# cla_addsub_pipe_flat

### Routed metal, one colour a layer, cla_addsub_pipe_flat

Bar = 50 µm.
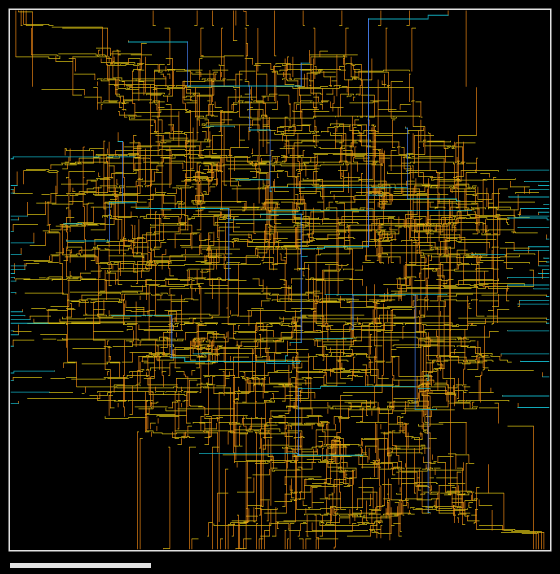

`config.mk`:
```
export PLATFORM = sky130hd
export DESIGN_NAME = cla_addsub_pipe_flat
export DESIGN_NICKNAME = d
export VERILOG_FILES = /design/src/rtl/cla_addsub_pipe_if.sv /design/src/rtl/cla_addsub_pipe.sv /design/src/flat_wrapper.sv
export SDC_FILE = /design/constraint.sdc
export NUM_CORES = 1
export LEC_CHECK = 0
export CAP_MARGIN = 20
export CORE_UTILIZATION = 30
export DETAILED_ROUTE_END_ITERATION = 8
export SYNTH_ARGS = -nofsm -noshare
export SYNTH_HDL_FRONTEND = slang
export SYNTH_SLANG_ARGS = --single-unit
```
`constraint.sdc`:
```
create_clock -name clk -period 3.9 [get_ports clk]
set_input_delay 0.585 -clock clk [delete_from_list [all_inputs] [get_ports clk]]
set_output_delay 0.585 -clock clk [all_outputs]
set_load 0.01 [all_outputs]
```
`src/rtl/cla_addsub_pipe_if.sv`:
```
// Operand/result handshake bundle for the pipelined CLA adder/subtractor.
// The slave modport is the adder's view and the master modport is the producer/consumer view.
interface cla_addsub_pipe_if #(
  parameter int WIDTH = 32
) ();
  logic             in_valid;
  logic             in_ready;
  logic [WIDTH-1:0] a;
  logic [WIDTH-1:0] b;
  logic             ci;
  logic             sub;
  logic             out_valid;
  logic             out_ready;
  logic [WIDTH-1:0] s;
  logic             co;
  logic             ov;
  logic             zero;
  logic             neg;

  modport slave (
    input  in_valid, a, b, ci, sub, out_ready,
    output in_ready, out_valid, s, co, ov, zero, neg
  );

  modport master (
    output in_valid, a, b, ci, sub, out_ready,
    input  in_ready, out_valid, s, co, ov, zero, neg
  );
endinterface

```
`src/rtl/cla_addsub_pipe.sv`:
```
// Pipelined WIDTH-bit carry-lookahead adder/subtractor: an input rank followed by LAT
// compute stages, each resolving GRP_PER_STG 4-bit CLA groups; stall-able valid/ready on both sides.
module cla_addsub_pipe #(
  parameter int WIDTH       = 32,
  parameter int GRP_PER_STG = 2
) (
  input logic              clk,
  input logic              reset_n,
  cla_addsub_pipe_if.slave bus
);

  localparam int SW  = 4 * GRP_PER_STG;
  localparam int LAT = WIDTH / SW;

  if ((WIDTH % SW) != 0 || WIDTH < SW) begin : g_width_check
    $error("cla_addsub_pipe: WIDTH must be a non-zero multiple of 4*GRP_PER_STG");
  end

  typedef struct packed {
    logic [3:0] sum;
    logic       g;
    logic       p;
    logic       c3;
  } cla4_t;

  typedef struct packed {
    logic [SW-1:0] sum;
    logic          cout;
    logic          cmsb;
  } stg_t;

  // 4-bit lookahead group; c3 is the carry into the group's top bit (needed for ov)
  function automatic cla4_t cla4(input logic [3:0] x, input logic [3:0] y, input logic c0);
    logic [3:0] g;
    logic [3:0] p;
    logic [3:0] c;
    cla4_t      r;
    g    = x & y;
    p    = x ^ y;
    c[0] = c0;
    c[1] = g[0] | (p[0] & c0);
    c[2] = g[1] | (p[1] & g[0]) | (p[1] & p[0] & c0);
    c[3] = g[2] | (p[2] & g[1]) | (p[2] & p[1] & g[0]) | (p[2] & p[1] & p[0] & c0);
    r.sum = p ^ c;
    r.g   = g[3] | (p[3] & g[2]) | (p[3] & p[2] & g[1]) | (p[3] & p[2] & p[1] & g[0]);
    r.p   = &p;
    r.c3  = c[3];
    return r;
  endfunction

  // Second-level lookahead: every group carry is a sum of products of group G/P and cin
  function automatic logic [GRP_PER_STG:0] grp_carries(
    input logic [GRP_PER_STG-1:0] gg,
    input logic [GRP_PER_STG-1:0] pp,
    input logic                   cin
  );
    logic [GRP_PER_STG:0] gc;
    logic                 term;
    logic                 prod;
    gc[0] = cin;
    for (int j = 0; j < GRP_PER_STG; j++) begin
      term = gg[j];
      prod = pp[j];
      for (int i = j - 1; i >= 0; i--) begin
        term = term | (prod & gg[i]);
        prod = prod & pp[i];
      end
      gc[j+1] = term | (prod & cin);
    end
    return gc;
  endfunction

  // One pipeline stage worth of sum bits from an SW-bit operand slice
  function automatic stg_t stage_eval(input logic [SW-1:0] x, input logic [SW-1:0] y, input logic cin);
    logic [GRP_PER_STG-1:0] gg;
    logic [GRP_PER_STG-1:0] pp;
    logic [GRP_PER_STG:0]   gc;
    cla4_t                  r;
    stg_t                   o;
    for (int j = 0; j < GRP_PER_STG; j++) begin
      r     = cla4(x[4*j +: 4], y[4*j +: 4], 1'b0);
      gg[j] = r.g;
      pp[j] = r.p;
    end
    gc    = grp_carries(gg, pp, cin);
    o.sum = {SW{1'b0}};
    r     = cla4(x[3:0], y[3:0], gc[0]);
    for (int j = 0; j < GRP_PER_STG; j++) begin
      r               = cla4(x[4*j +: 4], y[4*j +: 4], gc[j]);
      o.sum[4*j +: 4] = r.sum;
    end
    o.cmsb = r.c3;
    o.cout = gc[GRP_PER_STG];
    return o;
  endfunction

  logic             en_s;
  logic [LAT:0]     v_q;
  logic [LAT:0]     v_d;
  logic [WIDTH-1:0] a_q [LAT];
  logic [WIDTH-1:0] a_d [LAT];
  logic [WIDTH-1:0] b_q [LAT];
  logic [WIDTH-1:0] b_d [LAT];
  logic [WIDTH-1:0] s_q [LAT+1];
  logic [WIDTH-1:0] s_d [LAT+1];
  logic [LAT:0]     c_q;
  logic [LAT:0]     c_d;
  stg_t             st_s [LAT];
  logic             ov_q;
  logic             ov_d;
  logic             zero_q;
  logic             zero_d;
  logic             neg_q;
  logic             neg_d;

  // Next-state for every rank; rank 0 captures effective operands, rank k+1 gets stage k's slice
  always_comb begin
    en_s   = !v_q[LAT] || bus.out_ready;
    v_d    = {v_q[LAT-1:0], bus.in_valid};
    a_d[0] = bus.a;
    b_d[0] = bus.sub ? ~bus.b : bus.b;
    c_d[0] = bus.ci ^ bus.sub;
    s_d[0] = {WIDTH{1'b0}};
    for (int k = 1; k < LAT; k++) begin
      a_d[k] = a_q[k-1];
      b_d[k] = b_q[k-1];
    end
    for (int k = 0; k < LAT; k++) begin
      st_s[k]                 = stage_eval(a_q[k][k*SW +: SW], b_q[k][k*SW +: SW], c_q[k]);
      s_d[k+1]                = s_q[k];
      s_d[k+1][k*SW +: SW]    = st_s[k].sum;
      c_d[k+1]                = st_s[k].cout;
    end
    ov_d   = c_d[LAT] ^ st_s[LAT-1].cmsb;
    zero_d = (s_d[LAT] == {WIDTH{1'b0}});
    neg_d  = s_d[LAT][WIDTH-1];
  end

  // Pipeline ranks: all advance together on en, all hold otherwise
  always_ff @(posedge clk or negedge reset_n) begin
    if (!reset_n) begin
      v_q    <= {(LAT+1){1'b0}};
      c_q    <= {(LAT+1){1'b0}};
      ov_q   <= 1'b0;
      zero_q <= 1'b0;
      neg_q  <= 1'b0;
      for (int k = 0; k < LAT; k++) begin
        a_q[k] <= {WIDTH{1'b0}};
        b_q[k] <= {WIDTH{1'b0}};
      end
      for (int k = 0; k <= LAT; k++) begin
        s_q[k] <= {WIDTH{1'b0}};
      end
    end else if (en_s) begin
      v_q    <= v_d;
      c_q    <= c_d;
      ov_q   <= ov_d;
      zero_q <= zero_d;
      neg_q  <= neg_d;
      for (int k = 0; k < LAT; k++) begin
        a_q[k] <= a_d[k];
        b_q[k] <= b_d[k];
      end
      for (int k = 0; k <= LAT; k++) begin
        s_q[k] <= s_d[k];
      end
    end
  end

  assign bus.in_ready  = en_s;
  assign bus.out_valid = v_q[LAT];
  assign bus.s         = s_q[LAT];
  assign bus.co        = c_q[LAT];
  assign bus.ov        = ov_q;
  assign bus.zero      = zero_q;
  assign bus.neg       = neg_q;

endmodule

```
`src/flat_wrapper.sv`:
```
// flat-port wrapper written by rule: the top's interface ports become plain ports
module cla_addsub_pipe_flat 
#(
  parameter int WIDTH       = 32,
  parameter int GRP_PER_STG = 2
)
  (clk, reset_n, bus_in_valid, bus_a, bus_b, bus_ci, bus_sub, bus_out_ready, bus_in_ready, bus_out_valid, bus_s, bus_co, bus_ov, bus_zero, bus_neg);
  cla_addsub_pipe_if #(.WIDTH(WIDTH)) bus_i ();
  input logic clk;
  input logic reset_n;
  input wire logic [$bits(bus_i.in_valid)-1:0] bus_in_valid;
  input wire logic [$bits(bus_i.a)-1:0] bus_a;
  input wire logic [$bits(bus_i.b)-1:0] bus_b;
  input wire logic [$bits(bus_i.ci)-1:0] bus_ci;
  input wire logic [$bits(bus_i.sub)-1:0] bus_sub;
  input wire logic [$bits(bus_i.out_ready)-1:0] bus_out_ready;
  output wire logic [$bits(bus_i.in_ready)-1:0] bus_in_ready;
  output wire logic [$bits(bus_i.out_valid)-1:0] bus_out_valid;
  output wire logic [$bits(bus_i.s)-1:0] bus_s;
  output wire logic [$bits(bus_i.co)-1:0] bus_co;
  output wire logic [$bits(bus_i.ov)-1:0] bus_ov;
  output wire logic [$bits(bus_i.zero)-1:0] bus_zero;
  output wire logic [$bits(bus_i.neg)-1:0] bus_neg;
  assign bus_i.in_valid = bus_in_valid;
  assign bus_i.a = bus_a;
  assign bus_i.b = bus_b;
  assign bus_i.ci = bus_ci;
  assign bus_i.sub = bus_sub;
  assign bus_i.out_ready = bus_out_ready;
  assign bus_in_ready = bus_i.in_ready;
  assign bus_out_valid = bus_i.out_valid;
  assign bus_s = bus_i.s;
  assign bus_co = bus_i.co;
  assign bus_ov = bus_i.ov;
  assign bus_zero = bus_i.zero;
  assign bus_neg = bus_i.neg;
  cla_addsub_pipe #(.WIDTH(WIDTH), .GRP_PER_STG(GRP_PER_STG)) u_core (.clk(clk), .reset_n(reset_n), .bus(bus_i));
endmodule
```
# axi_burst_ctrl

$ cat config.mk
export PLATFORM = sky130hd
export DESIGN_NAME = axi_burst_ctrl
export DESIGN_NICKNAME = d
export VERILOG_FILES = /design/src/rtl/axi_burst_ctrl.sv
export SDC_FILE = /design/constraint.sdc
export NUM_CORES = 1
export LEC_CHECK = 0
export ABC_AREA = 1
export CORE_AREA = 4 4 126 128
export CTS_CLUSTER_DIAMETER = 100
export DETAILED_ROUTE_END_ITERATION = 16
export DIE_AREA = 0 0 130 132
export GPL_ROUTABILITY_DRIVEN = 0
export PLACE_DENSITY = 0.7
export SETUP_SLACK_MARGIN = 0.1
export SYNTH_ARGS = -nofsm -noshare
export SYNTH_HDL_FRONTEND = slang
export SYNTH_SLANG_ARGS = --single-unit
$ cat constraint.sdc
create_clock -name ACLK -period 1.81 [get_ports ACLK]
set_input_delay 0.4525 -clock ACLK [delete_from_list [all_inputs] [get_ports ACLK]]
set_output_delay 0.4525 -clock ACLK [all_outputs]
set_load 0.01 [all_outputs]
$ cat src/rtl/axi_burst_ctrl.sv
// axi_burst_ctrl: single-outstanding AXI4 INCR burst master; one read or write command at a time.
module axi_burst_ctrl #(
  parameter int ADDR_W = 32,
  parameter int DATA_W = 32,
  parameter logic [2:0] AXSIZE = 3'd2
) (
  input  logic                ACLK,
  input  logic                ARESETN,
  input  logic                CMD_VALID,
  output logic                CMD_READY,
  input  logic                CMD_WRITE,
  input  logic [ADDR_W-1:0]   CMD_ADDR,
  input  logic [7:0]          CMD_LEN,
  input  logic [DATA_W-1:0]   WR_DATA,
  input  logic                WR_VALID,
  output logic                WR_READY,
  output logic [DATA_W-1:0]   RD_DATA,
  output logic                RD_VALID,
  output logic                RD_LAST,
  input  logic                RD_READY,
  output logic                DONE,
  output logic [1:0]          DONE_RESP,
  output logic                DONE_LENERR,
  output logic [3:0]          M_AXI_AWID,
  output logic [ADDR_W-1:0]   M_AXI_AWADDR,
  output logic [7:0]          M_AXI_AWLEN,
  output logic [2:0]          M_AXI_AWSIZE,
  output logic [1:0]          M_AXI_AWBURST,
  output logic                M_AXI_AWLOCK,
  output logic [3:0]          M_AXI_AWCACHE,
  output logic [2:0]          M_AXI_AWPROT,
  output logic [3:0]          M_AXI_AWQOS,
  output logic                M_AXI_AWUSER,
  output logic                M_AXI_AWVALID,
  input  logic                M_AXI_AWREADY,
  output logic [DATA_W-1:0]   M_AXI_WDATA,
  output logic [DATA_W/8-1:0] M_AXI_WSTRB,
  output logic                M_AXI_WLAST,
  output logic                M_AXI_WUSER,
  output logic                M_AXI_WVALID,
  input  logic                M_AXI_WREADY,
  input  logic [1:0]          M_AXI_BRESP,
  input  logic                M_AXI_BVALID,
  output logic                M_AXI_BREADY,
  output logic [3:0]          M_AXI_ARID,
  output logic [ADDR_W-1:0]   M_AXI_ARADDR,
  output logic [7:0]          M_AXI_ARLEN,
  output logic [2:0]          M_AXI_ARSIZE,
  output logic [1:0]          M_AXI_ARBURST,
  output logic                M_AXI_ARLOCK,
  output logic [3:0]          M_AXI_ARCACHE,
  output logic [2:0]          M_AXI_ARPROT,
  output logic [3:0]          M_AXI_ARQOS,
  output logic                M_AXI_ARUSER,
  output logic                M_AXI_ARVALID,
  input  logic                M_AXI_ARREADY,
  input  logic [DATA_W-1:0]   M_AXI_RDATA,
  input  logic [1:0]          M_AXI_RRESP,
  input  logic                M_AXI_RLAST,
  input  logic                M_AXI_RVALID,
  output logic                M_AXI_RREADY
);
  typedef enum logic [2:0] {IDLE, AR, R, AW, W, B, FIN} state_t;

  state_t            state, state_n;
  logic [ADDR_W-1:0] addr;
  logic [7:0]        len;
  logic [8:0]        cnt;
  logic [1:0]        resp_acc, resp_n;
  logic              lenerr, lenerr_n;
  logic              arvalid, awvalid, bready, done;
  logic              r_beat, w_beat, at_len;

  assign at_len = cnt == {1'b0, len};
  assign r_beat = state == R && M_AXI_RVALID && RD_READY;
  assign w_beat = state == W && WR_VALID && M_AXI_WREADY;

  always_comb begin
    state_n  = state;
    resp_n   = resp_acc;
    lenerr_n = lenerr;
    unique case (state)
      IDLE: state_n = CMD_VALID ? (CMD_WRITE ? AW : AR) : IDLE;
      AR:   state_n = M_AXI_ARREADY ? R : AR;
      R: if (r_beat) begin
        resp_n = M_AXI_RRESP > resp_acc ? M_AXI_RRESP : resp_acc;
        // an RLAST at the wrong beat, or a missing one at the expected beat, both flag a length error
        lenerr_n = M_AXI_RLAST ? lenerr | !at_len : lenerr | at_len;
        state_n = M_AXI_RLAST ? FIN : R;
      end
      AW:   state_n = M_AXI_AWREADY ? W : AW;
      W:    state_n = w_beat && at_len ? B : W;
      B: if (M_AXI_BVALID) begin
        resp_n  = M_AXI_BRESP;
        state_n = FIN;
      end
      FIN:  state_n = IDLE;
      default: state_n = IDLE;
    endcase
  end

  always_ff @(posedge ACLK or negedge ARESETN) begin
    if (!ARESETN) begin
      state       <= IDLE;
      addr        <= '0;
      len         <= '0;
      cnt         <= '0;
      resp_acc    <= '0;
      lenerr      <= 1'b0;
      arvalid     <= 1'b0;
      awvalid     <= 1'b0;
      bready      <= 1'b0;
      done        <= 1'b0;
      DONE_RESP   <= '0;
      DONE_LENERR <= 1'b0;
    end else begin
      state    <= state_n;
      resp_acc <= resp_n;
      lenerr   <= lenerr_n;
      arvalid  <= state_n == AR;
      awvalid  <= state_n == AW;
      bready   <= state_n == B;
      done     <= state_n == FIN;
      if (state == IDLE && CMD_VALID) begin
        addr     <= CMD_ADDR;
        len      <= CMD_LEN;
        cnt      <= '0;
        resp_acc <= '0;
        lenerr   <= 1'b0;
      end else if (r_beat || w_beat) begin
        cnt <= cnt + 9'd1;
      end
      if (state_n == FIN) begin
        DONE_RESP   <= resp_n;
        DONE_LENERR <= lenerr_n;
      end
    end
  end

  assign CMD_READY     = state == IDLE;
  assign DONE          = done;
  assign WR_READY      = state == W && M_AXI_WREADY;
  assign RD_DATA       = M_AXI_RDATA;
  assign RD_VALID      = state == R && M_AXI_RVALID;
  assign RD_LAST       = M_AXI_RLAST;
  assign M_AXI_RREADY  = state == R && RD_READY;
  assign M_AXI_ARVALID = arvalid;
  assign M_AXI_ARADDR  = addr;
  assign M_AXI_ARLEN   = len;
  assign M_AXI_AWVALID = awvalid;
  assign M_AXI_AWADDR  = addr;
  assign M_AXI_AWLEN   = len;
  assign M_AXI_WVALID  = state == W && WR_VALID;
  assign M_AXI_WDATA   = WR_DATA;
  assign M_AXI_WSTRB   = '1;
  assign M_AXI_WLAST   = state == W && at_len;
  assign M_AXI_BREADY  = bready;
  assign M_AXI_AWID    = '0;
  assign M_AXI_ARID    = '0;
  assign M_AXI_AWSIZE  = AXSIZE;
  assign M_AXI_ARSIZE  = AXSIZE;
  assign M_AXI_AWBURST = 2'b01;
  assign M_AXI_ARBURST = 2'b01;
  assign M_AXI_AWLOCK  = 1'b0;
  assign M_AXI_ARLOCK  = 1'b0;
  assign M_AXI_AWCACHE = 4'b0011;
  assign M_AXI_ARCACHE = 4'b0011;
  assign M_AXI_AWPROT  = '0;
  assign M_AXI_ARPROT  = '0;
  assign M_AXI_AWQOS   = '0;
  assign M_AXI_ARQOS   = '0;
  assign M_AXI_AWUSER  = 1'b0;
  assign M_AXI_ARUSER  = 1'b0;
  assign M_AXI_WUSER   = 1'b0;
endmodule

### Routed metal, one colour a layer, axi_burst_ctrl

Bar = 50 µm.
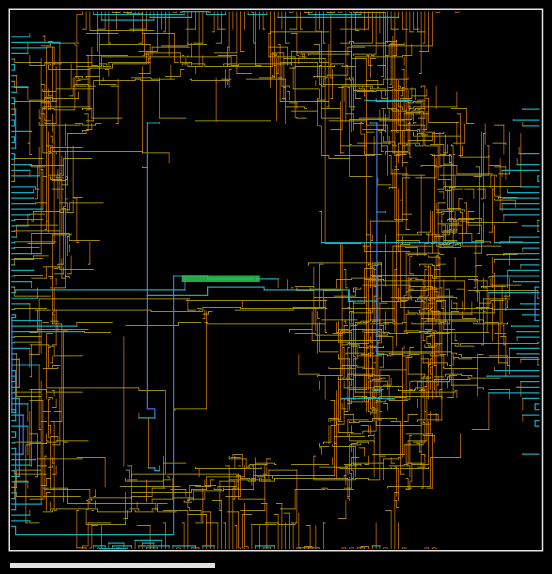
- green: M5 (wire length 17.5 µm)
- cyan: M3 (wire length 981 µm)
- yellow: M1 (wire length 4080 µm)
- orange: M2 (wire length 5130 µm)
- blue: M4 (wire length 300 µm)
total wirelength of the detailed-routed design: 10500 µm
total via count after detailed routing: 3393
GRT Total Usage: 12.2%
average detailed-routed wire length per instance: 12.6 µm

==> run summary, axi_burst_ctrl <==
The full implementation flow was run.

For this run the aggregate overflow at the end of global routing stands at 0. The number of register bits inferred by synthesis stands at 62. The run finished, with violations left.

The iteration-0 DRC count of the detailed router stands at 104. The final reports fail on setup timing. The cell type that accounts for the most area after synthesis is dfrtp_1.

Ranking logic cells in the layout by count gives the top entries nand2_1 (148), dlygate4sd2_1 (77), dfrtp_1 (60). The post-synthesis cell count from yosys stands at 534. Each instance of the synthesized netlist takes up on average 7.79 µm². After detailed routing, no signal wire sits above met5. In the final report, the number of endpoints failing setup comes to 1. The effective utilization at floorplan stands at 28.0%. The number of buffers and inverters on the critical path is 2. The critical path is of the reg -> out type. Across all setup checks in the final design, the least slack found is -74.4 ps. The capture point of the worst register-to-register path is recorded as M_AXI_ARVALID. In this run the full chip footprint comes out at between 15000 and 20000 µm². The final hold violation count stands at 0. The detailed-route wire length on metal 1 stands at 4080 µm. The CTS H-tree depth stands at 3.
axi_burst_ctrl: cell type report:
type / count / area share [%]
clock buffers: 11 / 4.39
clock inverters: 5 / 0.587
inverters: 46 / 3.26
multi-input cells: 310 / 27.4
flip-flops and latches: 62 / 27.0
well taps: 188 / 4.09
repair buffers: 213 / 33.3
axi_burst_ctrl: repair_timing:
| action | 4_1_cts | 5_1_grt |
|---|---|---|
| pin swaps | 10 | 17 |
| resized | 119 | 52 |
| setup endpoints to repair | 87 | 25 |
| buffers inserted | 15 | 5 |
axi_burst_ctrl: report_power, final:
| group | switching, W | leakage [nW] | internal [W] |
|---|---|---|---|
| Sequential | 0.000408 | 0.792 | 0.00194 |
| Combinational | 0.00238 | 2.18 | 0.00222 |
| Clock | 0.000649 | 0.138 | 0.000998 |
| Total | 0.00344 | 3.11 | 0.00515 |
axi_burst_ctrl: registers in the layout, summed over array words and instances (netlist names):
register	count
DONE	1
DONE_LENERR	1
M_AXI_ARADDR	32
M_AXI_AWVALID	1
DONE_RESP	2
cnt	9
M_AXI_ARVALID	1
lenerr	1
resp_acc	2
M_AXI_BREADY	1
state	3
M_AXI_ARLEN	8
### Routing congestion map, cla_addsub_pipe_flat

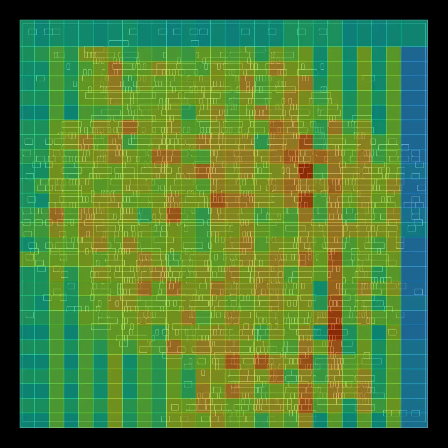
post-route core utilization: 37.3%
met2 Use GR: 19.7%
average detailed-routed wire length per instance: 13.2 µm
met1 global-route usage: 19.7%

Notes on 'Routed metal, one colour a layer' of cla_addsub_pipe_flat above:
- yellow: M1 (wire length 11900 µm)
- orange: M2 (wire length 9720 µm)
- blue: M4 (wire length 402 µm)
- cyan: M3 (wire length 1080 µm)
total wirelength of the detailed-routed design: 23100 µm
GRT Total Usage: 13.2%
total via count after detailed routing: 7629

==> run summary, cla_addsub_pipe_flat <==
The full implementation flow was run.

The class occupying the most area after layout is reported as sequential cells. The actual transition at the worst max-transition pin stands at about 970 ps. The sum of overflow across all layers after global routing stands at 0. The net switching power figure stands at roughly 0.0039 W. The synthesis run identifies the leading combinational cell family as simple AND/OR/NAND/NOR gates. The share of total power in sequential cells stands at between 40% and 50%. Per the timing report, the most critical flop-to-flop path originates at u_core.b_q[27]. The power of the sequential group stands at 0.00452 W. Measured against the total synthesized area, the mux share comes to less than 1%.

The number of warning messages in the logs stands at 30. Summed over all combinational cells, the power is about 0.0038 W. The later-pin clock latency in the skew report stands at approximately 540 ps. The number of inverters outside the clock class in the layout stands at 20.

The data arrival time of the worst path stands at 3240 ps. The number of register bits inferred by synthesis stands at 252. Per the synth stats, the flop cell with the highest instance count is dfrtp_1. The biggest fanout along the worst timing path stands at 5.

The cell count after synthesis stands at 1183. The run finished with clean final reports. The layout has 40 clock buffers. Synthesis instantiated 37 different standard cells from the library. During synthesis, Yosys emitted a total of 0 warnings. Counting instances in the post-synthesis netlist gives the leading cell types as nand2_1 (588), dfrtp_1 (252), o21ai_0 (54).
cla_addsub_pipe_flat: per-stage QoR:
stage / utilization [%] / hold slack [ps] / instance area, µm² / worst slack [ps]
after global routing: 37.3 / 73.5 / 13300 / 912
after CTS: 37.3 / 61.4 / 13300 / 1100
final: 37.3 / 18.3 / 13300 / 1120
after global placement: 34.6 / 447 / 12300 / 1150
after floorplan: - / 289 / 10800 / 1340
after detailed placement: 34.6 / 452 / 12300 / 1100
cla_addsub_pipe_flat: per-layer routing:
| metal | share of wire [%] | up-vias | routed length, µm | track usage [%] |
|---|---|---|---|---|
| li1 | - | 3891 | - | - |
| met1 | 52 | 3584 | 11900 | 19.7 |
| met2 | 42 | 119 | 9720 | 19.7 |
| met3 | 4.7 | 35 | 1080 | 2.12 |
| met4 | 1.7 | 0 | 401 | 3.11 |
| met5 | 0 | - | 0 | 0 |
cla_addsub_pipe_flat: worst max-delay path: stages (launching register included):
cell and delay (ps):
dfrtp_1 380, ha_1 370, and3_1 220, a22oi_2 300
or2b_1 290, fa_1 500, nor4_1 190, nand4_1 130
nor2_1 120, nand3_1 80, o21ai_1 120

# fft_frame_scheduler_flat

### Floorplan with the power grid, fft_frame_scheduler_flat

Pins as bars on the die edge. Tap cells in grey.
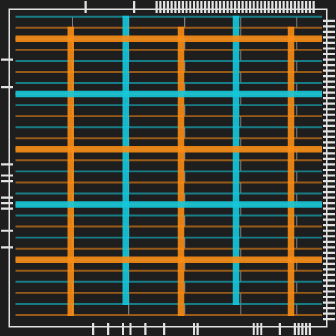

$ cat config.mk
export PLATFORM = sky130hd
export DESIGN_NAME = fft_frame_scheduler_flat
export DESIGN_NICKNAME = d
export VERILOG_FILES = /design/src/rtl/fft_disp_pkg.sv /design/src/rtl/fft_frame_scheduler_if.sv /design/src/rtl/fft_rr_arb2.sv /design/src/rtl/fft_frame_scheduler.sv /design/src/flat_wrapper.sv
export SDC_FILE = /design/constraint.sdc
export NUM_CORES = 1
export LEC_CHECK = 0
export ABC_AREA = 1
export ABC_CLOCK_PERIOD_IN_PS = 1890
export CORE_UTILIZATION = 39
export CTS_CLUSTER_SIZE = 24
export DETAILED_ROUTE_END_ITERATION = 12
export PLACE_DENSITY = 0.81
export SYNTH_ARGS = -nofsm -noshare
export SYNTH_HDL_FRONTEND = slang
export SYNTH_SLANG_ARGS = --single-unit
$ cat constraint.sdc
create_clock -name pix_clk -period 1.89 [get_ports pix_clk]
set_input_delay 0.189 -clock pix_clk [delete_from_list [all_inputs] [get_ports pix_clk]]
set_output_delay 0.189 -clock pix_clk [all_outputs]
set_load 0.02 [all_outputs]
$ cat src/rtl/fft_disp_pkg.sv
// Shared constants, FSM state type and helpers for the FFT display scheduler.
package fft_disp_pkg;

    localparam int unsigned N_POINTS = 512;
    localparam int unsigned ADDR_W   = 9;
    localparam int unsigned DATA_W   = 32;

    typedef enum logic [2:0] {
        IDLE,
        ARB,
        LOAD,
        FLUSH,
        READY
    } state_t;

    function automatic logic [7:0] sat_inc8(input logic [7:0] v);
        return (v == 8'hFF) ? v : v + 8'd1;
    endfunction

endpackage

$ cat src/rtl/fft_frame_scheduler_if.sv
// FIFO read side and display-RAM write side of the FFT frame scheduler.
interface fft_frame_scheduler_if;
    import fft_disp_pkg::*;

    logic              fifo_empty1;
    logic              fifo_rd_req1;
    logic [DATA_W-1:0] fifo_data1;
    logic              fifo_empty2;
    logic              fifo_rd_req2;
    logic [DATA_W-1:0] fifo_data2;
    logic              ram_wr_en;
    logic [ADDR_W:0]   ram_wr_addr;
    logic [DATA_W-1:0] ram_wr_data;

    modport master (
        input  fifo_empty1,
        input  fifo_data1,
        input  fifo_empty2,
        input  fifo_data2,
        output fifo_rd_req1,
        output fifo_rd_req2,
        output ram_wr_en,
        output ram_wr_addr,
        output ram_wr_data
    );

    modport slave (
        output fifo_empty1,
        output fifo_data1,
        output fifo_empty2,
        output fifo_data2,
        input  fifo_rd_req1,
        input  fifo_rd_req2,
        input  ram_wr_en,
        input  ram_wr_addr,
        input  ram_wr_data
    );

endinterface

$ cat src/rtl/fft_rr_arb2.sv
// Two-way round-robin picker: prefers the enabled channel that was not served last.
module fft_rr_arb2
    import fft_disp_pkg::*;
(
    input  logic [1:0] i_ch_en,
    input  logic       i_rr_last,
    output logic       o_grant,
    output logic       o_valid
);

    always_comb begin
        o_valid = |i_ch_en;
        o_grant = 1'b0;
        if (i_ch_en[~i_rr_last]) begin
            o_grant = ~i_rr_last;
        end else if (i_ch_en[i_rr_last]) begin
            o_grant = i_rr_last;
        end
    end

endmodule

$ cat src/rtl/fft_frame_scheduler.sv
// Copies one FFT frame per video frame from two result FIFOs into the hidden bank
// of a double-buffered display RAM; banks swap only on a vsync rising edge.
module fft_frame_scheduler
    import fft_disp_pkg::*;
(
    input  logic                  pix_clk,
    input  logic                  rstn,
    input  logic                  i_vs_in,
    input  logic [1:0]            i_ch_en,
    fft_frame_scheduler_if.master bus,
    output logic                  o_disp_bank,
    output logic                  o_disp_ch,
    output logic                  o_frame_swap,
    output logic [7:0]            o_miss_cnt
);

    localparam int unsigned     PT_W    = ADDR_W + 1;
    localparam logic [PT_W-1:0] N_PTS   = PT_W'(N_POINTS);
    localparam logic [PT_W-1:0] LAST_PT = PT_W'(N_POINTS - 1);

    state_t            r_state;
    state_t            w_state_nxt;
    logic              r_vs_d;
    logic              r_cur_ch;
    logic              r_rr_last;
    logic [PT_W-1:0]   r_pt_cnt;
    logic              r_wr_en;
    logic [ADDR_W:0]   r_wr_addr;
    logic              r_disp_bank;
    logic              r_disp_ch;
    logic              r_frame_swap;
    logic [7:0]        r_miss_cnt;

    logic              w_vs_rise;
    logic              w_grant;
    logic              w_grant_vld;
    logic              w_cur_en;
    logic              w_cur_empty;
    logic [DATA_W-1:0] w_cur_data;
    logic              w_rd_req;
    logic              w_swap;
    logic              w_miss;

    fft_rr_arb2 u_arb (
        .i_ch_en   (i_ch_en),
        .i_rr_last (r_rr_last),
        .o_grant   (w_grant),
        .o_valid   (w_grant_vld)
    );

    assign w_vs_rise   = i_vs_in & ~r_vs_d;
    assign w_cur_en    = r_cur_ch ? i_ch_en[1] : i_ch_en[0];
    assign w_cur_empty = r_cur_ch ? bus.fifo_empty2 : bus.fifo_empty1;
    assign w_cur_data  = r_cur_ch ? bus.fifo_data2 : bus.fifo_data1;
    // Any boundary that does not produce a swap is a miss, including one that lands on FLUSH->READY.
    assign w_miss      = w_vs_rise & ~w_swap;

    always_ff @(posedge pix_clk or negedge rstn) begin
        if (!rstn) begin
            r_state <= IDLE;
        end else begin
            r_state <= w_state_nxt;
        end
    end

    always_comb begin
        w_state_nxt = r_state;
        w_rd_req    = 1'b0;
        w_swap      = 1'b0;
        case (r_state)
            IDLE: begin
                if (|i_ch_en) begin
                    w_state_nxt = ARB;
                end
            end
            ARB: begin
                w_state_nxt = w_grant_vld ? LOAD : IDLE;
            end
            LOAD: begin
                if (!w_cur_en) begin
                    w_state_nxt = ARB;
                end else begin
                    w_rd_req = ~w_cur_empty & (r_pt_cnt < N_PTS);
                    if (w_rd_req && (r_pt_cnt == LAST_PT)) begin
                        w_state_nxt = FLUSH;
                    end
                end
            end
            FLUSH: begin
                w_state_nxt = w_cur_en ? READY : ARB;
            end
            READY: begin
                if (!w_cur_en) begin
                    w_state_nxt = ARB;
                end else if (w_vs_rise) begin
                    w_swap      = 1'b1;
                    w_state_nxt = ARB;
                end
            end
            default: begin
                w_state_nxt = IDLE;
            end
        endcase
    end

    always_ff @(posedge pix_clk or negedge rstn) begin
        if (!rstn) begin
            r_vs_d       <= 1'b0;
            r_cur_ch     <= 1'b0;
            r_rr_last    <= 1'b1;
            r_pt_cnt     <= '0;
            r_wr_en      <= 1'b0;
            r_wr_addr    <= '0;
            r_disp_bank  <= 1'b0;
            r_disp_ch    <= 1'b0;
            r_frame_swap <= 1'b0;
            r_miss_cnt   <= '0;
        end else begin
            r_vs_d       <= i_vs_in;
            r_wr_en      <= w_rd_req;
            r_frame_swap <= w_swap;
            if ((r_state == ARB) && w_grant_vld) begin
                r_cur_ch <= w_grant;
                r_pt_cnt <= '0;
            end
            // Address is captured with the request so it lines up with the FIFO data one cycle later.
            if (w_rd_req) begin
                r_wr_addr <= {~r_disp_bank, r_pt_cnt[ADDR_W-1:0]};
                r_pt_cnt  <= r_pt_cnt + 1'b1;
            end
            if (w_swap) begin
                r_disp_bank <= ~r_disp_bank;
                r_disp_ch   <= r_cur_ch;
                r_rr_last   <= r_cur_ch;
            end
            if (w_miss) begin
                r_miss_cnt <= sat_inc8(r_miss_cnt);
            end
        end
    end

    assign bus.fifo_rd_req1 = w_rd_req & ~r_cur_ch;
    assign bus.fifo_rd_req2 = w_rd_req & r_cur_ch;
    assign bus.ram_wr_en    = r_wr_en;
    assign bus.ram_wr_addr  = r_wr_addr;
    assign bus.ram_wr_data  = r_wr_en ? w_cur_data : '0;

    assign o_disp_bank  = r_disp_bank;
    assign o_disp_ch    = r_disp_ch;
    assign o_frame_swap = r_frame_swap;
    assign o_miss_cnt   = r_miss_cnt;

endmodule

$ cat src/flat_wrapper.sv
// flat-port wrapper written by rule: the top's interface ports become plain ports
module fft_frame_scheduler_flat import fft_disp_pkg::*;
  (pix_clk, rstn, i_vs_in, i_ch_en, o_disp_bank, o_disp_ch, o_frame_swap, o_miss_cnt, bus_fifo_empty1, bus_fifo_data1, bus_fifo_empty2, bus_fifo_data2, bus_fifo_rd_req1, bus_fifo_rd_req2, bus_ram_wr_en, bus_ram_wr_addr, bus_ram_wr_data);
  fft_frame_scheduler_if bus_i ();
  input  logic pix_clk;
  input  logic rstn;
  input  logic i_vs_in;
  input  logic [1:0] i_ch_en;
  output logic o_disp_bank;
  output logic o_disp_ch;
  output logic o_frame_swap;
  output logic [7:0] o_miss_cnt;
  input wire logic [$bits(bus_i.fifo_empty1)-1:0] bus_fifo_empty1;
  input wire logic [$bits(bus_i.fifo_data1)-1:0] bus_fifo_data1;
  input wire logic [$bits(bus_i.fifo_empty2)-1:0] bus_fifo_empty2;
  input wire logic [$bits(bus_i.fifo_data2)-1:0] bus_fifo_data2;
  output wire logic [$bits(bus_i.fifo_rd_req1)-1:0] bus_fifo_rd_req1;
  output wire logic [$bits(bus_i.fifo_rd_req2)-1:0] bus_fifo_rd_req2;
  output wire logic [$bits(bus_i.ram_wr_en)-1:0] bus_ram_wr_en;
  output wire logic [$bits(bus_i.ram_wr_addr)-1:0] bus_ram_wr_addr;
  output wire logic [$bits(bus_i.ram_wr_data)-1:0] bus_ram_wr_data;
  assign bus_i.fifo_empty1 = bus_fifo_empty1;
  assign bus_i.fifo_data1 = bus_fifo_data1;
  assign bus_i.fifo_empty2 = bus_fifo_empty2;
  assign bus_i.fifo_data2 = bus_fifo_data2;
  assign bus_fifo_rd_req1 = bus_i.fifo_rd_req1;
  assign bus_fifo_rd_req2 = bus_i.fifo_rd_req2;
  assign bus_ram_wr_en = bus_i.ram_wr_en;
  assign bus_ram_wr_addr = bus_i.ram_wr_addr;
  assign bus_ram_wr_data = bus_i.ram_wr_data;
  fft_frame_scheduler u_core (.pix_clk(pix_clk), .rstn(rstn), .i_vs_in(i_vs_in), .i_ch_en(i_ch_en), .bus(bus_i), .o_disp_bank(o_disp_bank), .o_disp_ch(o_disp_ch), .o_frame_swap(o_frame_swap), .o_miss_cnt(o_miss_cnt));
endmodule
# call_frame_ctrl

--- src/rtl/call_frame_ctrl.sv ---
// Call/return frame controller: saves {return pc, frame base} on call, restores them on return,
// and halts with a sticky trap code on overflow, bad argument count or a top-level return.
module call_frame_ctrl #(
  parameter int ROM_ADDR    = 6,
  parameter int STACK_DEPTH = 7,
  parameter int CALL_DEPTH  = 4
) (
  input  logic                  clk,
  input  logic                  reset,
  input  logic                  call_req,
  input  logic [ROM_ADDR-1:0]   call_target,
  input  logic [ROM_ADDR-1:0]   call_ret_pc,
  input  logic [STACK_DEPTH:0]  call_nargs,
  input  logic                  ret_req,
  input  logic [STACK_DEPTH:0]  sp,
  output logic                  busy,
  output logic                  done,
  output logic                  pc_load,
  output logic [ROM_ADDR-1:0]   pc_next,
  output logic [STACK_DEPTH:0]  fp,
  output logic [STACK_DEPTH:0]  ret_sp,
  output logic [CALL_DEPTH:0]   depth,
  output logic [3:0]            trap
);

  localparam int FW = ROM_ADDR + STACK_DEPTH + 1;
  localparam logic [CALL_DEPTH:0] MAX_DEPTH = (CALL_DEPTH+1)'(1) << CALL_DEPTH;

  typedef enum logic [2:0] {IDLE, CALL_SAVE, CALL_JUMP, RET_LOAD, RET_JUMP, HALT} state_t;

  state_t                state, state_nx;
  logic [ROM_ADDR-1:0]   target_q, target_nx, ret_pc_q, ret_pc_nx, pc_next_nx;
  logic [STACK_DEPTH:0]  new_fp_q, new_fp_nx, fp_nx, ret_sp_nx;
  logic [CALL_DEPTH:0]   depth_nx;
  logic [3:0]            trap_nx;
  logic                  done_nx, pc_load_nx;
  logic [FW-1:0]         frames [2**CALL_DEPTH];
  logic [FW-1:0]         frame_rd;
  logic [CALL_DEPTH-1:0] rd_idx;

  assign rd_idx = depth[CALL_DEPTH-1:0] - (CALL_DEPTH)'(1);

  always_ff @(posedge clk or negedge reset) begin
    if (!reset) begin
      state    <= IDLE;
      busy     <= 1'b0;
      done     <= 1'b0;
      pc_load  <= 1'b0;
      pc_next  <= '0;
      fp       <= '0;
      ret_sp   <= '0;
      depth    <= '0;
      trap     <= '0;
      target_q <= '0;
      ret_pc_q <= '0;
      new_fp_q <= '0;
    end else begin
      state    <= state_nx;
      busy     <= (state_nx != IDLE);
      done     <= done_nx;
      pc_load  <= pc_load_nx;
      pc_next  <= pc_next_nx;
      fp       <= fp_nx;
      ret_sp   <= ret_sp_nx;
      depth    <= depth_nx;
      trap     <= trap_nx;
      target_q <= target_nx;
      ret_pc_q <= ret_pc_nx;
      new_fp_q <= new_fp_nx;
    end
  end

  // Frame storage is only meaningful below depth, so it carries no reset.
  always_ff @(posedge clk) begin
    if (state == CALL_SAVE) frames[depth[CALL_DEPTH-1:0]] <= {ret_pc_q, fp};
    if (state == RET_LOAD) frame_rd <= frames[rd_idx];
  end

  always_comb begin
    state_nx   = state;
    target_nx  = target_q;
    ret_pc_nx  = ret_pc_q;
    new_fp_nx  = new_fp_q;
    pc_next_nx = pc_next;
    fp_nx      = fp;
    ret_sp_nx  = ret_sp;
    depth_nx   = depth;
    trap_nx    = trap;
    done_nx    = 1'b0;
    pc_load_nx = 1'b0;
    case (state)
      IDLE: begin
        // The done cycle blocks acceptance so a request not yet dropped is not re-taken.
        if (!done && trap == 4'd0) begin
          if (call_req) begin
            if (depth == MAX_DEPTH) begin
              state_nx = HALT;
              trap_nx  = 4'd2;
            end else if (call_nargs > sp) begin
              state_nx = HALT;
              trap_nx  = 4'd3;
            end else begin
              target_nx = call_target;
              ret_pc_nx = call_ret_pc;
              new_fp_nx = sp - call_nargs;
              state_nx  = CALL_SAVE;
            end
          end else if (ret_req) begin
            if (depth == '0) begin
              state_nx = HALT;
              trap_nx  = 4'd1;
            end else begin
              state_nx = RET_LOAD;
            end
          end
        end
      end
      CALL_SAVE: begin
        depth_nx = depth + (CALL_DEPTH+1)'(1);
        state_nx = CALL_JUMP;
      end
      CALL_JUMP: begin
        fp_nx      = new_fp_q;
        pc_next_nx = target_q;
        pc_load_nx = 1'b1;
        done_nx    = 1'b1;
        state_nx   = IDLE;
      end
      RET_LOAD: begin
        depth_nx = depth - (CALL_DEPTH+1)'(1);
        state_nx = RET_JUMP;
      end
      RET_JUMP: begin
        ret_sp_nx  = fp;
        fp_nx      = frame_rd[STACK_DEPTH:0];
        pc_next_nx = frame_rd[FW-1:STACK_DEPTH+1];
        pc_load_nx = 1'b1;
        done_nx    = 1'b1;
        state_nx   = IDLE;
      end
      HALT: state_nx = HALT;
      default: state_nx = IDLE;
    endcase
  end

endmodule

--- config.mk ---
export PLATFORM = sky130hd
export DESIGN_NAME = call_frame_ctrl
export DESIGN_NICKNAME = d
export VERILOG_FILES = /design/src/rtl/call_frame_ctrl.sv
export SDC_FILE = /design/constraint.sdc
export NUM_CORES = 1
export LEC_CHECK = 0
export ABC_AREA = 1
export CORE_MARGIN = 4
export CORE_UTILIZATION = 64
export CTS_CLUSTER_DIAMETER = 40
export DETAILED_ROUTE_END_ITERATION = 10
export PLACE_DENSITY = 0.84
export SYNTH_ARGS = -nofsm -noshare
export SYNTH_HDL_FRONTEND = slang
export SYNTH_SLANG_ARGS = --single-unit
--- constraint.sdc ---
create_clock -name clk -period 3.4 [get_ports clk]
set_input_delay 0.51 -clock clk [delete_from_list [all_inputs] [get_ports clk]]
set_output_delay 0.51 -clock clk [all_outputs]
set_load 0.02 [all_outputs]
# seq_mult

[src/rtl/seq_mult.sv]
// Multi-cycle radix-2 shift-and-add multiplier with start/busy/done handshake.
// Define SEQ_MULT_SIGNED_EN for two's-complement operands (sign-magnitude around the unsigned core).
module seq_mult #(
    parameter int unsigned WA = 8,
    parameter int unsigned WB = 8
) (
    input  logic              clk,
    input  logic              clr,
    input  logic              start,
    input  logic [WA-1:0]     a,
    input  logic [WB-1:0]     b,
    output logic              busy,
    output logic              done,
    output logic [WA+WB-1:0]  product
);

    localparam int unsigned CW = $clog2(WB + 1);
    localparam int unsigned PW = WA + WB;
`ifdef SEQ_MULT_SIGNED_EN
    // One extra bit so the most-negative operand's magnitude is representable.
    localparam int unsigned AW = WA + 1;
    localparam int unsigned BW = WB + 1;
`else
    localparam int unsigned AW = WA;
    localparam int unsigned BW = WB;
`endif

    typedef enum logic {
        IDLE = 1'b0,
        RUN  = 1'b1
    } state_t;

    state_t          state;
    state_t          state_nxt;

    logic [AW-1:0]   a_q;
    logic [BW-1:0]   b_sh;
    logic [PW-1:0]   acc;
    logic [CW-1:0]   cnt;

    logic            load_c;
    logic            step_c;
    logic            last_c;
    logic [AW-1:0]   a_mag_c;
    logic [BW-1:0]   b_mag_c;
    logic [PW-1:0]   addend_c;
    logic [PW-1:0]   acc_nxt_c;
    logic [PW-1:0]   result_c;

    // Operand conditioning: magnitudes (signed build) or plain copies.
`ifdef SEQ_MULT_SIGNED_EN
    logic            neg;
    logic            neg_c;
    logic [AW-1:0]   a_ext_c;
    logic [BW-1:0]   b_ext_c;

    always_comb begin
        a_ext_c = {a[WA-1], a};
        b_ext_c = {b[WB-1], b};
        a_mag_c = a[WA-1] ? AW'(~a_ext_c + AW'(1)) : a_ext_c;
        b_mag_c = b[WB-1] ? BW'(~b_ext_c + BW'(1)) : b_ext_c;
        neg_c   = a[WA-1] ^ b[WB-1];
    end
`else
    always_comb begin
        a_mag_c = a;
        b_mag_c = b;
    end
`endif

    // State register.
    always_ff @(posedge clk) begin
        if (clr) begin
            state <= IDLE;
        end else begin
            state <= state_nxt;
        end
    end

    // Next-state logic.
    always_comb begin
        state_nxt = state;
        case (state)
            IDLE: begin
                if (start) begin
                    state_nxt = RUN;
                end
            end
            RUN: begin
                if (last_c) begin
                    state_nxt = IDLE;
                end
            end
            default: state_nxt = IDLE;
        endcase
    end

    // Control strobes and datapath arithmetic for this cycle.
    always_comb begin
        load_c    = 1'b0;
        step_c    = 1'b0;
        last_c    = 1'b0;
        addend_c  = '0;
        acc_nxt_c = acc;
        result_c  = acc;
        case (state)
            IDLE: begin
                load_c = start;
            end
            RUN: begin
                step_c = 1'b1;
                last_c = (cnt == CW'(WB - 1));
            end
            default: ;
        endcase
        if (b_sh[0]) begin
            addend_c = PW'(a_q) << cnt;
        end
        acc_nxt_c = acc + addend_c;
`ifdef SEQ_MULT_SIGNED_EN
        result_c  = neg ? PW'(~acc_nxt_c + PW'(1)) : acc_nxt_c;
`else
        result_c  = acc_nxt_c;
`endif
    end

    // Datapath and registered handshake outputs.
    always_ff @(posedge clk) begin
        if (clr) begin
            a_q     <= '0;
            b_sh    <= '0;
            acc     <= '0;
            cnt     <= '0;
            busy    <= 1'b0;
            done    <= 1'b0;
            product <= '0;
        end else begin
            done <= 1'b0;
            if (load_c) begin
                a_q  <= a_mag_c;
                b_sh <= b_mag_c;
                acc  <= '0;
                cnt  <= '0;
                busy <= 1'b1;
            end
            if (step_c) begin
                acc  <= acc_nxt_c;
                b_sh <= b_sh >> 1;
                cnt  <= cnt + CW'(1);
                if (last_c) begin
                    product <= result_c;
                    done    <= 1'b1;
                    busy    <= 1'b0;
                end
            end
        end
    end

`ifdef SEQ_MULT_SIGNED_EN
    // Result sign is fixed at accept time.
    always_ff @(posedge clk) begin
        if (clr) begin
            neg <= 1'b0;
        end else if (load_c) begin
            neg <= neg_c;
        end
    end
`endif

endmodule
[config.mk]
export PLATFORM = sky130hd
export DESIGN_NAME = seq_mult
export DESIGN_NICKNAME = d
export VERILOG_FILES = /design/src/rtl/seq_mult.sv
export SDC_FILE = /design/constraint.sdc
export NUM_CORES = 1
export LEC_CHECK = 0
export CAP_MARGIN = 20
export CORE_UTILIZATION = 40
export CTS_CLUSTER_SIZE = 14
export DETAILED_ROUTE_END_ITERATION = 8
export RECOVER_POWER = 100
export SYNTH_ARGS = -nofsm -noshare
export SYNTH_HDL_FRONTEND = slang
export SYNTH_SLANG_ARGS = --single-unit
[constraint.sdc]
create_clock -name clk -period 3.5 [get_ports clk]
set_clock_uncertainty 0.05 [all_clocks]
set_input_delay 0.35 -clock clk [delete_from_list [all_inputs] [get_ports clk]]
set_output_delay 0.35 -clock clk [all_outputs]
set_load 0.005 [all_outputs]

==> gallery <==
Clock distribution.
shot_01.png
Bar = 20 µm.
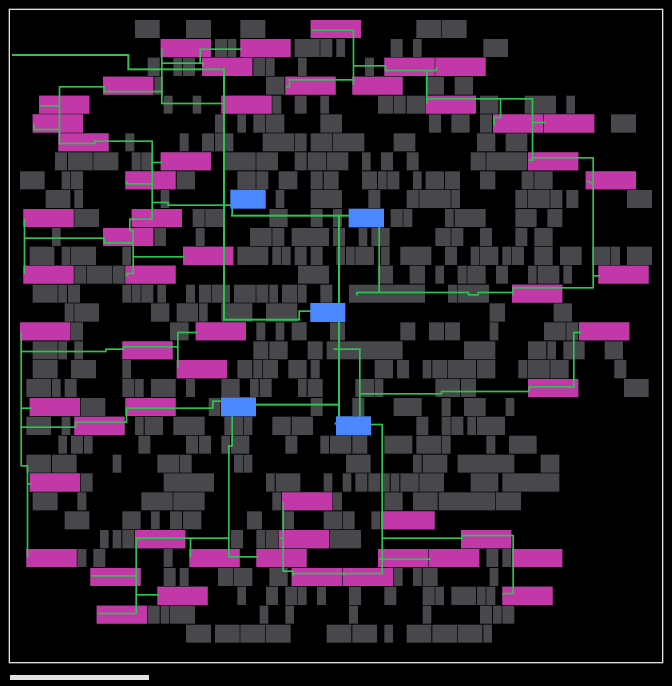
shot_02.png
Bar = 20 µm.
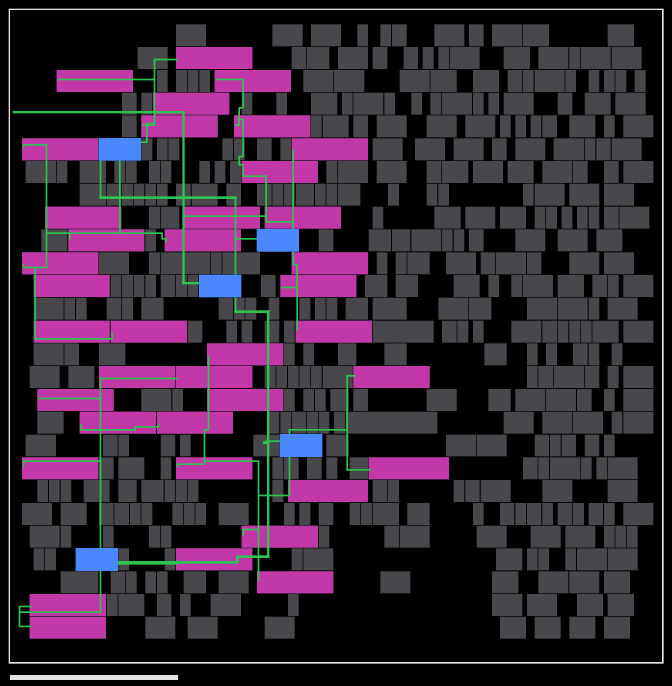
shot_03.png
Bar = 50 µm.
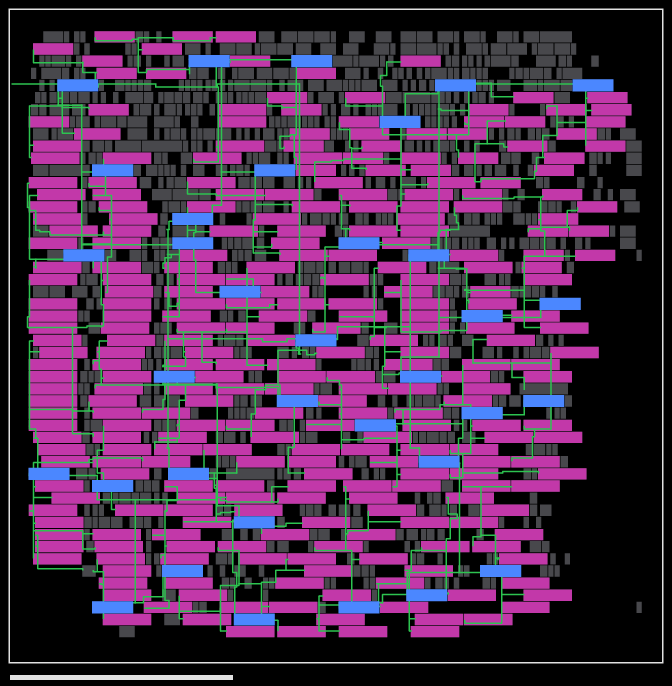
| from | picture |
|---|---|
| seq_mult | shot_01.png |
| call_frame_ctrl | shot_03.png |
| fft_frame_scheduler_flat | shot_02.png |

### Placement by cell class, seq_mult

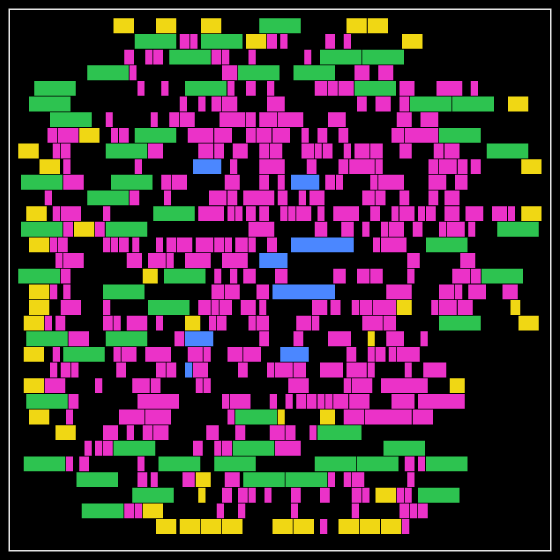
- yellow: remaining buffers and delay cells (cells 45)
- blue: clock drivers and dummy loads (cells 8)
- magenta: remaining logic cells (cells 343)
- green: registers (cells 55)
row count: 33
fraction of area in registers: 28.2%
post-route core utilization: 47.8%
cell area after layout: 3900 µm²

==> run summary, seq_mult <==
The full implementation flow was run.

The run finished with clean final reports. The number of post-CTS setup repair buffers stands at 0. The worst setup path is of the reg -> reg kind. The netlist area before placement stands at 3380 µm². The slowest stage of the critical path belongs to the cell or4_1. For this run, the detailed router's first-pass iteration total came to 4. The quantity of hold-fixing buffers added after cts stands at 0. Summed over all routing layers, the global router reports a total usage of around 20%.

The maximum vdd ir drop stands at between 0.15 and 0.2 mV. The vertical die dimension stands at 93.9 µm. For the worst reg-to-reg path, the endpoint reported by OpenROAD is product[14]. The final timing report counts setup violations totalling 0.

Checking max transition, the worst relative margin is slightly below 8%. The synthesis report lists the most area-consuming cells as dfxtp_1 (33%), a21oi_1 (8.5%), nand2_1 (6.6%), nor2_1 (6.1%), ha_1 (5.9%). The proportion of register bits with asynchronous set or reset after synthesis stands at 0%. The number of nets with antenna violations after detailed routing stands at 0. The routed design could run at a clock period as short as ~3200 ps. The number of enable-type register cells in the synthesized netlist stands at 0. The worst setup path is captured at a flop. The effective utilization at floorplan stands at between 40% and 50%. The number of antenna violations at the first check in global routing stands at 0. The data arrival time of the worst path stands at approximately 3400 ps. Summing the sequential cell areas from Yosys gives 32.6% of the chip area. In the placement report, post-DP HPWL is listed as 5810 µm.
[seq_mult: worst max-delay path: cells and delay by family, from the launching register on]
kind                       cells  cell delay, ps
AOI/OAI and AO/OA              6             970
adders and majority gates      1             410
DFF                            1             470
muxes                          2             560
and+or+nand+nor                2             690
[seq_mult: kinds of logic after synthesis]
logic type      after synthesis
compound gates              109
xor+xnor                     12
fa+ha+maj                    17
buf+inv                      37
flops                        55
mux                          24
simple gates                176
[seq_mult: registers in the layout, summed over array words and instances (netlist names)]
| name | flops |
|---|---|
| a_q | 8 |
| acc | 16 |
| b_sh | 8 |
| busy | 1 |
| cnt | 4 |
| done | 1 |
| product | 16 |
| state | 1 |
[seq_mult: worst max path at each step]
stage,startpoint,to,slack (ps),cells after the start
finish,cnt[1],product[14],280,11
global placement,cnt[1],product[14],220,11
CTS,cnt[1],product[14],120,11
floorplan,cnt[1],product[14],530,13
detailed placement,cnt[1],product[14],140,11
global route,cnt[1],product[15],30,13
[seq_mult: per-layer routing]
layer	GRT usage, %	part of all wire [%]	vias up
li1	-	-	1547
met4	4.23	1.1	0
met3	2.99	2.8	8
met2	32.4	45	52
met5	0	0	-
met1	26.4	51	1374
### Routing congestion map, fft_frame_scheduler_flat

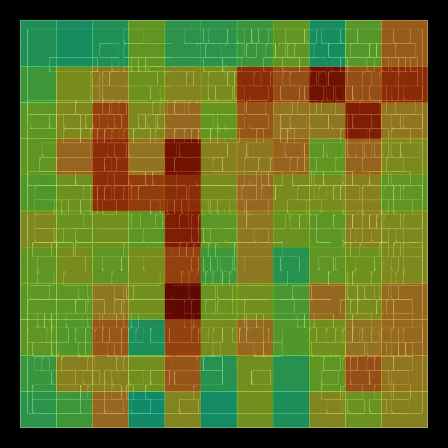
post-route core utilization: 66.8%
average detailed-routed wire length per instance: 13.6 µm
met1 global-route usage: 26.0%
met2 Use GR: 42.9%
most utilized layer in the global route result: met2

About 'Floorplan with the power grid' of fft_frame_scheduler_flat:
- orange: VSS
- cyan: VDD
- met1 rails: 28
- met4 straps: 5
- rows: 27
- met5 straps: 5
- signal pins: 127
vertical extent of the die: 77.8 µm
peak supply drop: 0.696 mV
die width: 77.8 µm
Core ar.: 5540 µm²

==> run summary, fft_frame_scheduler_flat <==
The full implementation flow was run.

In this run the tools logged warnings totalling 26. The share of total power in sequential cells stands at about a third. The worst setup path is captured at an output pin. Sorting the Yosys area breakdown by cell type puts at the top dfrtp_1.

The final wirelength stands at 7100 µm. The flow ran to the end, and the final reports show no timing, DRC or antenna violations. The net switching fraction of the power stands at around two fifths. Entering global routing, the biggest net connects 39 pins. The cell count after synthesis stands at around 320. The first global-routing pass estimated roughly 11000 µm of wire. Per the synthesis report, the number of distinct cell types is 30. Per the detail_route report, DRC violations left total 0. Looking at the gate-level netlist, the highest instance count belongs to nor2_1. Per the synth stats, the flop cell with the highest instance count is dfrtp_1. The final hold violation count stands at 0.
==> fft_frame_scheduler_flat: final cells by class <==
type                       instances  share of cell area [%]
clock buffer                       5                    1.86
clock inverter                     3                    1.08
inverter                          17                    1.79
multi-input combinational        249                    31.0
sequential                        38                    25.8
tap                               72                    2.43
timing repair buffer             140                    36.0
==> fft_frame_scheduler_flat: path summary, 6_finish.rpt <==
path	to	cells after the start	from	slack (ps)
worst min-delay path	u_core.r_vs_d	1	i_vs_in	360
worst max-delay path	bus_fifo_rd_req1	6	u_core.r_cur_ch	80
worst min register to register	u_core.bus.ram_wr_addr[2]	2	u_core.bus.ram_wr_addr[2]	480
worst max register to register	u_core.o_miss_cnt[6]	8	u_core.o_miss_cnt[0]	280
max in group asynchronous	u_core.r_cur_ch	3	rstn	1050
min in group asynchronous	u_core.bus.ram_wr_addr[7]	3	rstn	470
==> fft_frame_scheduler_flat: what timing repair did <==
item,4_1_cts,5_1_grt
setup endpoints to repair,34,8
resized,35,10
hold buffers,1,0
hold endpoints to repair,37,0
### Floorplan with the power grid, call_frame_ctrl

Pins as bars on the die edge. Tap cells in grey.
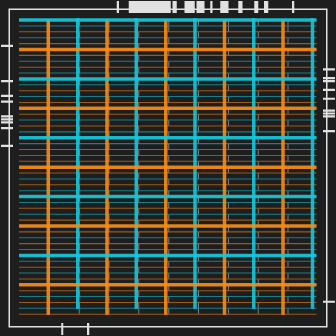
- orange: VSS
- cyan: VDD
- met1 rails: 51
- met5 straps: 10
- tap cells: 234
- rows: 50
- met4 straps: 10
die width: 146 µm
peak supply drop: 0.752 mV
Core ar.: 18700 µm²
vertical extent of the die: 146 µm

### Placement by cell class, call_frame_ctrl

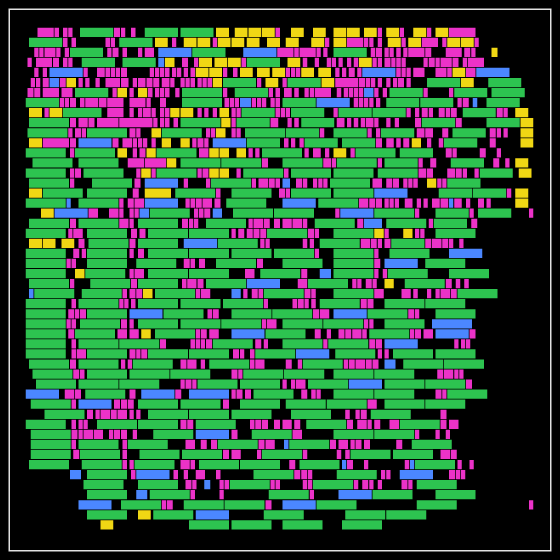
- yellow: remaining buffers and delay cells (cells 93)
- green: registers (cells 292)
- magenta: remaining logic cells (cells 704)
- blue: clock drivers and dummy loads (cells 58)

==> run summary, call_frame_ctrl <==
The full implementation flow was run.

Looking at the reg2reg group, the worst path ends at frame_rd[0]. The run finished with clean final reports. The number of antenna violations at the first check in global routing stands at 0.

Per the CTS log, the buffer count on the longest clock path is 3. The number of warning messages in the logs stands at 30. The number of flip-flops under the largest register name stands at between 200 and 250. The largest net degree at the start of global routing stands at between 80 and 90. The routed design shows a wire length per standard cell of between 20 and 25 µm.

Counting flops with an async set or reset pin after synthesis yields a share of a little under a fifth. The script extracted a total leakage power of 4.72 nW. Per the log, the first TritonRoute iteration ended with a DRC count of 1001. Data on the critical path arrives at its endpoint at around 3000 ps. For reference, the top cells by area after synthesis are edfxtp_1 (59%), dfrtp_1 (11%), nor2_1 (6.5%), o21ai_0 (5.4%), nand2_1 (4.5%). Per the layout report, the design carries approximately 1100 filler cells.

The worst hold slack after final layout stands at 144 ps. The post-synthesis cell count from yosys stands at between 1000 and 1500.
call_frame_ctrl: stage by stage:
step                      area [µm²]  std cells  setup WS [ps]  power, W
after global routing           14100       1381            550   0.00762
after global placement         13100       1323            707   0.00401
after floorplan                12200       1053           1030   0.00395
final                          14100       1381            658   0.00742
after detailed placement       13100       1323            609   0.00402
after CTS                      14100       1381            701   0.00744
call_frame_ctrl: power breakdown:
group	switching [W]	leakage, nW	total, W	internal, W
registers	0	2.37	0.00382	0.00382
clock network	0.00141	0.511	0.00348	0.00207
logic	0.0000667	1.85	0.000125	0.0000578
total	0.00148	4.72	0.00742	0.00595
call_frame_ctrl: cell families (layout without fill, tap and decap cells):
| kind of cell | after synthesis | after routing | synth area share, % |
|---|---|---|---|
| other | 1 | 2 | 0.0307 |
| flip-flops | 292 | 292 | 69.6 |
| adder cells (fa/ha/maj) | 18 | 18 | 1.97 |
| AND/OR/NAND/NOR | 403 | 403 | 13.2 |
| XOR/XNOR | 7 | 7 | 0.564 |
| AND-OR/OR-AND | 215 | 215 | 10.1 |
| buffers and inverters | 116 | 210 | 4.54 |

# lsu_align_split_flat

### Placement by cell class, lsu_align_split_flat

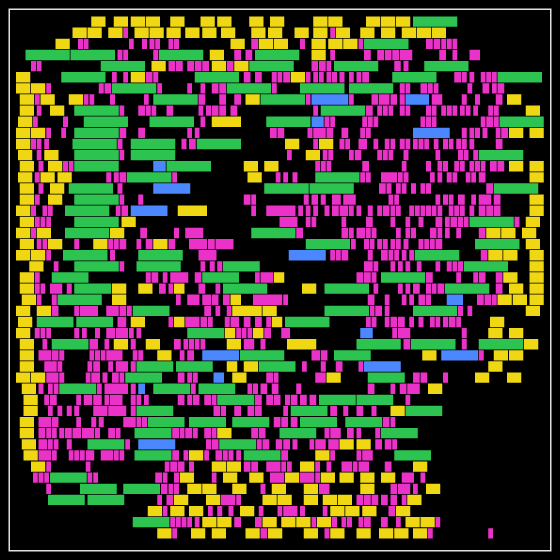

$ cat src/rtl/lsu_align_split_if.sv
// lsu_align_split_if
//   Bundle of every signal between the core's memory-access stage, the
//   load/store alignment unit and the data memory.
//
//   Core -> unit : req_read, req_write, req_size, req_unsigned, req_addr,
//                  req_wdata
//   Unit -> core : stall, load_data, load_valid, fault, split_count
//   Unit -> mem  : mem_WriteEn, mem_address, mem_datain, mem_datasize,
//                  mem_datatype
//   Mem  -> unit : mem_dataout (combinational read of mem_address)
//
//   slave  modport : the alignment unit itself
//   master modport : the environment (core plus memory) around it
interface lsu_align_split_if #(
    parameter int CNT_W = 16
);
    // Core request side
    logic             req_read;
    logic             req_write;
    logic [1:0]       req_size;
    logic             req_unsigned;
    logic [31:0]      req_addr;
    logic [31:0]      req_wdata;

    // Core response side
    logic             stall;
    logic [31:0]      load_data;
    logic             load_valid;
    logic             fault;
    logic [CNT_W-1:0] split_count;

    // Data memory side
    logic             mem_WriteEn;
    logic [31:0]      mem_address;
    logic [31:0]      mem_datain;
    logic [1:0]       mem_datasize;
    logic             mem_datatype;
    logic [31:0]      mem_dataout;

    modport slave (
        input  req_read, req_write, req_size, req_unsigned, req_addr, req_wdata,
        input  mem_dataout,
        output stall, load_data, load_valid, fault, split_count,
        output mem_WriteEn, mem_address, mem_datain, mem_datasize, mem_datatype
    );

    modport master (
        output req_read, req_write, req_size, req_unsigned, req_addr, req_wdata,
        output mem_dataout,
        input  stall, load_data, load_valid, fault, split_count,
        input  mem_WriteEn, mem_address, mem_datain, mem_datasize, mem_datatype
    );
endinterface

$ cat src/rtl/lsu_align_split.sv
// lsu_align_split
//   Load/store alignment unit sitting between the core's memory-access
//   stage and the data memory.
//
//   * Aligned accesses, and every byte access, are forwarded to memory
//     combinationally (zero latency, no stall).
//   * A misaligned word (addr[1:0] != 0) or half (addr[0] = 1) is broken
//     into N byte accesses (N = 4 / 2) on consecutive cycles. stall is held
//     high for the first N-1 cycles; load bytes are gathered little-endian
//     and the final byte is merged combinationally in the last cycle.
//   * With ALLOW_MISALIGNED = 0 such an access is refused instead: fault
//     pulses for the cycle and memory is left untouched.
//   * split_count counts completed split accesses and saturates.
//
//   Ports:
//     clk    system clock
//     reset  asynchronous, active-high; forces every output to 0 while high
//     bus    lsu_align_split_if.slave (core request/response + memory bus)
//
//   Parameters:
//     ALLOW_MISALIGNED  1 = split misaligned accesses, 0 = fault them
//     CNT_W             width of split_count (must match the interface)
module lsu_align_split #(
    parameter bit ALLOW_MISALIGNED = 1'b1,
    parameter int CNT_W            = 16
) (
    input  logic               clk,
    input  logic               reset,
    lsu_align_split_if.slave   bus
);

    typedef enum logic {
        S_IDLE  = 1'b0,
        S_SPLIT = 1'b1
    } state_t;

    localparam logic [1:0] SZ_WORD = 2'b00;
    localparam logic [1:0] SZ_HALF = 2'b01;
    localparam logic [1:0] SZ_BYTE = 2'b10;

    // Control state
    state_t           state_q, state_d;
    logic [1:0]       idx_q, idx_d;
    logic [23:0]      buf_q, buf_d;
    logic [CNT_W-1:0] cnt_q, cnt_d;

    // Request captured at the start of a split; only meaningful in S_SPLIT
    logic             lat_wr_q;
    logic             lat_half_q;
    logic             lat_uns_q;
    logic [31:0]      lat_addr_q;
    logic [31:0]      lat_wdata_q;
    logic             latch_en;

    logic             req_any;
    logic             misaligned;
    logic [1:0]       last_idx;
    logic             last_byte;
    logic [7:0]       wr_byte;
    logic [31:0]      split_raw;

    // Sign/zero extension of a reassembled split load. A half result sits
    // in raw[15:0]; a word result needs no extension.
    function automatic logic [31:0] extend_load(input logic        half,
                                                input logic        uns,
                                                input logic [31:0] raw);
        logic [31:0] res;
        if (half) begin
            res = {(uns ? 16'h0000 : {16{raw[15]}}), raw[15:0]};
        end else begin
            res = raw;
        end
        return res;
    endfunction

    assign req_any    = bus.req_read | bus.req_write;
    assign misaligned = ((bus.req_size == SZ_WORD) && (bus.req_addr[1:0] != 2'b00)) ||
                        ((bus.req_size == SZ_HALF) && bus.req_addr[0]);

    assign last_idx  = lat_half_q ? 2'd1 : 2'd3;
    assign last_byte = (idx_q == last_idx);

    // Store byte selected by the current split index
    always_comb begin
        wr_byte = lat_wdata_q[7:0];
        case (idx_q)
            2'd1:    wr_byte = lat_wdata_q[15:8];
            2'd2:    wr_byte = lat_wdata_q[23:16];
            2'd3:    wr_byte = lat_wdata_q[31:24];
            default: wr_byte = lat_wdata_q[7:0];
        endcase
    end

    // Final byte comes straight from memory; earlier ones from the buffer
    assign split_raw = lat_half_q ? {16'h0000, bus.mem_dataout[7:0], buf_q[7:0]}
                                  : {bus.mem_dataout[7:0], buf_q};

    // ---------------------------------------------------------------
    // State register
    // ---------------------------------------------------------------
    always_ff @(posedge clk or posedge reset) begin
        if (reset) begin
            state_q <= S_IDLE;
            idx_q   <= 2'd0;
            buf_q   <= 24'h0;
            cnt_q   <= '0;
        end else begin
            state_q <= state_d;
            idx_q   <= idx_d;
            buf_q   <= buf_d;
            cnt_q   <= cnt_d;
        end
    end

    // Latched request fields carry data only, so they need no reset
    always_ff @(posedge clk) begin
        if (latch_en) begin
            lat_wr_q    <= bus.req_write;
            lat_half_q  <= (bus.req_size == SZ_HALF);
            lat_uns_q   <= bus.req_unsigned;
            lat_addr_q  <= bus.req_addr;
            lat_wdata_q <= bus.req_wdata;
        end
    end

    // ---------------------------------------------------------------
    // Next-state logic
    // ---------------------------------------------------------------
    always_comb begin
        state_d  = state_q;
        idx_d    = idx_q;
        buf_d    = buf_q;
        cnt_d    = cnt_q;
        latch_en = 1'b0;

        case (state_q)
            S_IDLE: begin
                // Byte 0 is issued in this very cycle, so its data is
                // captured now and the split resumes at index 1.
                if (ALLOW_MISALIGNED && req_any && misaligned) begin
                    latch_en    = 1'b1;
                    state_d     = S_SPLIT;
                    idx_d       = 2'd1;
                    buf_d[7:0]  = bus.mem_dataout[7:0];
                end
            end

            S_SPLIT: begin
                if (last_byte) begin
                    state_d = S_IDLE;
                    idx_d   = 2'd0;
                    if (cnt_q != {CNT_W{1'b1}}) begin
                        cnt_d = cnt_q + CNT_W'(1);
                    end
                end else begin
                    idx_d = idx_q + 2'd1;
                    // Only bytes 1 and 2 are ever buffered here; byte 3 is
                    // always the final one and is merged combinationally.
                    case (idx_q)
                        2'd1:    buf_d[15:8]  = bus.mem_dataout[7:0];
                        2'd2:    buf_d[23:16] = bus.mem_dataout[7:0];
                        default: ;
                    endcase
                end
            end

            default: state_d = S_IDLE;
        endcase
    end

    // ---------------------------------------------------------------
    // Output logic
    // ---------------------------------------------------------------
    always_comb begin
        bus.stall        = 1'b0;
        bus.load_data    = 32'h0;
        bus.load_valid   = 1'b0;
        bus.fault        = 1'b0;
        bus.mem_WriteEn  = 1'b0;
        bus.mem_address  = 32'h0;
        bus.mem_datain   = 32'h0;
        bus.mem_datasize = SZ_WORD;
        bus.mem_datatype = 1'b0;

        // Reset blanks every output, even the combinational pass-through,
        // so nothing can reach memory while reset is asserted.
        if (!reset) begin
            case (state_q)
                S_IDLE: begin
                    if (req_any) begin
                        if (!misaligned) begin
                            bus.mem_address  = bus.req_addr;
                            bus.mem_datasize = bus.req_size;
                            bus.mem_datatype = bus.req_unsigned;
                            bus.mem_datain   = bus.req_wdata;
                            bus.mem_WriteEn  = bus.req_write;
                            // A write wins when both request lines are high
                            bus.load_valid   = bus.req_read & ~bus.req_write;
                            if (bus.req_read && !bus.req_write) begin
                                bus.load_data = bus.mem_dataout;
                            end
                        end else if (ALLOW_MISALIGNED) begin
                            bus.mem_address  = bus.req_addr;
                            bus.mem_datasize = SZ_BYTE;
                            bus.mem_datatype = 1'b1;
                            bus.mem_datain   = {24'h0, bus.req_wdata[7:0]};
                            bus.mem_WriteEn  = bus.req_write;
                            bus.stall        = 1'b1;
                        end else begin
                            bus.fault = 1'b1;
                        end
                    end
                end

                S_SPLIT: begin
                    bus.mem_address  = lat_addr_q + {30'h0, idx_q};
                    bus.mem_datasize = SZ_BYTE;
                    bus.mem_datatype = 1'b1;
                    bus.mem_datain   = {24'h0, wr_byte};
                    bus.mem_WriteEn  = lat_wr_q;
                    bus.stall        = ~last_byte;
                    if (last_byte && !lat_wr_q) begin
                        bus.load_valid = 1'b1;
                        bus.load_data  = extend_load(lat_half_q, lat_uns_q, split_raw);
                    end
                end

                default: ;
            endcase
        end
    end

    assign bus.split_count = cnt_q;

endmodule

$ cat src/flat_wrapper.sv
// flat-port wrapper written by rule: the top's interface ports become plain ports
module lsu_align_split_flat 
#(
    parameter bit ALLOW_MISALIGNED = 1'b1,
    parameter int CNT_W            = 16
)
  (clk, reset, bus_req_read, bus_req_write, bus_req_size, bus_req_unsigned, bus_req_addr, bus_req_wdata, bus_mem_dataout, bus_stall, bus_load_data, bus_load_valid, bus_fault, bus_split_count, bus_mem_WriteEn, bus_mem_address, bus_mem_datain, bus_mem_datasize, bus_mem_datatype);
  lsu_align_split_if #(.CNT_W(CNT_W)) bus_i ();
  input  logic clk;
  input  logic reset;
  input wire logic [$bits(bus_i.req_read)-1:0] bus_req_read;
  input wire logic [$bits(bus_i.req_write)-1:0] bus_req_write;
  input wire logic [$bits(bus_i.req_size)-1:0] bus_req_size;
  input wire logic [$bits(bus_i.req_unsigned)-1:0] bus_req_unsigned;
  input wire logic [$bits(bus_i.req_addr)-1:0] bus_req_addr;
  input wire logic [$bits(bus_i.req_wdata)-1:0] bus_req_wdata;
  input wire logic [$bits(bus_i.mem_dataout)-1:0] bus_mem_dataout;
  output wire logic [$bits(bus_i.stall)-1:0] bus_stall;
  output wire logic [$bits(bus_i.load_data)-1:0] bus_load_data;
  output wire logic [$bits(bus_i.load_valid)-1:0] bus_load_valid;
  output wire logic [$bits(bus_i.fault)-1:0] bus_fault;
  output wire logic [$bits(bus_i.split_count)-1:0] bus_split_count;
  output wire logic [$bits(bus_i.mem_WriteEn)-1:0] bus_mem_WriteEn;
  output wire logic [$bits(bus_i.mem_address)-1:0] bus_mem_address;
  output wire logic [$bits(bus_i.mem_datain)-1:0] bus_mem_datain;
  output wire logic [$bits(bus_i.mem_datasize)-1:0] bus_mem_datasize;
  output wire logic [$bits(bus_i.mem_datatype)-1:0] bus_mem_datatype;
  assign bus_i.req_read = bus_req_read;
  assign bus_i.req_write = bus_req_write;
  assign bus_i.req_size = bus_req_size;
  assign bus_i.req_unsigned = bus_req_unsigned;
  assign bus_i.req_addr = bus_req_addr;
  assign bus_i.req_wdata = bus_req_wdata;
  assign bus_i.mem_dataout = bus_mem_dataout;
  assign bus_stall = bus_i.stall;
  assign bus_load_data = bus_i.load_data;
  assign bus_load_valid = bus_i.load_valid;
  assign bus_fault = bus_i.fault;
  assign bus_split_count = bus_i.split_count;
  assign bus_mem_WriteEn = bus_i.mem_WriteEn;
  assign bus_mem_address = bus_i.mem_address;
  assign bus_mem_datain = bus_i.mem_datain;
  assign bus_mem_datasize = bus_i.mem_datasize;
  assign bus_mem_datatype = bus_i.mem_datatype;
  lsu_align_split #(.ALLOW_MISALIGNED(ALLOW_MISALIGNED), .CNT_W(CNT_W)) u_core (.clk(clk), .reset(reset), .bus(bus_i));
endmodule
$ cat config.mk
export PLATFORM = sky130hd
export DESIGN_NAME = lsu_align_split_flat
export DESIGN_NICKNAME = d
export VERILOG_FILES = /design/src/rtl/lsu_align_split_if.sv /design/src/rtl/lsu_align_split.sv /design/src/flat_wrapper.sv
export SDC_FILE = /design/constraint.sdc
export NUM_CORES = 1
export LEC_CHECK = 0
export ABC_AREA = 1
export ABC_CLOCK_PERIOD_IN_PS = 3730
export CAP_MARGIN = 40
export CORE_UTILIZATION = 40
export DETAILED_ROUTE_END_ITERATION = 8
export PLACE_DENSITY = 0.76
export SLEW_MARGIN = 10
export SYNTH_ARGS = -nofsm -noshare
export SYNTH_HDL_FRONTEND = slang
export SYNTH_SLANG_ARGS = --single-unit
$ cat constraint.sdc
create_clock -name clk -period 3.73 [get_ports clk]
set_input_delay 0.5595 -clock clk [delete_from_list [all_inputs] [get_ports clk]]
set_output_delay 0.5595 -clock clk [all_outputs]
set_load 0.02 [all_outputs]
# seq_detector_param

[src/rtl/seq_detector_param.sv]
// seq_detector_param - serial pattern detector with runtime pattern load,
// overlap control, prefix-length tracking and a saturating match counter.
module seq_detector_param #(
  parameter int                PAT_W       = 5,
  parameter logic [PAT_W-1:0]  DEF_PATTERN = 5'b10110,
  parameter int                CNT_W       = 8
) (
  input  logic                       clk,
  input  logic                       reset,
  input  logic                       in_data,
  input  logic                       in_valid,
  input  logic                       overlap_en,
  input  logic                       cfg_load,
  input  logic [PAT_W-1:0]           cfg_pattern,
  input  logic                       cnt_clr,
  output logic                       sq_detected,
  output logic [$clog2(PAT_W+1)-1:0] match_len,
  output logic [CNT_W-1:0]           match_cnt
);

  localparam int               LW      = $clog2(PAT_W + 1);
  localparam logic [LW-1:0]    FULL    = LW'(PAT_W);
  localparam logic [CNT_W-1:0] CNT_MAX = '1;

  logic [PAT_W-1:0] pat;
  logic [PAT_W-1:0] hist;
  logic [LW-1:0]    fill;

  logic [PAT_W-1:0] sh;
  logic [LW-1:0]    fn;
  logic             hit;
  logic [PAT_W-1:0] hist_n;
  logic [LW-1:0]    fill_n;
  logic [LW-1:0]    len_n;
  logic [PAT_W-1:0] mask;
  logic [CNT_W-1:0] cnt_n;

  always_comb begin
    sh     = {hist[PAT_W-2:0], in_data};
    fn     = (fill == FULL) ? FULL : fill + 1'b1;
    hit    = in_valid && !cfg_load && (fn == FULL) && (sh == pat);
    hist_n = hist;
    fill_n = fill;
    if (cfg_load) begin
      hist_n = '0;
      fill_n = '0;
    end else if (in_valid) begin
      hist_n = sh;
      fill_n = (hit && !overlap_en) ? '0 : fn;
    end

    // Longest pattern prefix that ends the post-update history; the loop
    // runs upward so the last qualifying k wins.
    len_n = '0;
    mask  = '0;
    for (int k = 1; k <= PAT_W; k++) begin
      mask = PAT_W'((1 << k) - 1);
      if ((LW'(k) <= fill_n) && ((hist_n & mask) == (pat >> (PAT_W - k))))
        len_n = LW'(k);
    end

    cnt_n = match_cnt;
    if (cnt_clr)
      cnt_n = '0;
    if (hit)
      cnt_n = cnt_clr ? CNT_W'(1) :
              (match_cnt == CNT_MAX) ? match_cnt : match_cnt + 1'b1;
  end

  always_ff @(posedge clk) begin
    if (reset) begin
      pat         <= DEF_PATTERN;
      hist        <= '0;
      fill        <= '0;
      sq_detected <= 1'b0;
      match_len   <= '0;
      match_cnt   <= '0;
    end else begin
      if (cfg_load)
        pat <= cfg_pattern;
      hist        <= hist_n;
      fill        <= fill_n;
      sq_detected <= hit;
      match_len   <= len_n;
      match_cnt   <= cnt_n;
    end
  end

endmodule

[config.mk]
export PLATFORM = sky130hd
export DESIGN_NAME = seq_detector_param
export DESIGN_NICKNAME = d
export VERILOG_FILES = /design/src/rtl/seq_detector_param.sv
export SDC_FILE = /design/constraint.sdc
export NUM_CORES = 1
export LEC_CHECK = 0
export CAP_MARGIN = 20
export CORE_UTILIZATION = 36
export DETAILED_ROUTE_END_ITERATION = 10
export PLACE_DENSITY = 0.63
export SLEW_MARGIN = 10
export SYNTH_ARGS = -nofsm -noshare
export SYNTH_HDL_FRONTEND = slang
export SYNTH_SLANG_ARGS = --single-unit
export TNS_END_PERCENT = 10
[constraint.sdc]
create_clock -name clk -period 2.8 [get_ports clk]
set_input_delay 0.42 -clock clk [delete_from_list [all_inputs] [get_ports clk]]
set_output_delay 0.42 -clock clk [all_outputs]
set_load 0.02 [all_outputs]
# fir_coef_loader_flat

==> src/rtl/fir_coef_loader_if.sv <==
// rtl/fir_coef_loader_if.sv - coefficient beat stream between a source and the loader
interface fir_coef_loader_if #(
    parameter int COEFW = 18
);
    logic [COEFW-1:0] s_coef_data;
    logic             s_coef_valid;
    logic             s_coef_ready;

    modport master (
        output s_coef_data,
        output s_coef_valid,
        input  s_coef_ready
    );

    modport slave (
        input  s_coef_data,
        input  s_coef_valid,
        output s_coef_ready
    );
endinterface

==> src/rtl/fir_coef_loader.sv <==
// rtl/fir_coef_loader.sv - shadow/active coefficient bank loader for the FIR tap chain
module fir_coef_loader #(
    parameter int NTAPS = 16,
    parameter int COEFW = 18,
    parameter int IDXW  = 5
) (
    input  logic                   clk,
    input  logic                   rst,
    input  logic                   load_start,
    fir_coef_loader_if.slave       coef,
    input  logic                   sample_stb,
    output logic                   load_busy,
    output logic                   load_done,
    output logic                   restart_err,
    output logic [NTAPS*COEFW-1:0] coef_out
);

    typedef enum logic [1:0] {
        IDLE      = 2'd0,
        LOAD      = 2'd1,
        WAIT_SWAP = 2'd2
    } state_t;

    localparam logic [IDXW-1:0] LAST_IDX = IDXW'(NTAPS - 1);

    state_t           state;
    state_t           state_nxt;
    logic [IDXW-1:0]  idx;
    logic [COEFW-1:0] shadow [NTAPS];
    logic [COEFW-1:0] active [NTAPS];

    logic beat;
    logic restart;
    logic commit;

    // A restart in LOAD takes priority over a coincident beat, so the beat is dropped.
    assign beat    = (state == LOAD) && coef.s_coef_valid && !load_start;
    assign restart = (state == LOAD) && load_start;
    assign commit  = (state == WAIT_SWAP) && sample_stb;

    always_ff @(posedge clk) begin
        if (rst) begin
            state <= IDLE;
        end else begin
            state <= state_nxt;
        end
    end

    always_comb begin
        state_nxt = state;
        case (state)
            IDLE: begin
                if (load_start) begin
                    state_nxt = LOAD;
                end
            end
            LOAD: begin
                if (!load_start && beat && (idx == LAST_IDX)) begin
                    state_nxt = WAIT_SWAP;
                end
            end
            WAIT_SWAP: begin
                if (sample_stb) begin
                    state_nxt = IDLE;
                end
            end
            default: state_nxt = IDLE;
        endcase
    end

    // Ready and busy decode straight from the state register, so they are glitch-free.
    always_comb begin
        coef.s_coef_ready = 1'b0;
        load_busy         = 1'b0;
        case (state)
            IDLE: begin
                coef.s_coef_ready = 1'b0;
                load_busy         = 1'b0;
            end
            LOAD: begin
                coef.s_coef_ready = 1'b1;
                load_busy         = 1'b1;
            end
            WAIT_SWAP: begin
                coef.s_coef_ready = 1'b0;
                load_busy         = 1'b1;
            end
            default: begin
                coef.s_coef_ready = 1'b0;
                load_busy         = 1'b0;
            end
        endcase
    end

    always_ff @(posedge clk) begin
        if (rst) begin
            idx         <= '0;
            load_done   <= 1'b0;
            restart_err <= 1'b0;
            for (int k = 0; k < NTAPS; k++) begin
                shadow[k] <= '0;
                active[k] <= '0;
            end
        end else begin
            load_done   <= commit;
            restart_err <= restart;

            if (load_start && (state != WAIT_SWAP)) begin
                idx <= '0;
            end else if (beat) begin
                idx <= (idx == LAST_IDX) ? '0 : idx + IDXW'(1);
            end

            // Decoded write keeps the index compare at full counter width.
            if (beat) begin
                for (int k = 0; k < NTAPS; k++) begin
                    if (idx == IDXW'(k)) begin
                        shadow[k] <= coef.s_coef_data;
                    end
                end
            end

            if (commit) begin
                for (int k = 0; k < NTAPS; k++) begin
                    active[k] <= shadow[k];
                end
            end
        end
    end

    for (genvar g = 0; g < NTAPS; g++) begin : g_coef_out
        assign coef_out[g*COEFW +: COEFW] = active[g];
    end

endmodule

==> src/flat_wrapper.sv <==
// flat-port wrapper written by rule: the top's interface ports become plain ports
module fir_coef_loader_flat 
#(
    parameter int NTAPS = 16,
    parameter int COEFW = 18,
    parameter int IDXW  = 5
)
  (clk, rst, load_start, sample_stb, load_busy, load_done, restart_err, coef_out, coef_s_coef_data, coef_s_coef_valid, coef_s_coef_ready);
  fir_coef_loader_if #(.COEFW(COEFW)) coef_i ();
  input  logic clk;
  input  logic rst;
  input  logic load_start;
  input  logic sample_stb;
  output logic load_busy;
  output logic load_done;
  output logic restart_err;
  output logic [NTAPS*COEFW-1:0] coef_out;
  input wire logic [$bits(coef_i.s_coef_data)-1:0] coef_s_coef_data;
  input wire logic [$bits(coef_i.s_coef_valid)-1:0] coef_s_coef_valid;
  output wire logic [$bits(coef_i.s_coef_ready)-1:0] coef_s_coef_ready;
  assign coef_i.s_coef_data = coef_s_coef_data;
  assign coef_i.s_coef_valid = coef_s_coef_valid;
  assign coef_s_coef_ready = coef_i.s_coef_ready;
  fir_coef_loader #(.NTAPS(NTAPS), .COEFW(COEFW), .IDXW(IDXW)) u_core (.clk(clk), .rst(rst), .load_start(load_start), .coef(coef_i), .sample_stb(sample_stb), .load_busy(load_busy), .load_done(load_done), .restart_err(restart_err), .coef_out(coef_out));
endmodule
==> config.mk <==
export PLATFORM = sky130hd
export DESIGN_NAME = fir_coef_loader_flat
export DESIGN_NICKNAME = d
export VERILOG_FILES = /design/src/rtl/fir_coef_loader_if.sv /design/src/rtl/fir_coef_loader.sv /design/src/flat_wrapper.sv
export SDC_FILE = /design/constraint.sdc
export NUM_CORES = 1
export LEC_CHECK = 0
export ABC_AREA = 1
export CORE_MARGIN = 8
export CORE_UTILIZATION = 49
export DETAILED_ROUTE_END_ITERATION = 12
export PLACE_DENSITY_LB_ADDON = 0.15
export SLEW_MARGIN = 20
export SYNTH_ARGS = -nofsm -noshare
export SYNTH_HDL_FRONTEND = slang
export SYNTH_SLANG_ARGS = --single-unit
==> constraint.sdc <==
create_clock -name clk -period 28.4 [get_ports clk]
set_clock_uncertainty 0.15 [all_clocks]
set_input_delay 5.68 -clock clk [delete_from_list [all_inputs] [get_ports clk]]
set_output_delay 5.68 -clock clk [all_outputs]
set_load 0.02 [all_outputs]
# spi_master

==> src/rtl/spi_master.sv <==
// Serial loader for a block-cipher responder: shifts msg then key out LSB first on SIMO,
// then (when SPI_MASTER_READBACK_EN is defined) reads a 128-bit block back on SOMI.
module spi_master #(
    parameter int unsigned Nk = 4,
    parameter int unsigned Nr = 10
) (
    input  logic              clk,
    input  logic              rst_n,
    input  logic              start,
    input  logic [127:0]      msg_in,
    input  logic [Nk*32-1:0]  key_in,
    input  logic              SOMI,
    output logic              SIMO,
    output logic              CSS,
    output logic              mode,
    output logic [127:0]      result,
    output logic              busy,
    output logic              done
);

    localparam int unsigned MSG_BITS = 128;
    localparam int unsigned KEY_BITS = Nk * 32;
    localparam int unsigned TX_BITS  = MSG_BITS + KEY_BITS;
    localparam int unsigned GAP_CYC  = 2;
    localparam int unsigned CNT_W    = (KEY_BITS > 256) ? 9 : 8;

    localparam logic [CNT_W-1:0] MSG_LAST = CNT_W'(MSG_BITS - 1);
    localparam logic [CNT_W-1:0] KEY_LAST = CNT_W'(KEY_BITS - 1);
    localparam logic [CNT_W-1:0] GAP_LAST = CNT_W'(GAP_CYC - 1);

    // Round count is carried only so system-level parameter sets stay uniform.
    localparam int unsigned unused_nr = Nr;

    typedef enum logic [2:0] {
        S_IDLE,
        S_MSG,
        S_KEY,
        S_GAP,
        S_READ,
        S_DONE
    } state_e;

    state_e             state_q;
    logic [CNT_W-1:0]   cnt_q;
    logic [TX_BITS-1:0] tx_sr_q;
    logic               armed_q;
    logic               css_q;
    logic               mode_q;
    logic               busy_q;
    logic               done_q;

    // tx_sr shifts in zeros, so it is empty (SIMO=0) everywhere outside MSG/KEY.
    assign SIMO = tx_sr_q[0];
    assign CSS  = css_q;
    assign mode = mode_q;
    assign busy = busy_q;
    assign done = done_q;

    // Transaction sequencer; armed_q blocks a start seen on the reset-release edge.
    always_ff @(posedge clk or negedge rst_n) begin
        if (!rst_n) begin
            state_q <= S_IDLE;
            cnt_q   <= '0;
            tx_sr_q <= '0;
            armed_q <= 1'b0;
            css_q   <= 1'b1;
            mode_q  <= 1'b0;
            busy_q  <= 1'b0;
            done_q  <= 1'b0;
        end else begin
            armed_q <= 1'b1;
            done_q  <= 1'b0;
            case (state_q)
                S_IDLE: begin
                    if (start && armed_q) begin
                        state_q <= S_MSG;
                        cnt_q   <= '0;
                        tx_sr_q <= {key_in, msg_in};
                        css_q   <= 1'b0;
                        mode_q  <= 1'b0;
                        busy_q  <= 1'b1;
                    end
                end
                S_MSG: begin
                    tx_sr_q <= tx_sr_q >> 1;
                    if (cnt_q == MSG_LAST) begin
                        state_q <= S_KEY;
                        cnt_q   <= '0;
                    end else begin
                        cnt_q <= cnt_q + CNT_W'(1);
                    end
                end
                S_KEY: begin
                    tx_sr_q <= tx_sr_q >> 1;
                    if (cnt_q == KEY_LAST) begin
                        state_q <= S_GAP;
                        cnt_q   <= '0;
                        mode_q  <= 1'b1;
                    end else begin
                        cnt_q <= cnt_q + CNT_W'(1);
                    end
                end
                S_GAP: begin
                    if (cnt_q == GAP_LAST) begin
                        cnt_q <= '0;
`ifdef SPI_MASTER_READBACK_EN
                        state_q <= S_READ;
`else
                        state_q <= S_DONE;
                        css_q   <= 1'b1;
                        mode_q  <= 1'b0;
                        busy_q  <= 1'b0;
                        done_q  <= 1'b1;
`endif
                    end else begin
                        cnt_q <= cnt_q + CNT_W'(1);
                    end
                end
`ifdef SPI_MASTER_READBACK_EN
                S_READ: begin
                    if (cnt_q == MSG_LAST) begin
                        state_q <= S_DONE;
                        cnt_q   <= '0;
                        css_q   <= 1'b1;
                        mode_q  <= 1'b0;
                        busy_q  <= 1'b0;
                        done_q  <= 1'b1;
                    end else begin
                        cnt_q <= cnt_q + CNT_W'(1);
                    end
                end
`endif
                S_DONE: begin
                    state_q <= S_IDLE;
                    cnt_q   <= '0;
                end
                default: begin
                    state_q <= S_IDLE;
                    cnt_q   <= '0;
                end
            endcase
        end
    end

`ifdef SPI_MASTER_READBACK_EN
    logic [126:0] rx_sr_q;
    logic [127:0] result_q;

    // Bit k is SOMI at the end of READ cycle k; result only moves on the final bit.
    always_ff @(posedge clk or negedge rst_n) begin
        if (!rst_n) begin
            rx_sr_q  <= '0;
            result_q <= '0;
        end else if (state_q == S_READ) begin
            rx_sr_q <= {SOMI, rx_sr_q[126:1]};
            if (cnt_q == MSG_LAST) begin
                result_q <= {SOMI, rx_sr_q};
            end
        end
    end

    assign result = result_q;
`else
    logic unused_somi;

    assign unused_somi = SOMI;
    assign result      = '0;
`endif

endmodule

==> config.mk <==
export PLATFORM = sky130hd
export DESIGN_NAME = spi_master
export DESIGN_NICKNAME = d
export VERILOG_FILES = /design/src/rtl/spi_master.sv
export SDC_FILE = /design/constraint.sdc
export NUM_CORES = 1
export LEC_CHECK = 0
export CORE_MARGIN = 5
export CORE_UTILIZATION = 25
export DETAILED_ROUTE_END_ITERATION = 10
export HOLD_SLACK_MARGIN = 0.05
export PLACE_DENSITY = 0.51
export SLEW_MARGIN = 20
export SYNTH_ARGS = -nofsm -noshare
export SYNTH_HDL_FRONTEND = slang
export SYNTH_SLANG_ARGS = --single-unit
==> constraint.sdc <==
create_clock -name clk -period 2.6 [get_ports clk]
set_input_delay 0.52 -clock clk [delete_from_list [all_inputs] [get_ports clk]]
set_output_delay 0.52 -clock clk [all_outputs]
set_load 0.005 [all_outputs]

==> notes/layouts.md <==
Pictures saved along the way, in no particular order.

Routing congestion map.
panel A
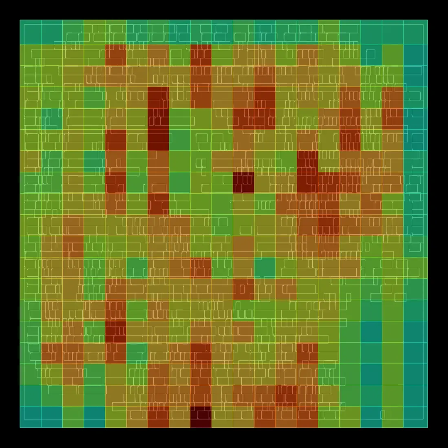
panel B
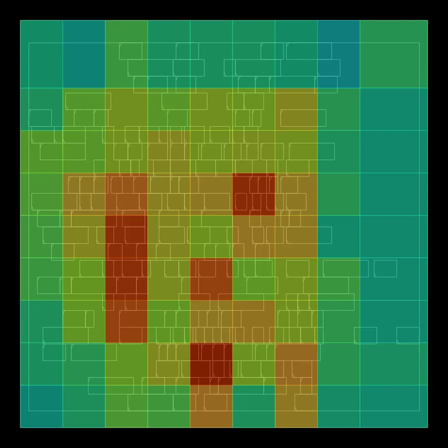
panel C
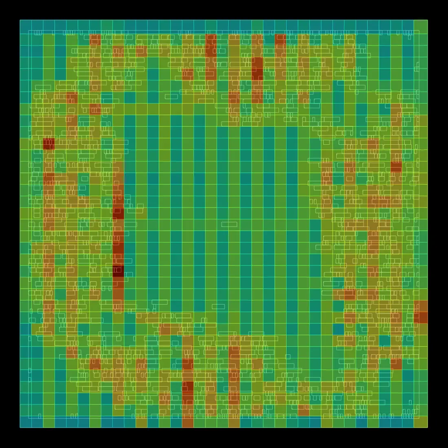
panel D
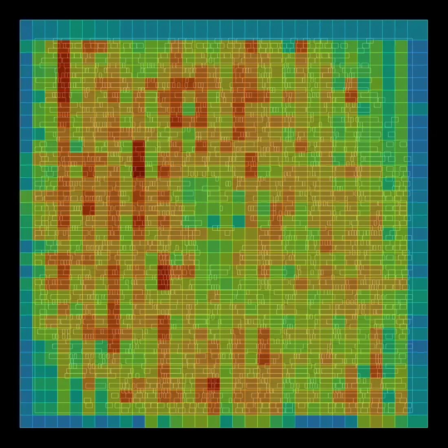
The one with the lowest utilization is panel C.
panel A: lsu_align_split_flat
panel B: seq_detector_param
panel C: spi_master
panel D: fir_coef_loader_flat

### Placement by cell class, spi_master

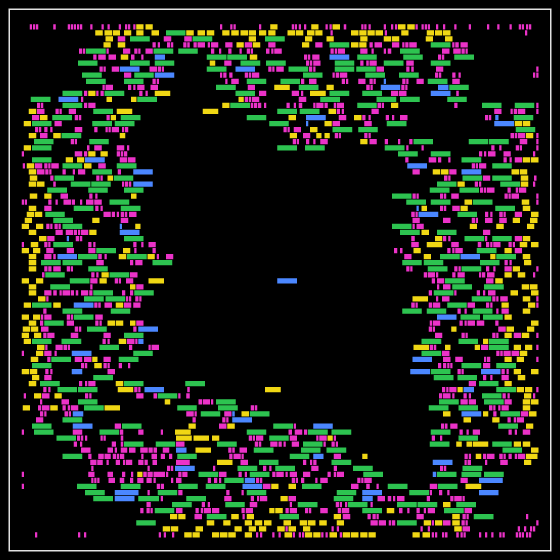
- magenta: remaining logic cells (cells 973)
- yellow: remaining buffers and delay cells (cells 313)
- green: registers (cells 272)
- blue: clock drivers and dummy loads (cells 57)
post-route core utilization: 33.2%
cell area after layout: 17800 µm²

==> run summary, spi_master <==
The full implementation flow was run.

The die covers between 50000 and 60000 µm². Counting stages on the worst path, the most repeated cell is buf_12. The share of total power dissipated in combinational logic is 25.2%. Looking at the clock tree report, the root buffer type is clkbuf_16.

The most common logic cells in the final layout are dfrtp_1 (271), nand2_1 (265), clkdlybuf4s50_1 (262). The final period utilization stands at 80.6%. Summing all multiplexer cells gives an area fraction of 18.8%. Counting tap cells, the placed design contains a total of between 2000 and 2500 instances.

The wire length of the first global-routing pass stands at around 53000 µm. Per the detail_route report, vias per standard cell equal 4.12. The normalized max-slew margin stands at between 40% and 50%. The number of synthesis warnings stands at 0. The final standard cell count with taps included and fillers excluded stands at ~2300. The depth of the critical timing path with buffers and inverters included stands at 6. The actual transition at the worst max-transition pin stands at ~860 ps. Counting only logic cells after layout, the most numerous master is dfrtp_1. Summed over the clock group, the power is between 0.004 and 0.005 W. The routed layout has approximately 9500 vias. The power after layout stands at 0.0163 W.

After floorplanning, the core was divided into 85 placement rows. The run finished with clean final reports. Setup repair after global routing left no endpoint under its margin.

Per the synth stats, the proportion of register bits with asynchronous set or reset is 100%. The commonest register cell is dfrtp_1. According to the cell report, flip-flops and latches in the layout number between 200 and 300. The internal portion of total power stands at around 0.011 W.
## spi_master: metal layers
layer	up-vias	global-route usage, %	wire, µm
met5	-	0	11
met4	2	3.24	672
met3	55	3.42	2390
met2	241	16.7	14800
met1	4413	14.9	15500
li1	4818	-	-
## spi_master: worst min-delay path by stage
stage                     cells after the start      endpoint          from  slack, ps
after floorplan                               0       armed_q         rst_n        220
after global placement                        2  tx_sr_q[184]  tx_sr_q[184]        460
after detailed placement                      2   tx_sr_q[42]   tx_sr_q[42]        470
after CTS                                     2  tx_sr_q[163]  tx_sr_q[163]        480
after global routing                          2  tx_sr_q[153]  tx_sr_q[153]        500
final                                         2   tx_sr_q[42]   tx_sr_q[42]        480
## spi_master: worst min-delay path, delay by kind of cell, from the launching register on
family | cells | cell delay [ps]
compound gates | 1 | 60
simple gates | 1 | 40
flops | 1 | 340
## spi_master: state kept, by name, indices dropped and copies added, names as in the netlist
signal / flops
CSS: 1
armed_q: 1
busy: 1
cnt_q: 8
done: 1
mode: 1
state_q: 3
tx_sr_q: 256
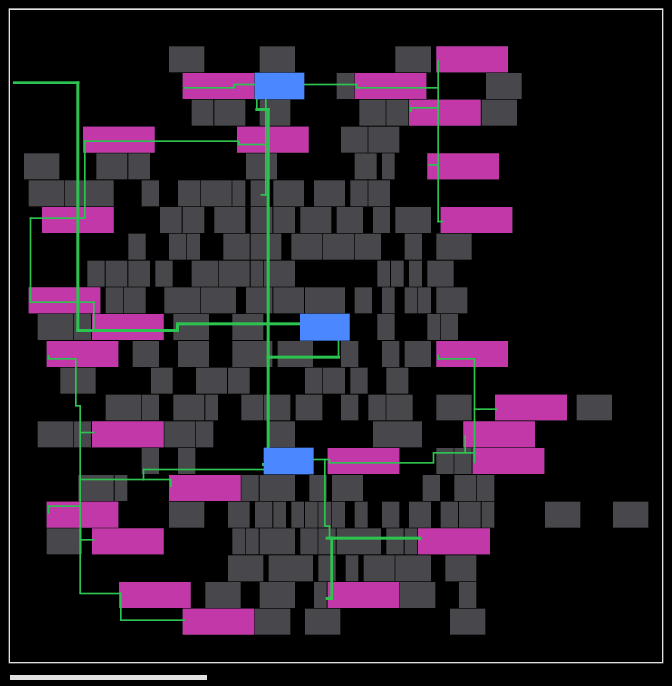
*Clock distribution, seq_detector_param*
Bar = 20 µm.
- green: clock wires (length 349 µm)
- blue: clock-net drivers (count 3)
- magenta: flip-flops (count 25)
- flops lie: spread over the die
- routed clock nets: 4
Clock power frac: 32.3%
final setup skew: 9.38 ps
Worst-Skew Late Latency: 280 ps

### Routed metal, one colour a layer, seq_detector_param

Bar = 20 µm.
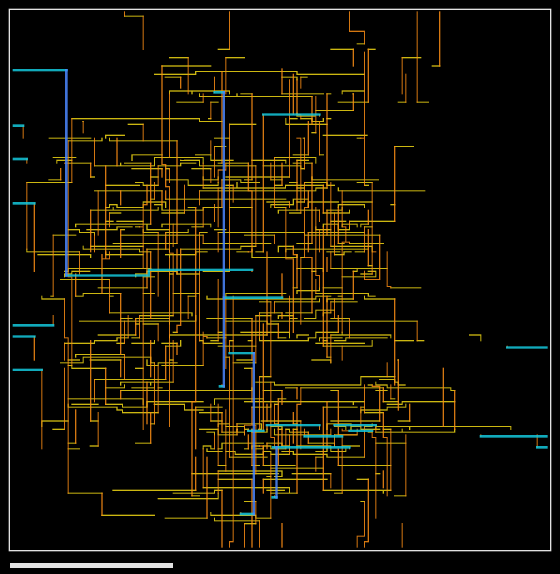
- orange: M2 (wire length 1410 µm)
- cyan: M3 (wire length 110 µm)
- yellow: M1 (wire length 1540 µm)
- blue: M4 (wire length 87.0 µm)
total wirelength of the detailed-routed design: 3140 µm
average detailed-routed wire length per instance: 12.9 µm
GRT Total Usage: 16.8%
total via count after detailed routing: 1296

==> run summary, seq_detector_param <==
The full implementation flow was run.

The flow ran to the end, and the final reports show no timing, DRC or antenna violations. Global route summary, busiest routing layer listed as met2. The power after layout stands at roughly 0.00068 W.

The met2 usage stands at 25.4%. For reference, the final report shows the hold violation count at 0. Per the final layout report, the fraction of cells sized above drive strength 1 comes to 7.18%. The placeable core region stands at around 3800 µm². Setup repair after global routing left no endpoint under its margin. Once placement finished, the instance area stood at ~1700 µm². The routability congestion estimate stands at a little over 0.8.

The effective utilization at floorplan stands at 39.1%. The internal portion of total power stands at 0.000505 W. The total leakage power stands at 0.604 nW. After detailed routing, the number of remaining DRC violations is 0. Looking at the VDD voltage map, the peak drop is ~0.19 mV. The number of CTS-inserted buffers stands at 3. The largest share of the power goes to sequential cells. STA classifies the critical path startpoint as a primary input. Per the post-synthesis report, the nets total ~190. The number of warning messages in the logs stands at 26. Among all cell types in the netlist, the one instantiated most often is dfxtp_1.

The netlist uses between 40 and 50 different library cells. The synthesis report names the predominant flop master as dfxtp_1. The proportion of synthesized chip area in sequential cells stands at about 34%. The worst setup path is of the in -> reg kind. The final HPWL from detailed placement stands at approximately 2400 µm. Synthesis produced 176 cells. The shortest period the worst path allows stands at approximately 2400 ps. In the layout the commonest cells are dfxtp_1 (25), clkdlybuf4s50_1 (23), nor2_1 (16). Across all setup checks in the final design, the least slack found is just under 400 ps.
## seq_detector_param: state kept, by name, summed over array words and instances, names as in the netlist
name,flops
sq_detected,1
match_len,3
hist,5
pat,5
fill,3
match_cnt,8
## seq_detector_param: cells by family after synthesis
kind of cell	synth area share (%)
AND/OR/NAND/NOR	25.0
AND-OR/OR-AND	16.9
flip-flops	33.7
buffers and inverters	6.74
XOR/XNOR	9.44
multiplexers	7.42
adder cells (fa/ha/maj)	0.843
## seq_detector_param: layout make-up
| class | instances | area, µm² | share of cell area, % |
|---|---|---|---|
| Clock buffer | 3 | 41.3 | 2.33 |
| Clock inverter | 1 | 5.00 | 0.282 |
| Inverter | 4 | 15.0 | 0.847 |
| Multi-Input combinational cell | 134 | 883 | 49.8 |
| Sequential cell | 25 | 500 | 28.2 |
| Tap cell | 48 | 60.1 | 3.39 |
| Timing Repair Buffer | 28 | 268 | 15.1 |
## seq_detector_param: worst paths after layout
kind | slack (ps) | startpoint | to | cells past startpoint
max | 380 | in_data | match_cnt[6] | 7
min | 530 | match_cnt[6] | match_cnt[6] | 2
max reg2reg | 480 | pat[4] | match_cnt[6] | 6
min reg2reg | 530 | match_cnt[6] | match_cnt[6] | 2
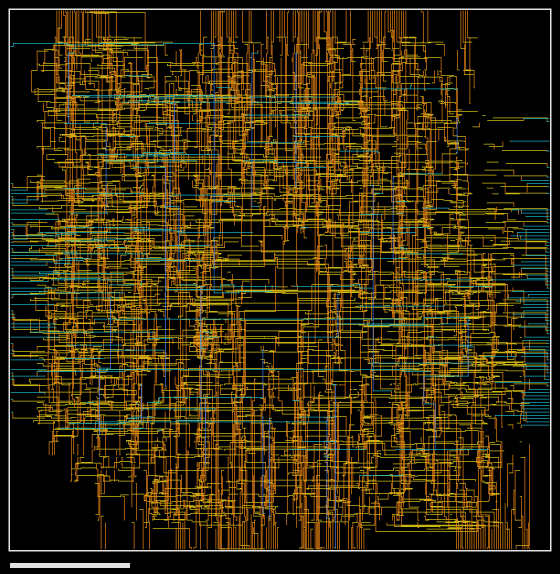
*Routed metal, one colour a layer, fir_coef_loader_flat*
Bar = 50 µm.
- orange: M2 (wire length 24.7 mm)
- blue: M4 (wire length 1020 µm)
- yellow: M1 (wire length 21.7 mm)
- cyan: M3 (wire length 3820 µm)
total wirelength of the detailed-routed design: 51300 µm
average detailed-routed wire length per instance: 20.4 µm
GRT Total Usage: 19.9%
total via count after detailed routing: 12000

==> run summary, fir_coef_loader_flat <==
The full implementation flow was run.

Buffers outside the clock tree occupy between 10 and 15% of the routed design's cell area. The total leakage power stands at 10.5 nW. Per the layout report, the design carries 324 non-clock buffers. The clock share of power stands at 33.8%. Grouping stages by cell kind, the critical path spends the most delay in buffers and inverters. Signal routing reaches up to met4. For this design, the CTS-stage hold fixing added 0 buffers. Counting every net in the synthesized netlist gives 1579.

In this run the critical path is formed by clkdlybuf4s50_1 -> inv_1 -> o21ai_4 -> buf_4 -> buf_4. The internal portion of total power stands at roughly 0.0015 W. Looking at the post-CTS report, the setup buffer insertion count equals 0. The delay of the slowest critical-path stage stands at 900 ps. The run finished with clean final reports. The synthesized design devotes to its leading area cell type around 81% of total area. The CTS H-tree depth stands at 2. The iteration-0 DRC count of the detailed router stands at 1208. The final-report setup violation count stands at 0.

The proportion of register bits with asynchronous set or reset after synthesis stands at 0%. The I/O pin count stands at 315. The flow reports that combinational logic draws between 10% and 20% of the design power. Post-route period utilization is reported as 28.9%. Per the synthesis report, the adder-cell share of the synthesized area is less than 1%. Adding up every negative setup slack in the final design gives 0 ps.
==> fir_coef_loader_flat: state kept, by name, summed over array words and instances, names as in the netlist <==
register,count
u_core.shadow,288
u_core.idx,5
u_core.state,2
u_core.restart_err,1
u_core.active,288
u_core.load_done,1
==> fir_coef_loader_flat: kinds of logic after synthesis <==
logic type      Yosys count
flops                   585
simple gates            544
buf+inv                 393
compound gates           16
fa+ha+maj                 9
==> fir_coef_loader_flat: metrics by stage <==
step                power [W]  setup slack (ps)  util (%)  hold slack, ps
floorplan             0.00127              1160         -             327
global placement      0.00138             19640      58.3             348
detailed placement    0.00138             19610      58.3             366
CTS                   0.00207             20240      62.2             365
global route          0.00212             20060      62.4             390
finish                0.00205             20200      62.4             355
==> fir_coef_loader_flat: final timing paths <==
| path | cells past startpoint | startpoint | slack [ps] | end |
|---|---|---|---|---|
| worst max-delay path | 5 | sample_stb | 20200 | u_core.active[0][92] |
| worst min-delay path | 2 | u_core.shadow[1][42] | 350 | u_core.active[1][42] |
| worst max register to register | 6 | u_core.state[0] | 25160 | u_core.active[0][92] |
| worst min register to register | 2 | u_core.shadow[1][42] | 350 | u_core.active[1][42] |
### Floorplan with the power grid, lsu_align_split_flat

Pins as bars on the die edge. Tap cells in grey.
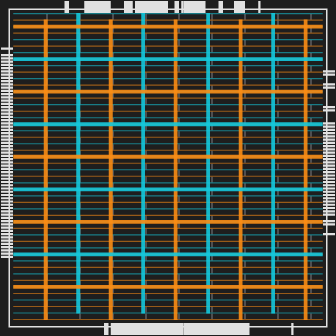
- cyan: VDD
- orange: VSS
- tap cells: 220
- met5 straps: 9

### Clock distribution, lsu_align_split_flat

Bar = 50 µm.
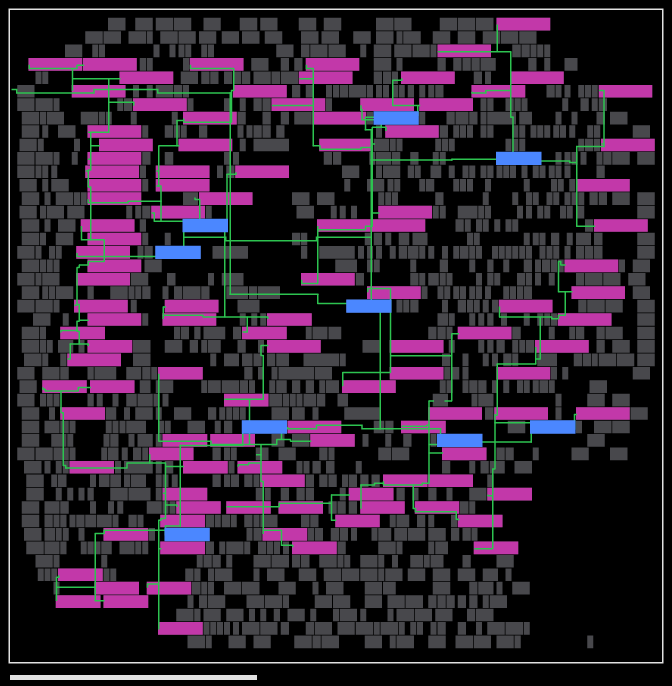
- blue: clock-net drivers (count 9)
- green: clock wires (length 1420 µm)
- magenta: flip-flops (count 110)
- routed clock nets: 10
Clock power frac: 18.3%
final setup skew: 6.95 ps
Worst-Skew Late Latency: 360 ps

## Picture notes: 'Placement by cell class' of lsu_align_split_flat
- green: registers (cells 110)
- blue: clock drivers and dummy loads (cells 16)
- magenta: remaining logic cells (cells 763)
- yellow: remaining buffers and delay cells (cells 232)
row count: 47
fraction of area in registers: 32.6%
cell area after layout: 9480 µm²
post-route core utilization: 57.4%
Core ar.: 16500 µm²

==> run summary, lsu_align_split_flat <==
The full implementation flow was run.

The flow ran to the end, and the final reports show no timing, DRC or antenna violations. The largest buffer count on any clock path stands at 2. The number of enable-type register cells in the synthesized netlist stands at between 60 and 70. The final period utilization stands at between 90% and 100%. Leaving out fill and tap cells, the most frequent cells in the layout are nand2_1 (309), clkdlybuf4s50_1 (220), nor2_1 (111). The synthesis run identifies the leading combinational cell family as simple AND/OR/NAND/NOR gates. Measured in cells, the most critical reg-to-reg path has a length of 5.

The final-report setup violation count stands at 0. CTS placed an instance of clkbuf_16 at the clock tree root. The wire length of the first global-routing pass stands at around 33000 µm. The critical path in this run is classified as reg -> out. In this run the worst path has a maximum fanout of 5.

Pins over their slew limit in the final report were tallied at 0. met3 track demand over resource after global routing is between 5 and 6%. The setup TNS stands at 0 ps. The setup slack of the worst register-to-register path stands at ~1700 ps. The synthesis stat section lists a flop and latch total of around 110. The OpenROAD report gives the critical path a data arrival time of between 2000 and 3000 ps. The total of plain and repair buffers excluding clock buffers stands at between 200 and 250. The I/O pin count stands at 222. The number of clock sinks seen by CTS stands at around 110. Per the layout area report, the combinational fraction of cell area is 33.6%. The antenna diode instance count stands at 1. The overall fraction of global-route tracks in use stands at 23.7%.

The number of distinct library cells after synthesis stands at 39.
==> lsu_align_split_flat: where the power goes <==
group,switching [W],internal (W)
clock,0.000489,0.000469
combinational,0.00153,0.00102
sequential,0.000163,0.00155
==> lsu_align_split_flat: Yosys cell counts (4+ instances only) <==
master,count,area [µm²]
inv_1,74,278
a21oi_1,72,360
edfxtp_1,67,2010
clkbuf_1,12,45.0
xnor2_1,12,105
dfrtp_1,43,1080
nor3_1,6,30.0
buf_2,20,100
o21ai_0,72,360
nand4_1,5,31.3
nand2_1,309,1160
nand2_2,6,37.5
xor2_1,7,61.3
nor2_2,4,25.0
ha_1,7,87.6
nor3_2,6,60.1
nand3_1,40,200
inv_2,4,15.0
a22oi_1,7,52.6
nor2_1,112,420
==> lsu_align_split_flat: stage by stage <==
stage               total power (W)  setup slack [ps]  cells
CTS                         0.00526               230   1341
finish                      0.00523               247   1342
detailed placement          0.00429               469   1325
global route                0.00556             0.916   1342
global placement            0.00426               534   1325
floorplan                   0.00323               731    911


==> notes/layouts.md <==
Pictures saved along the way, in no particular order.

Clock distribution.
Bar = 50 µm.
(a)
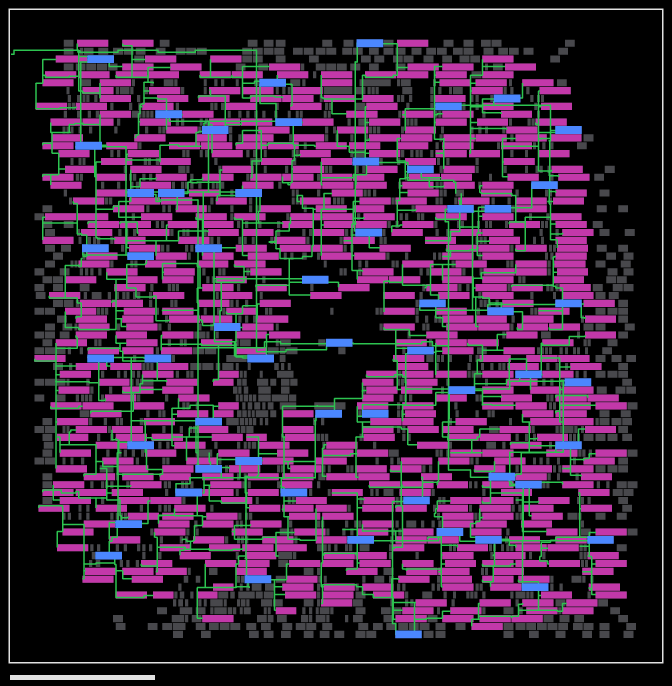
(b)
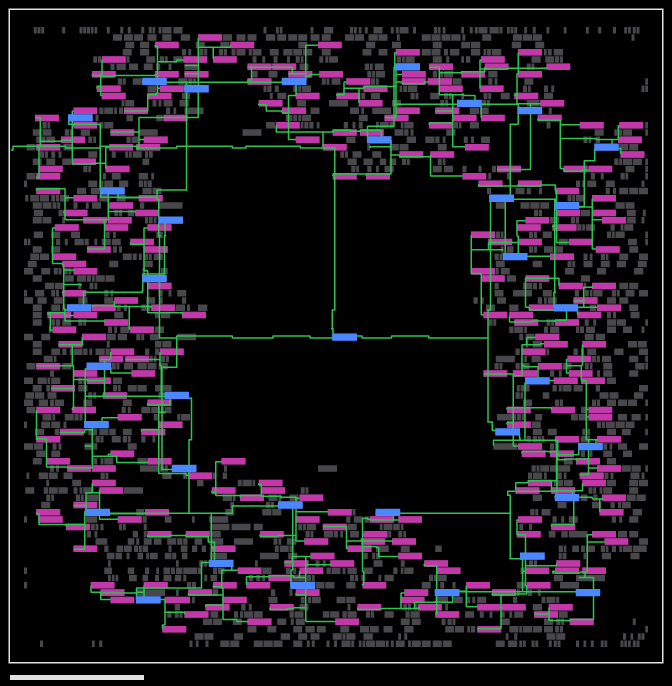
(c)
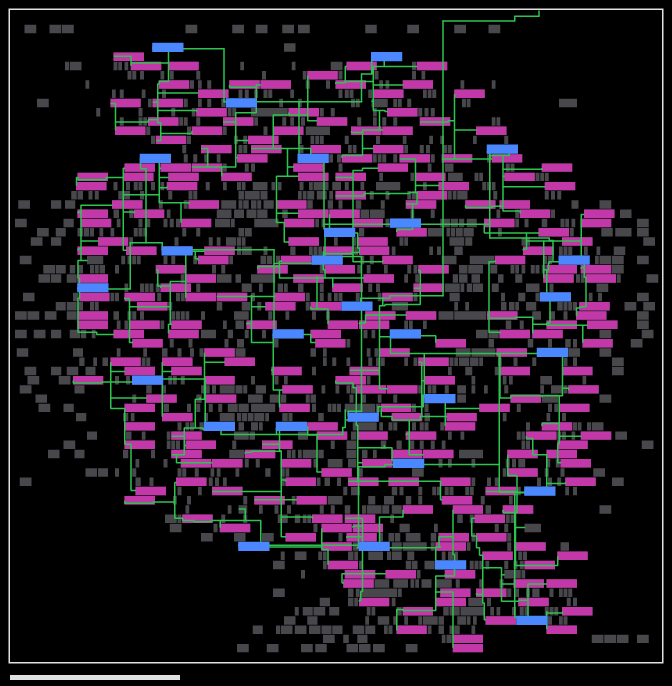
(d)
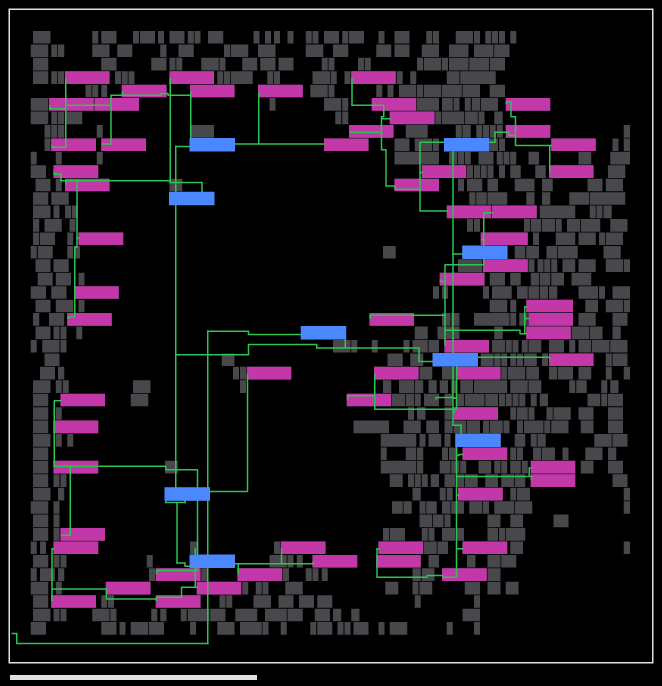
(c) is cla_addsub_pipe_flat.
(b) is spi_master.
(a) is fir_coef_loader_flat.
(d) is axi_burst_ctrl.
Of these, smallest die: (d)
Of these, most sequential cells: (a)

Key to (a):
- magenta: flip-flops (count 585)
- green: clock wires (length 6470 µm)
- blue: clock-net drivers (count 56)
- flops lie: spread over the die
- routed clock nets: 57


==> screenshots <==
Floorplan with the power grid.
Pins as bars on the die edge. Tap cells in grey.
picture 1
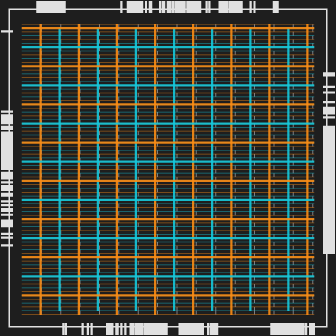
picture 2
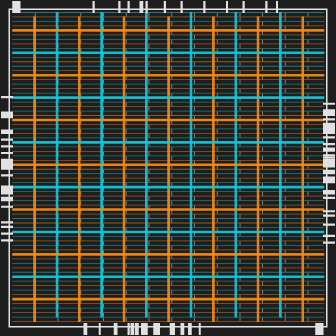
picture 3
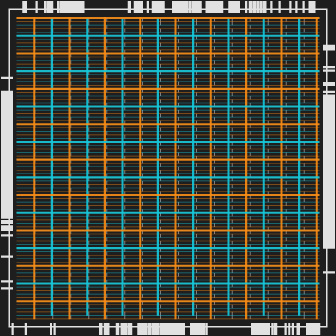
picture 4
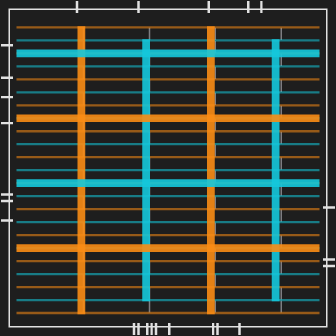
picture 5
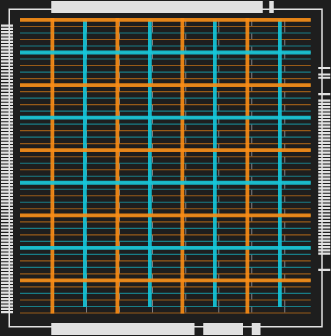
picture 6
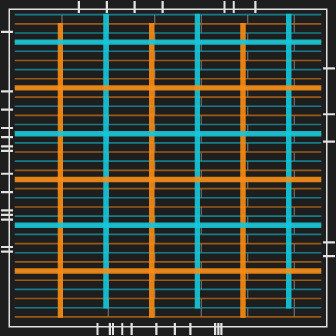
- fir_coef_loader_flat = picture 1
- seq_detector_param = picture 4
- axi_burst_ctrl = picture 5
- seq_mult = picture 6
- cla_addsub_pipe_flat = picture 2
- spi_master = picture 3
- most pins: picture 3
- largest die: picture 3

Power and IR drop assume default switching activity.
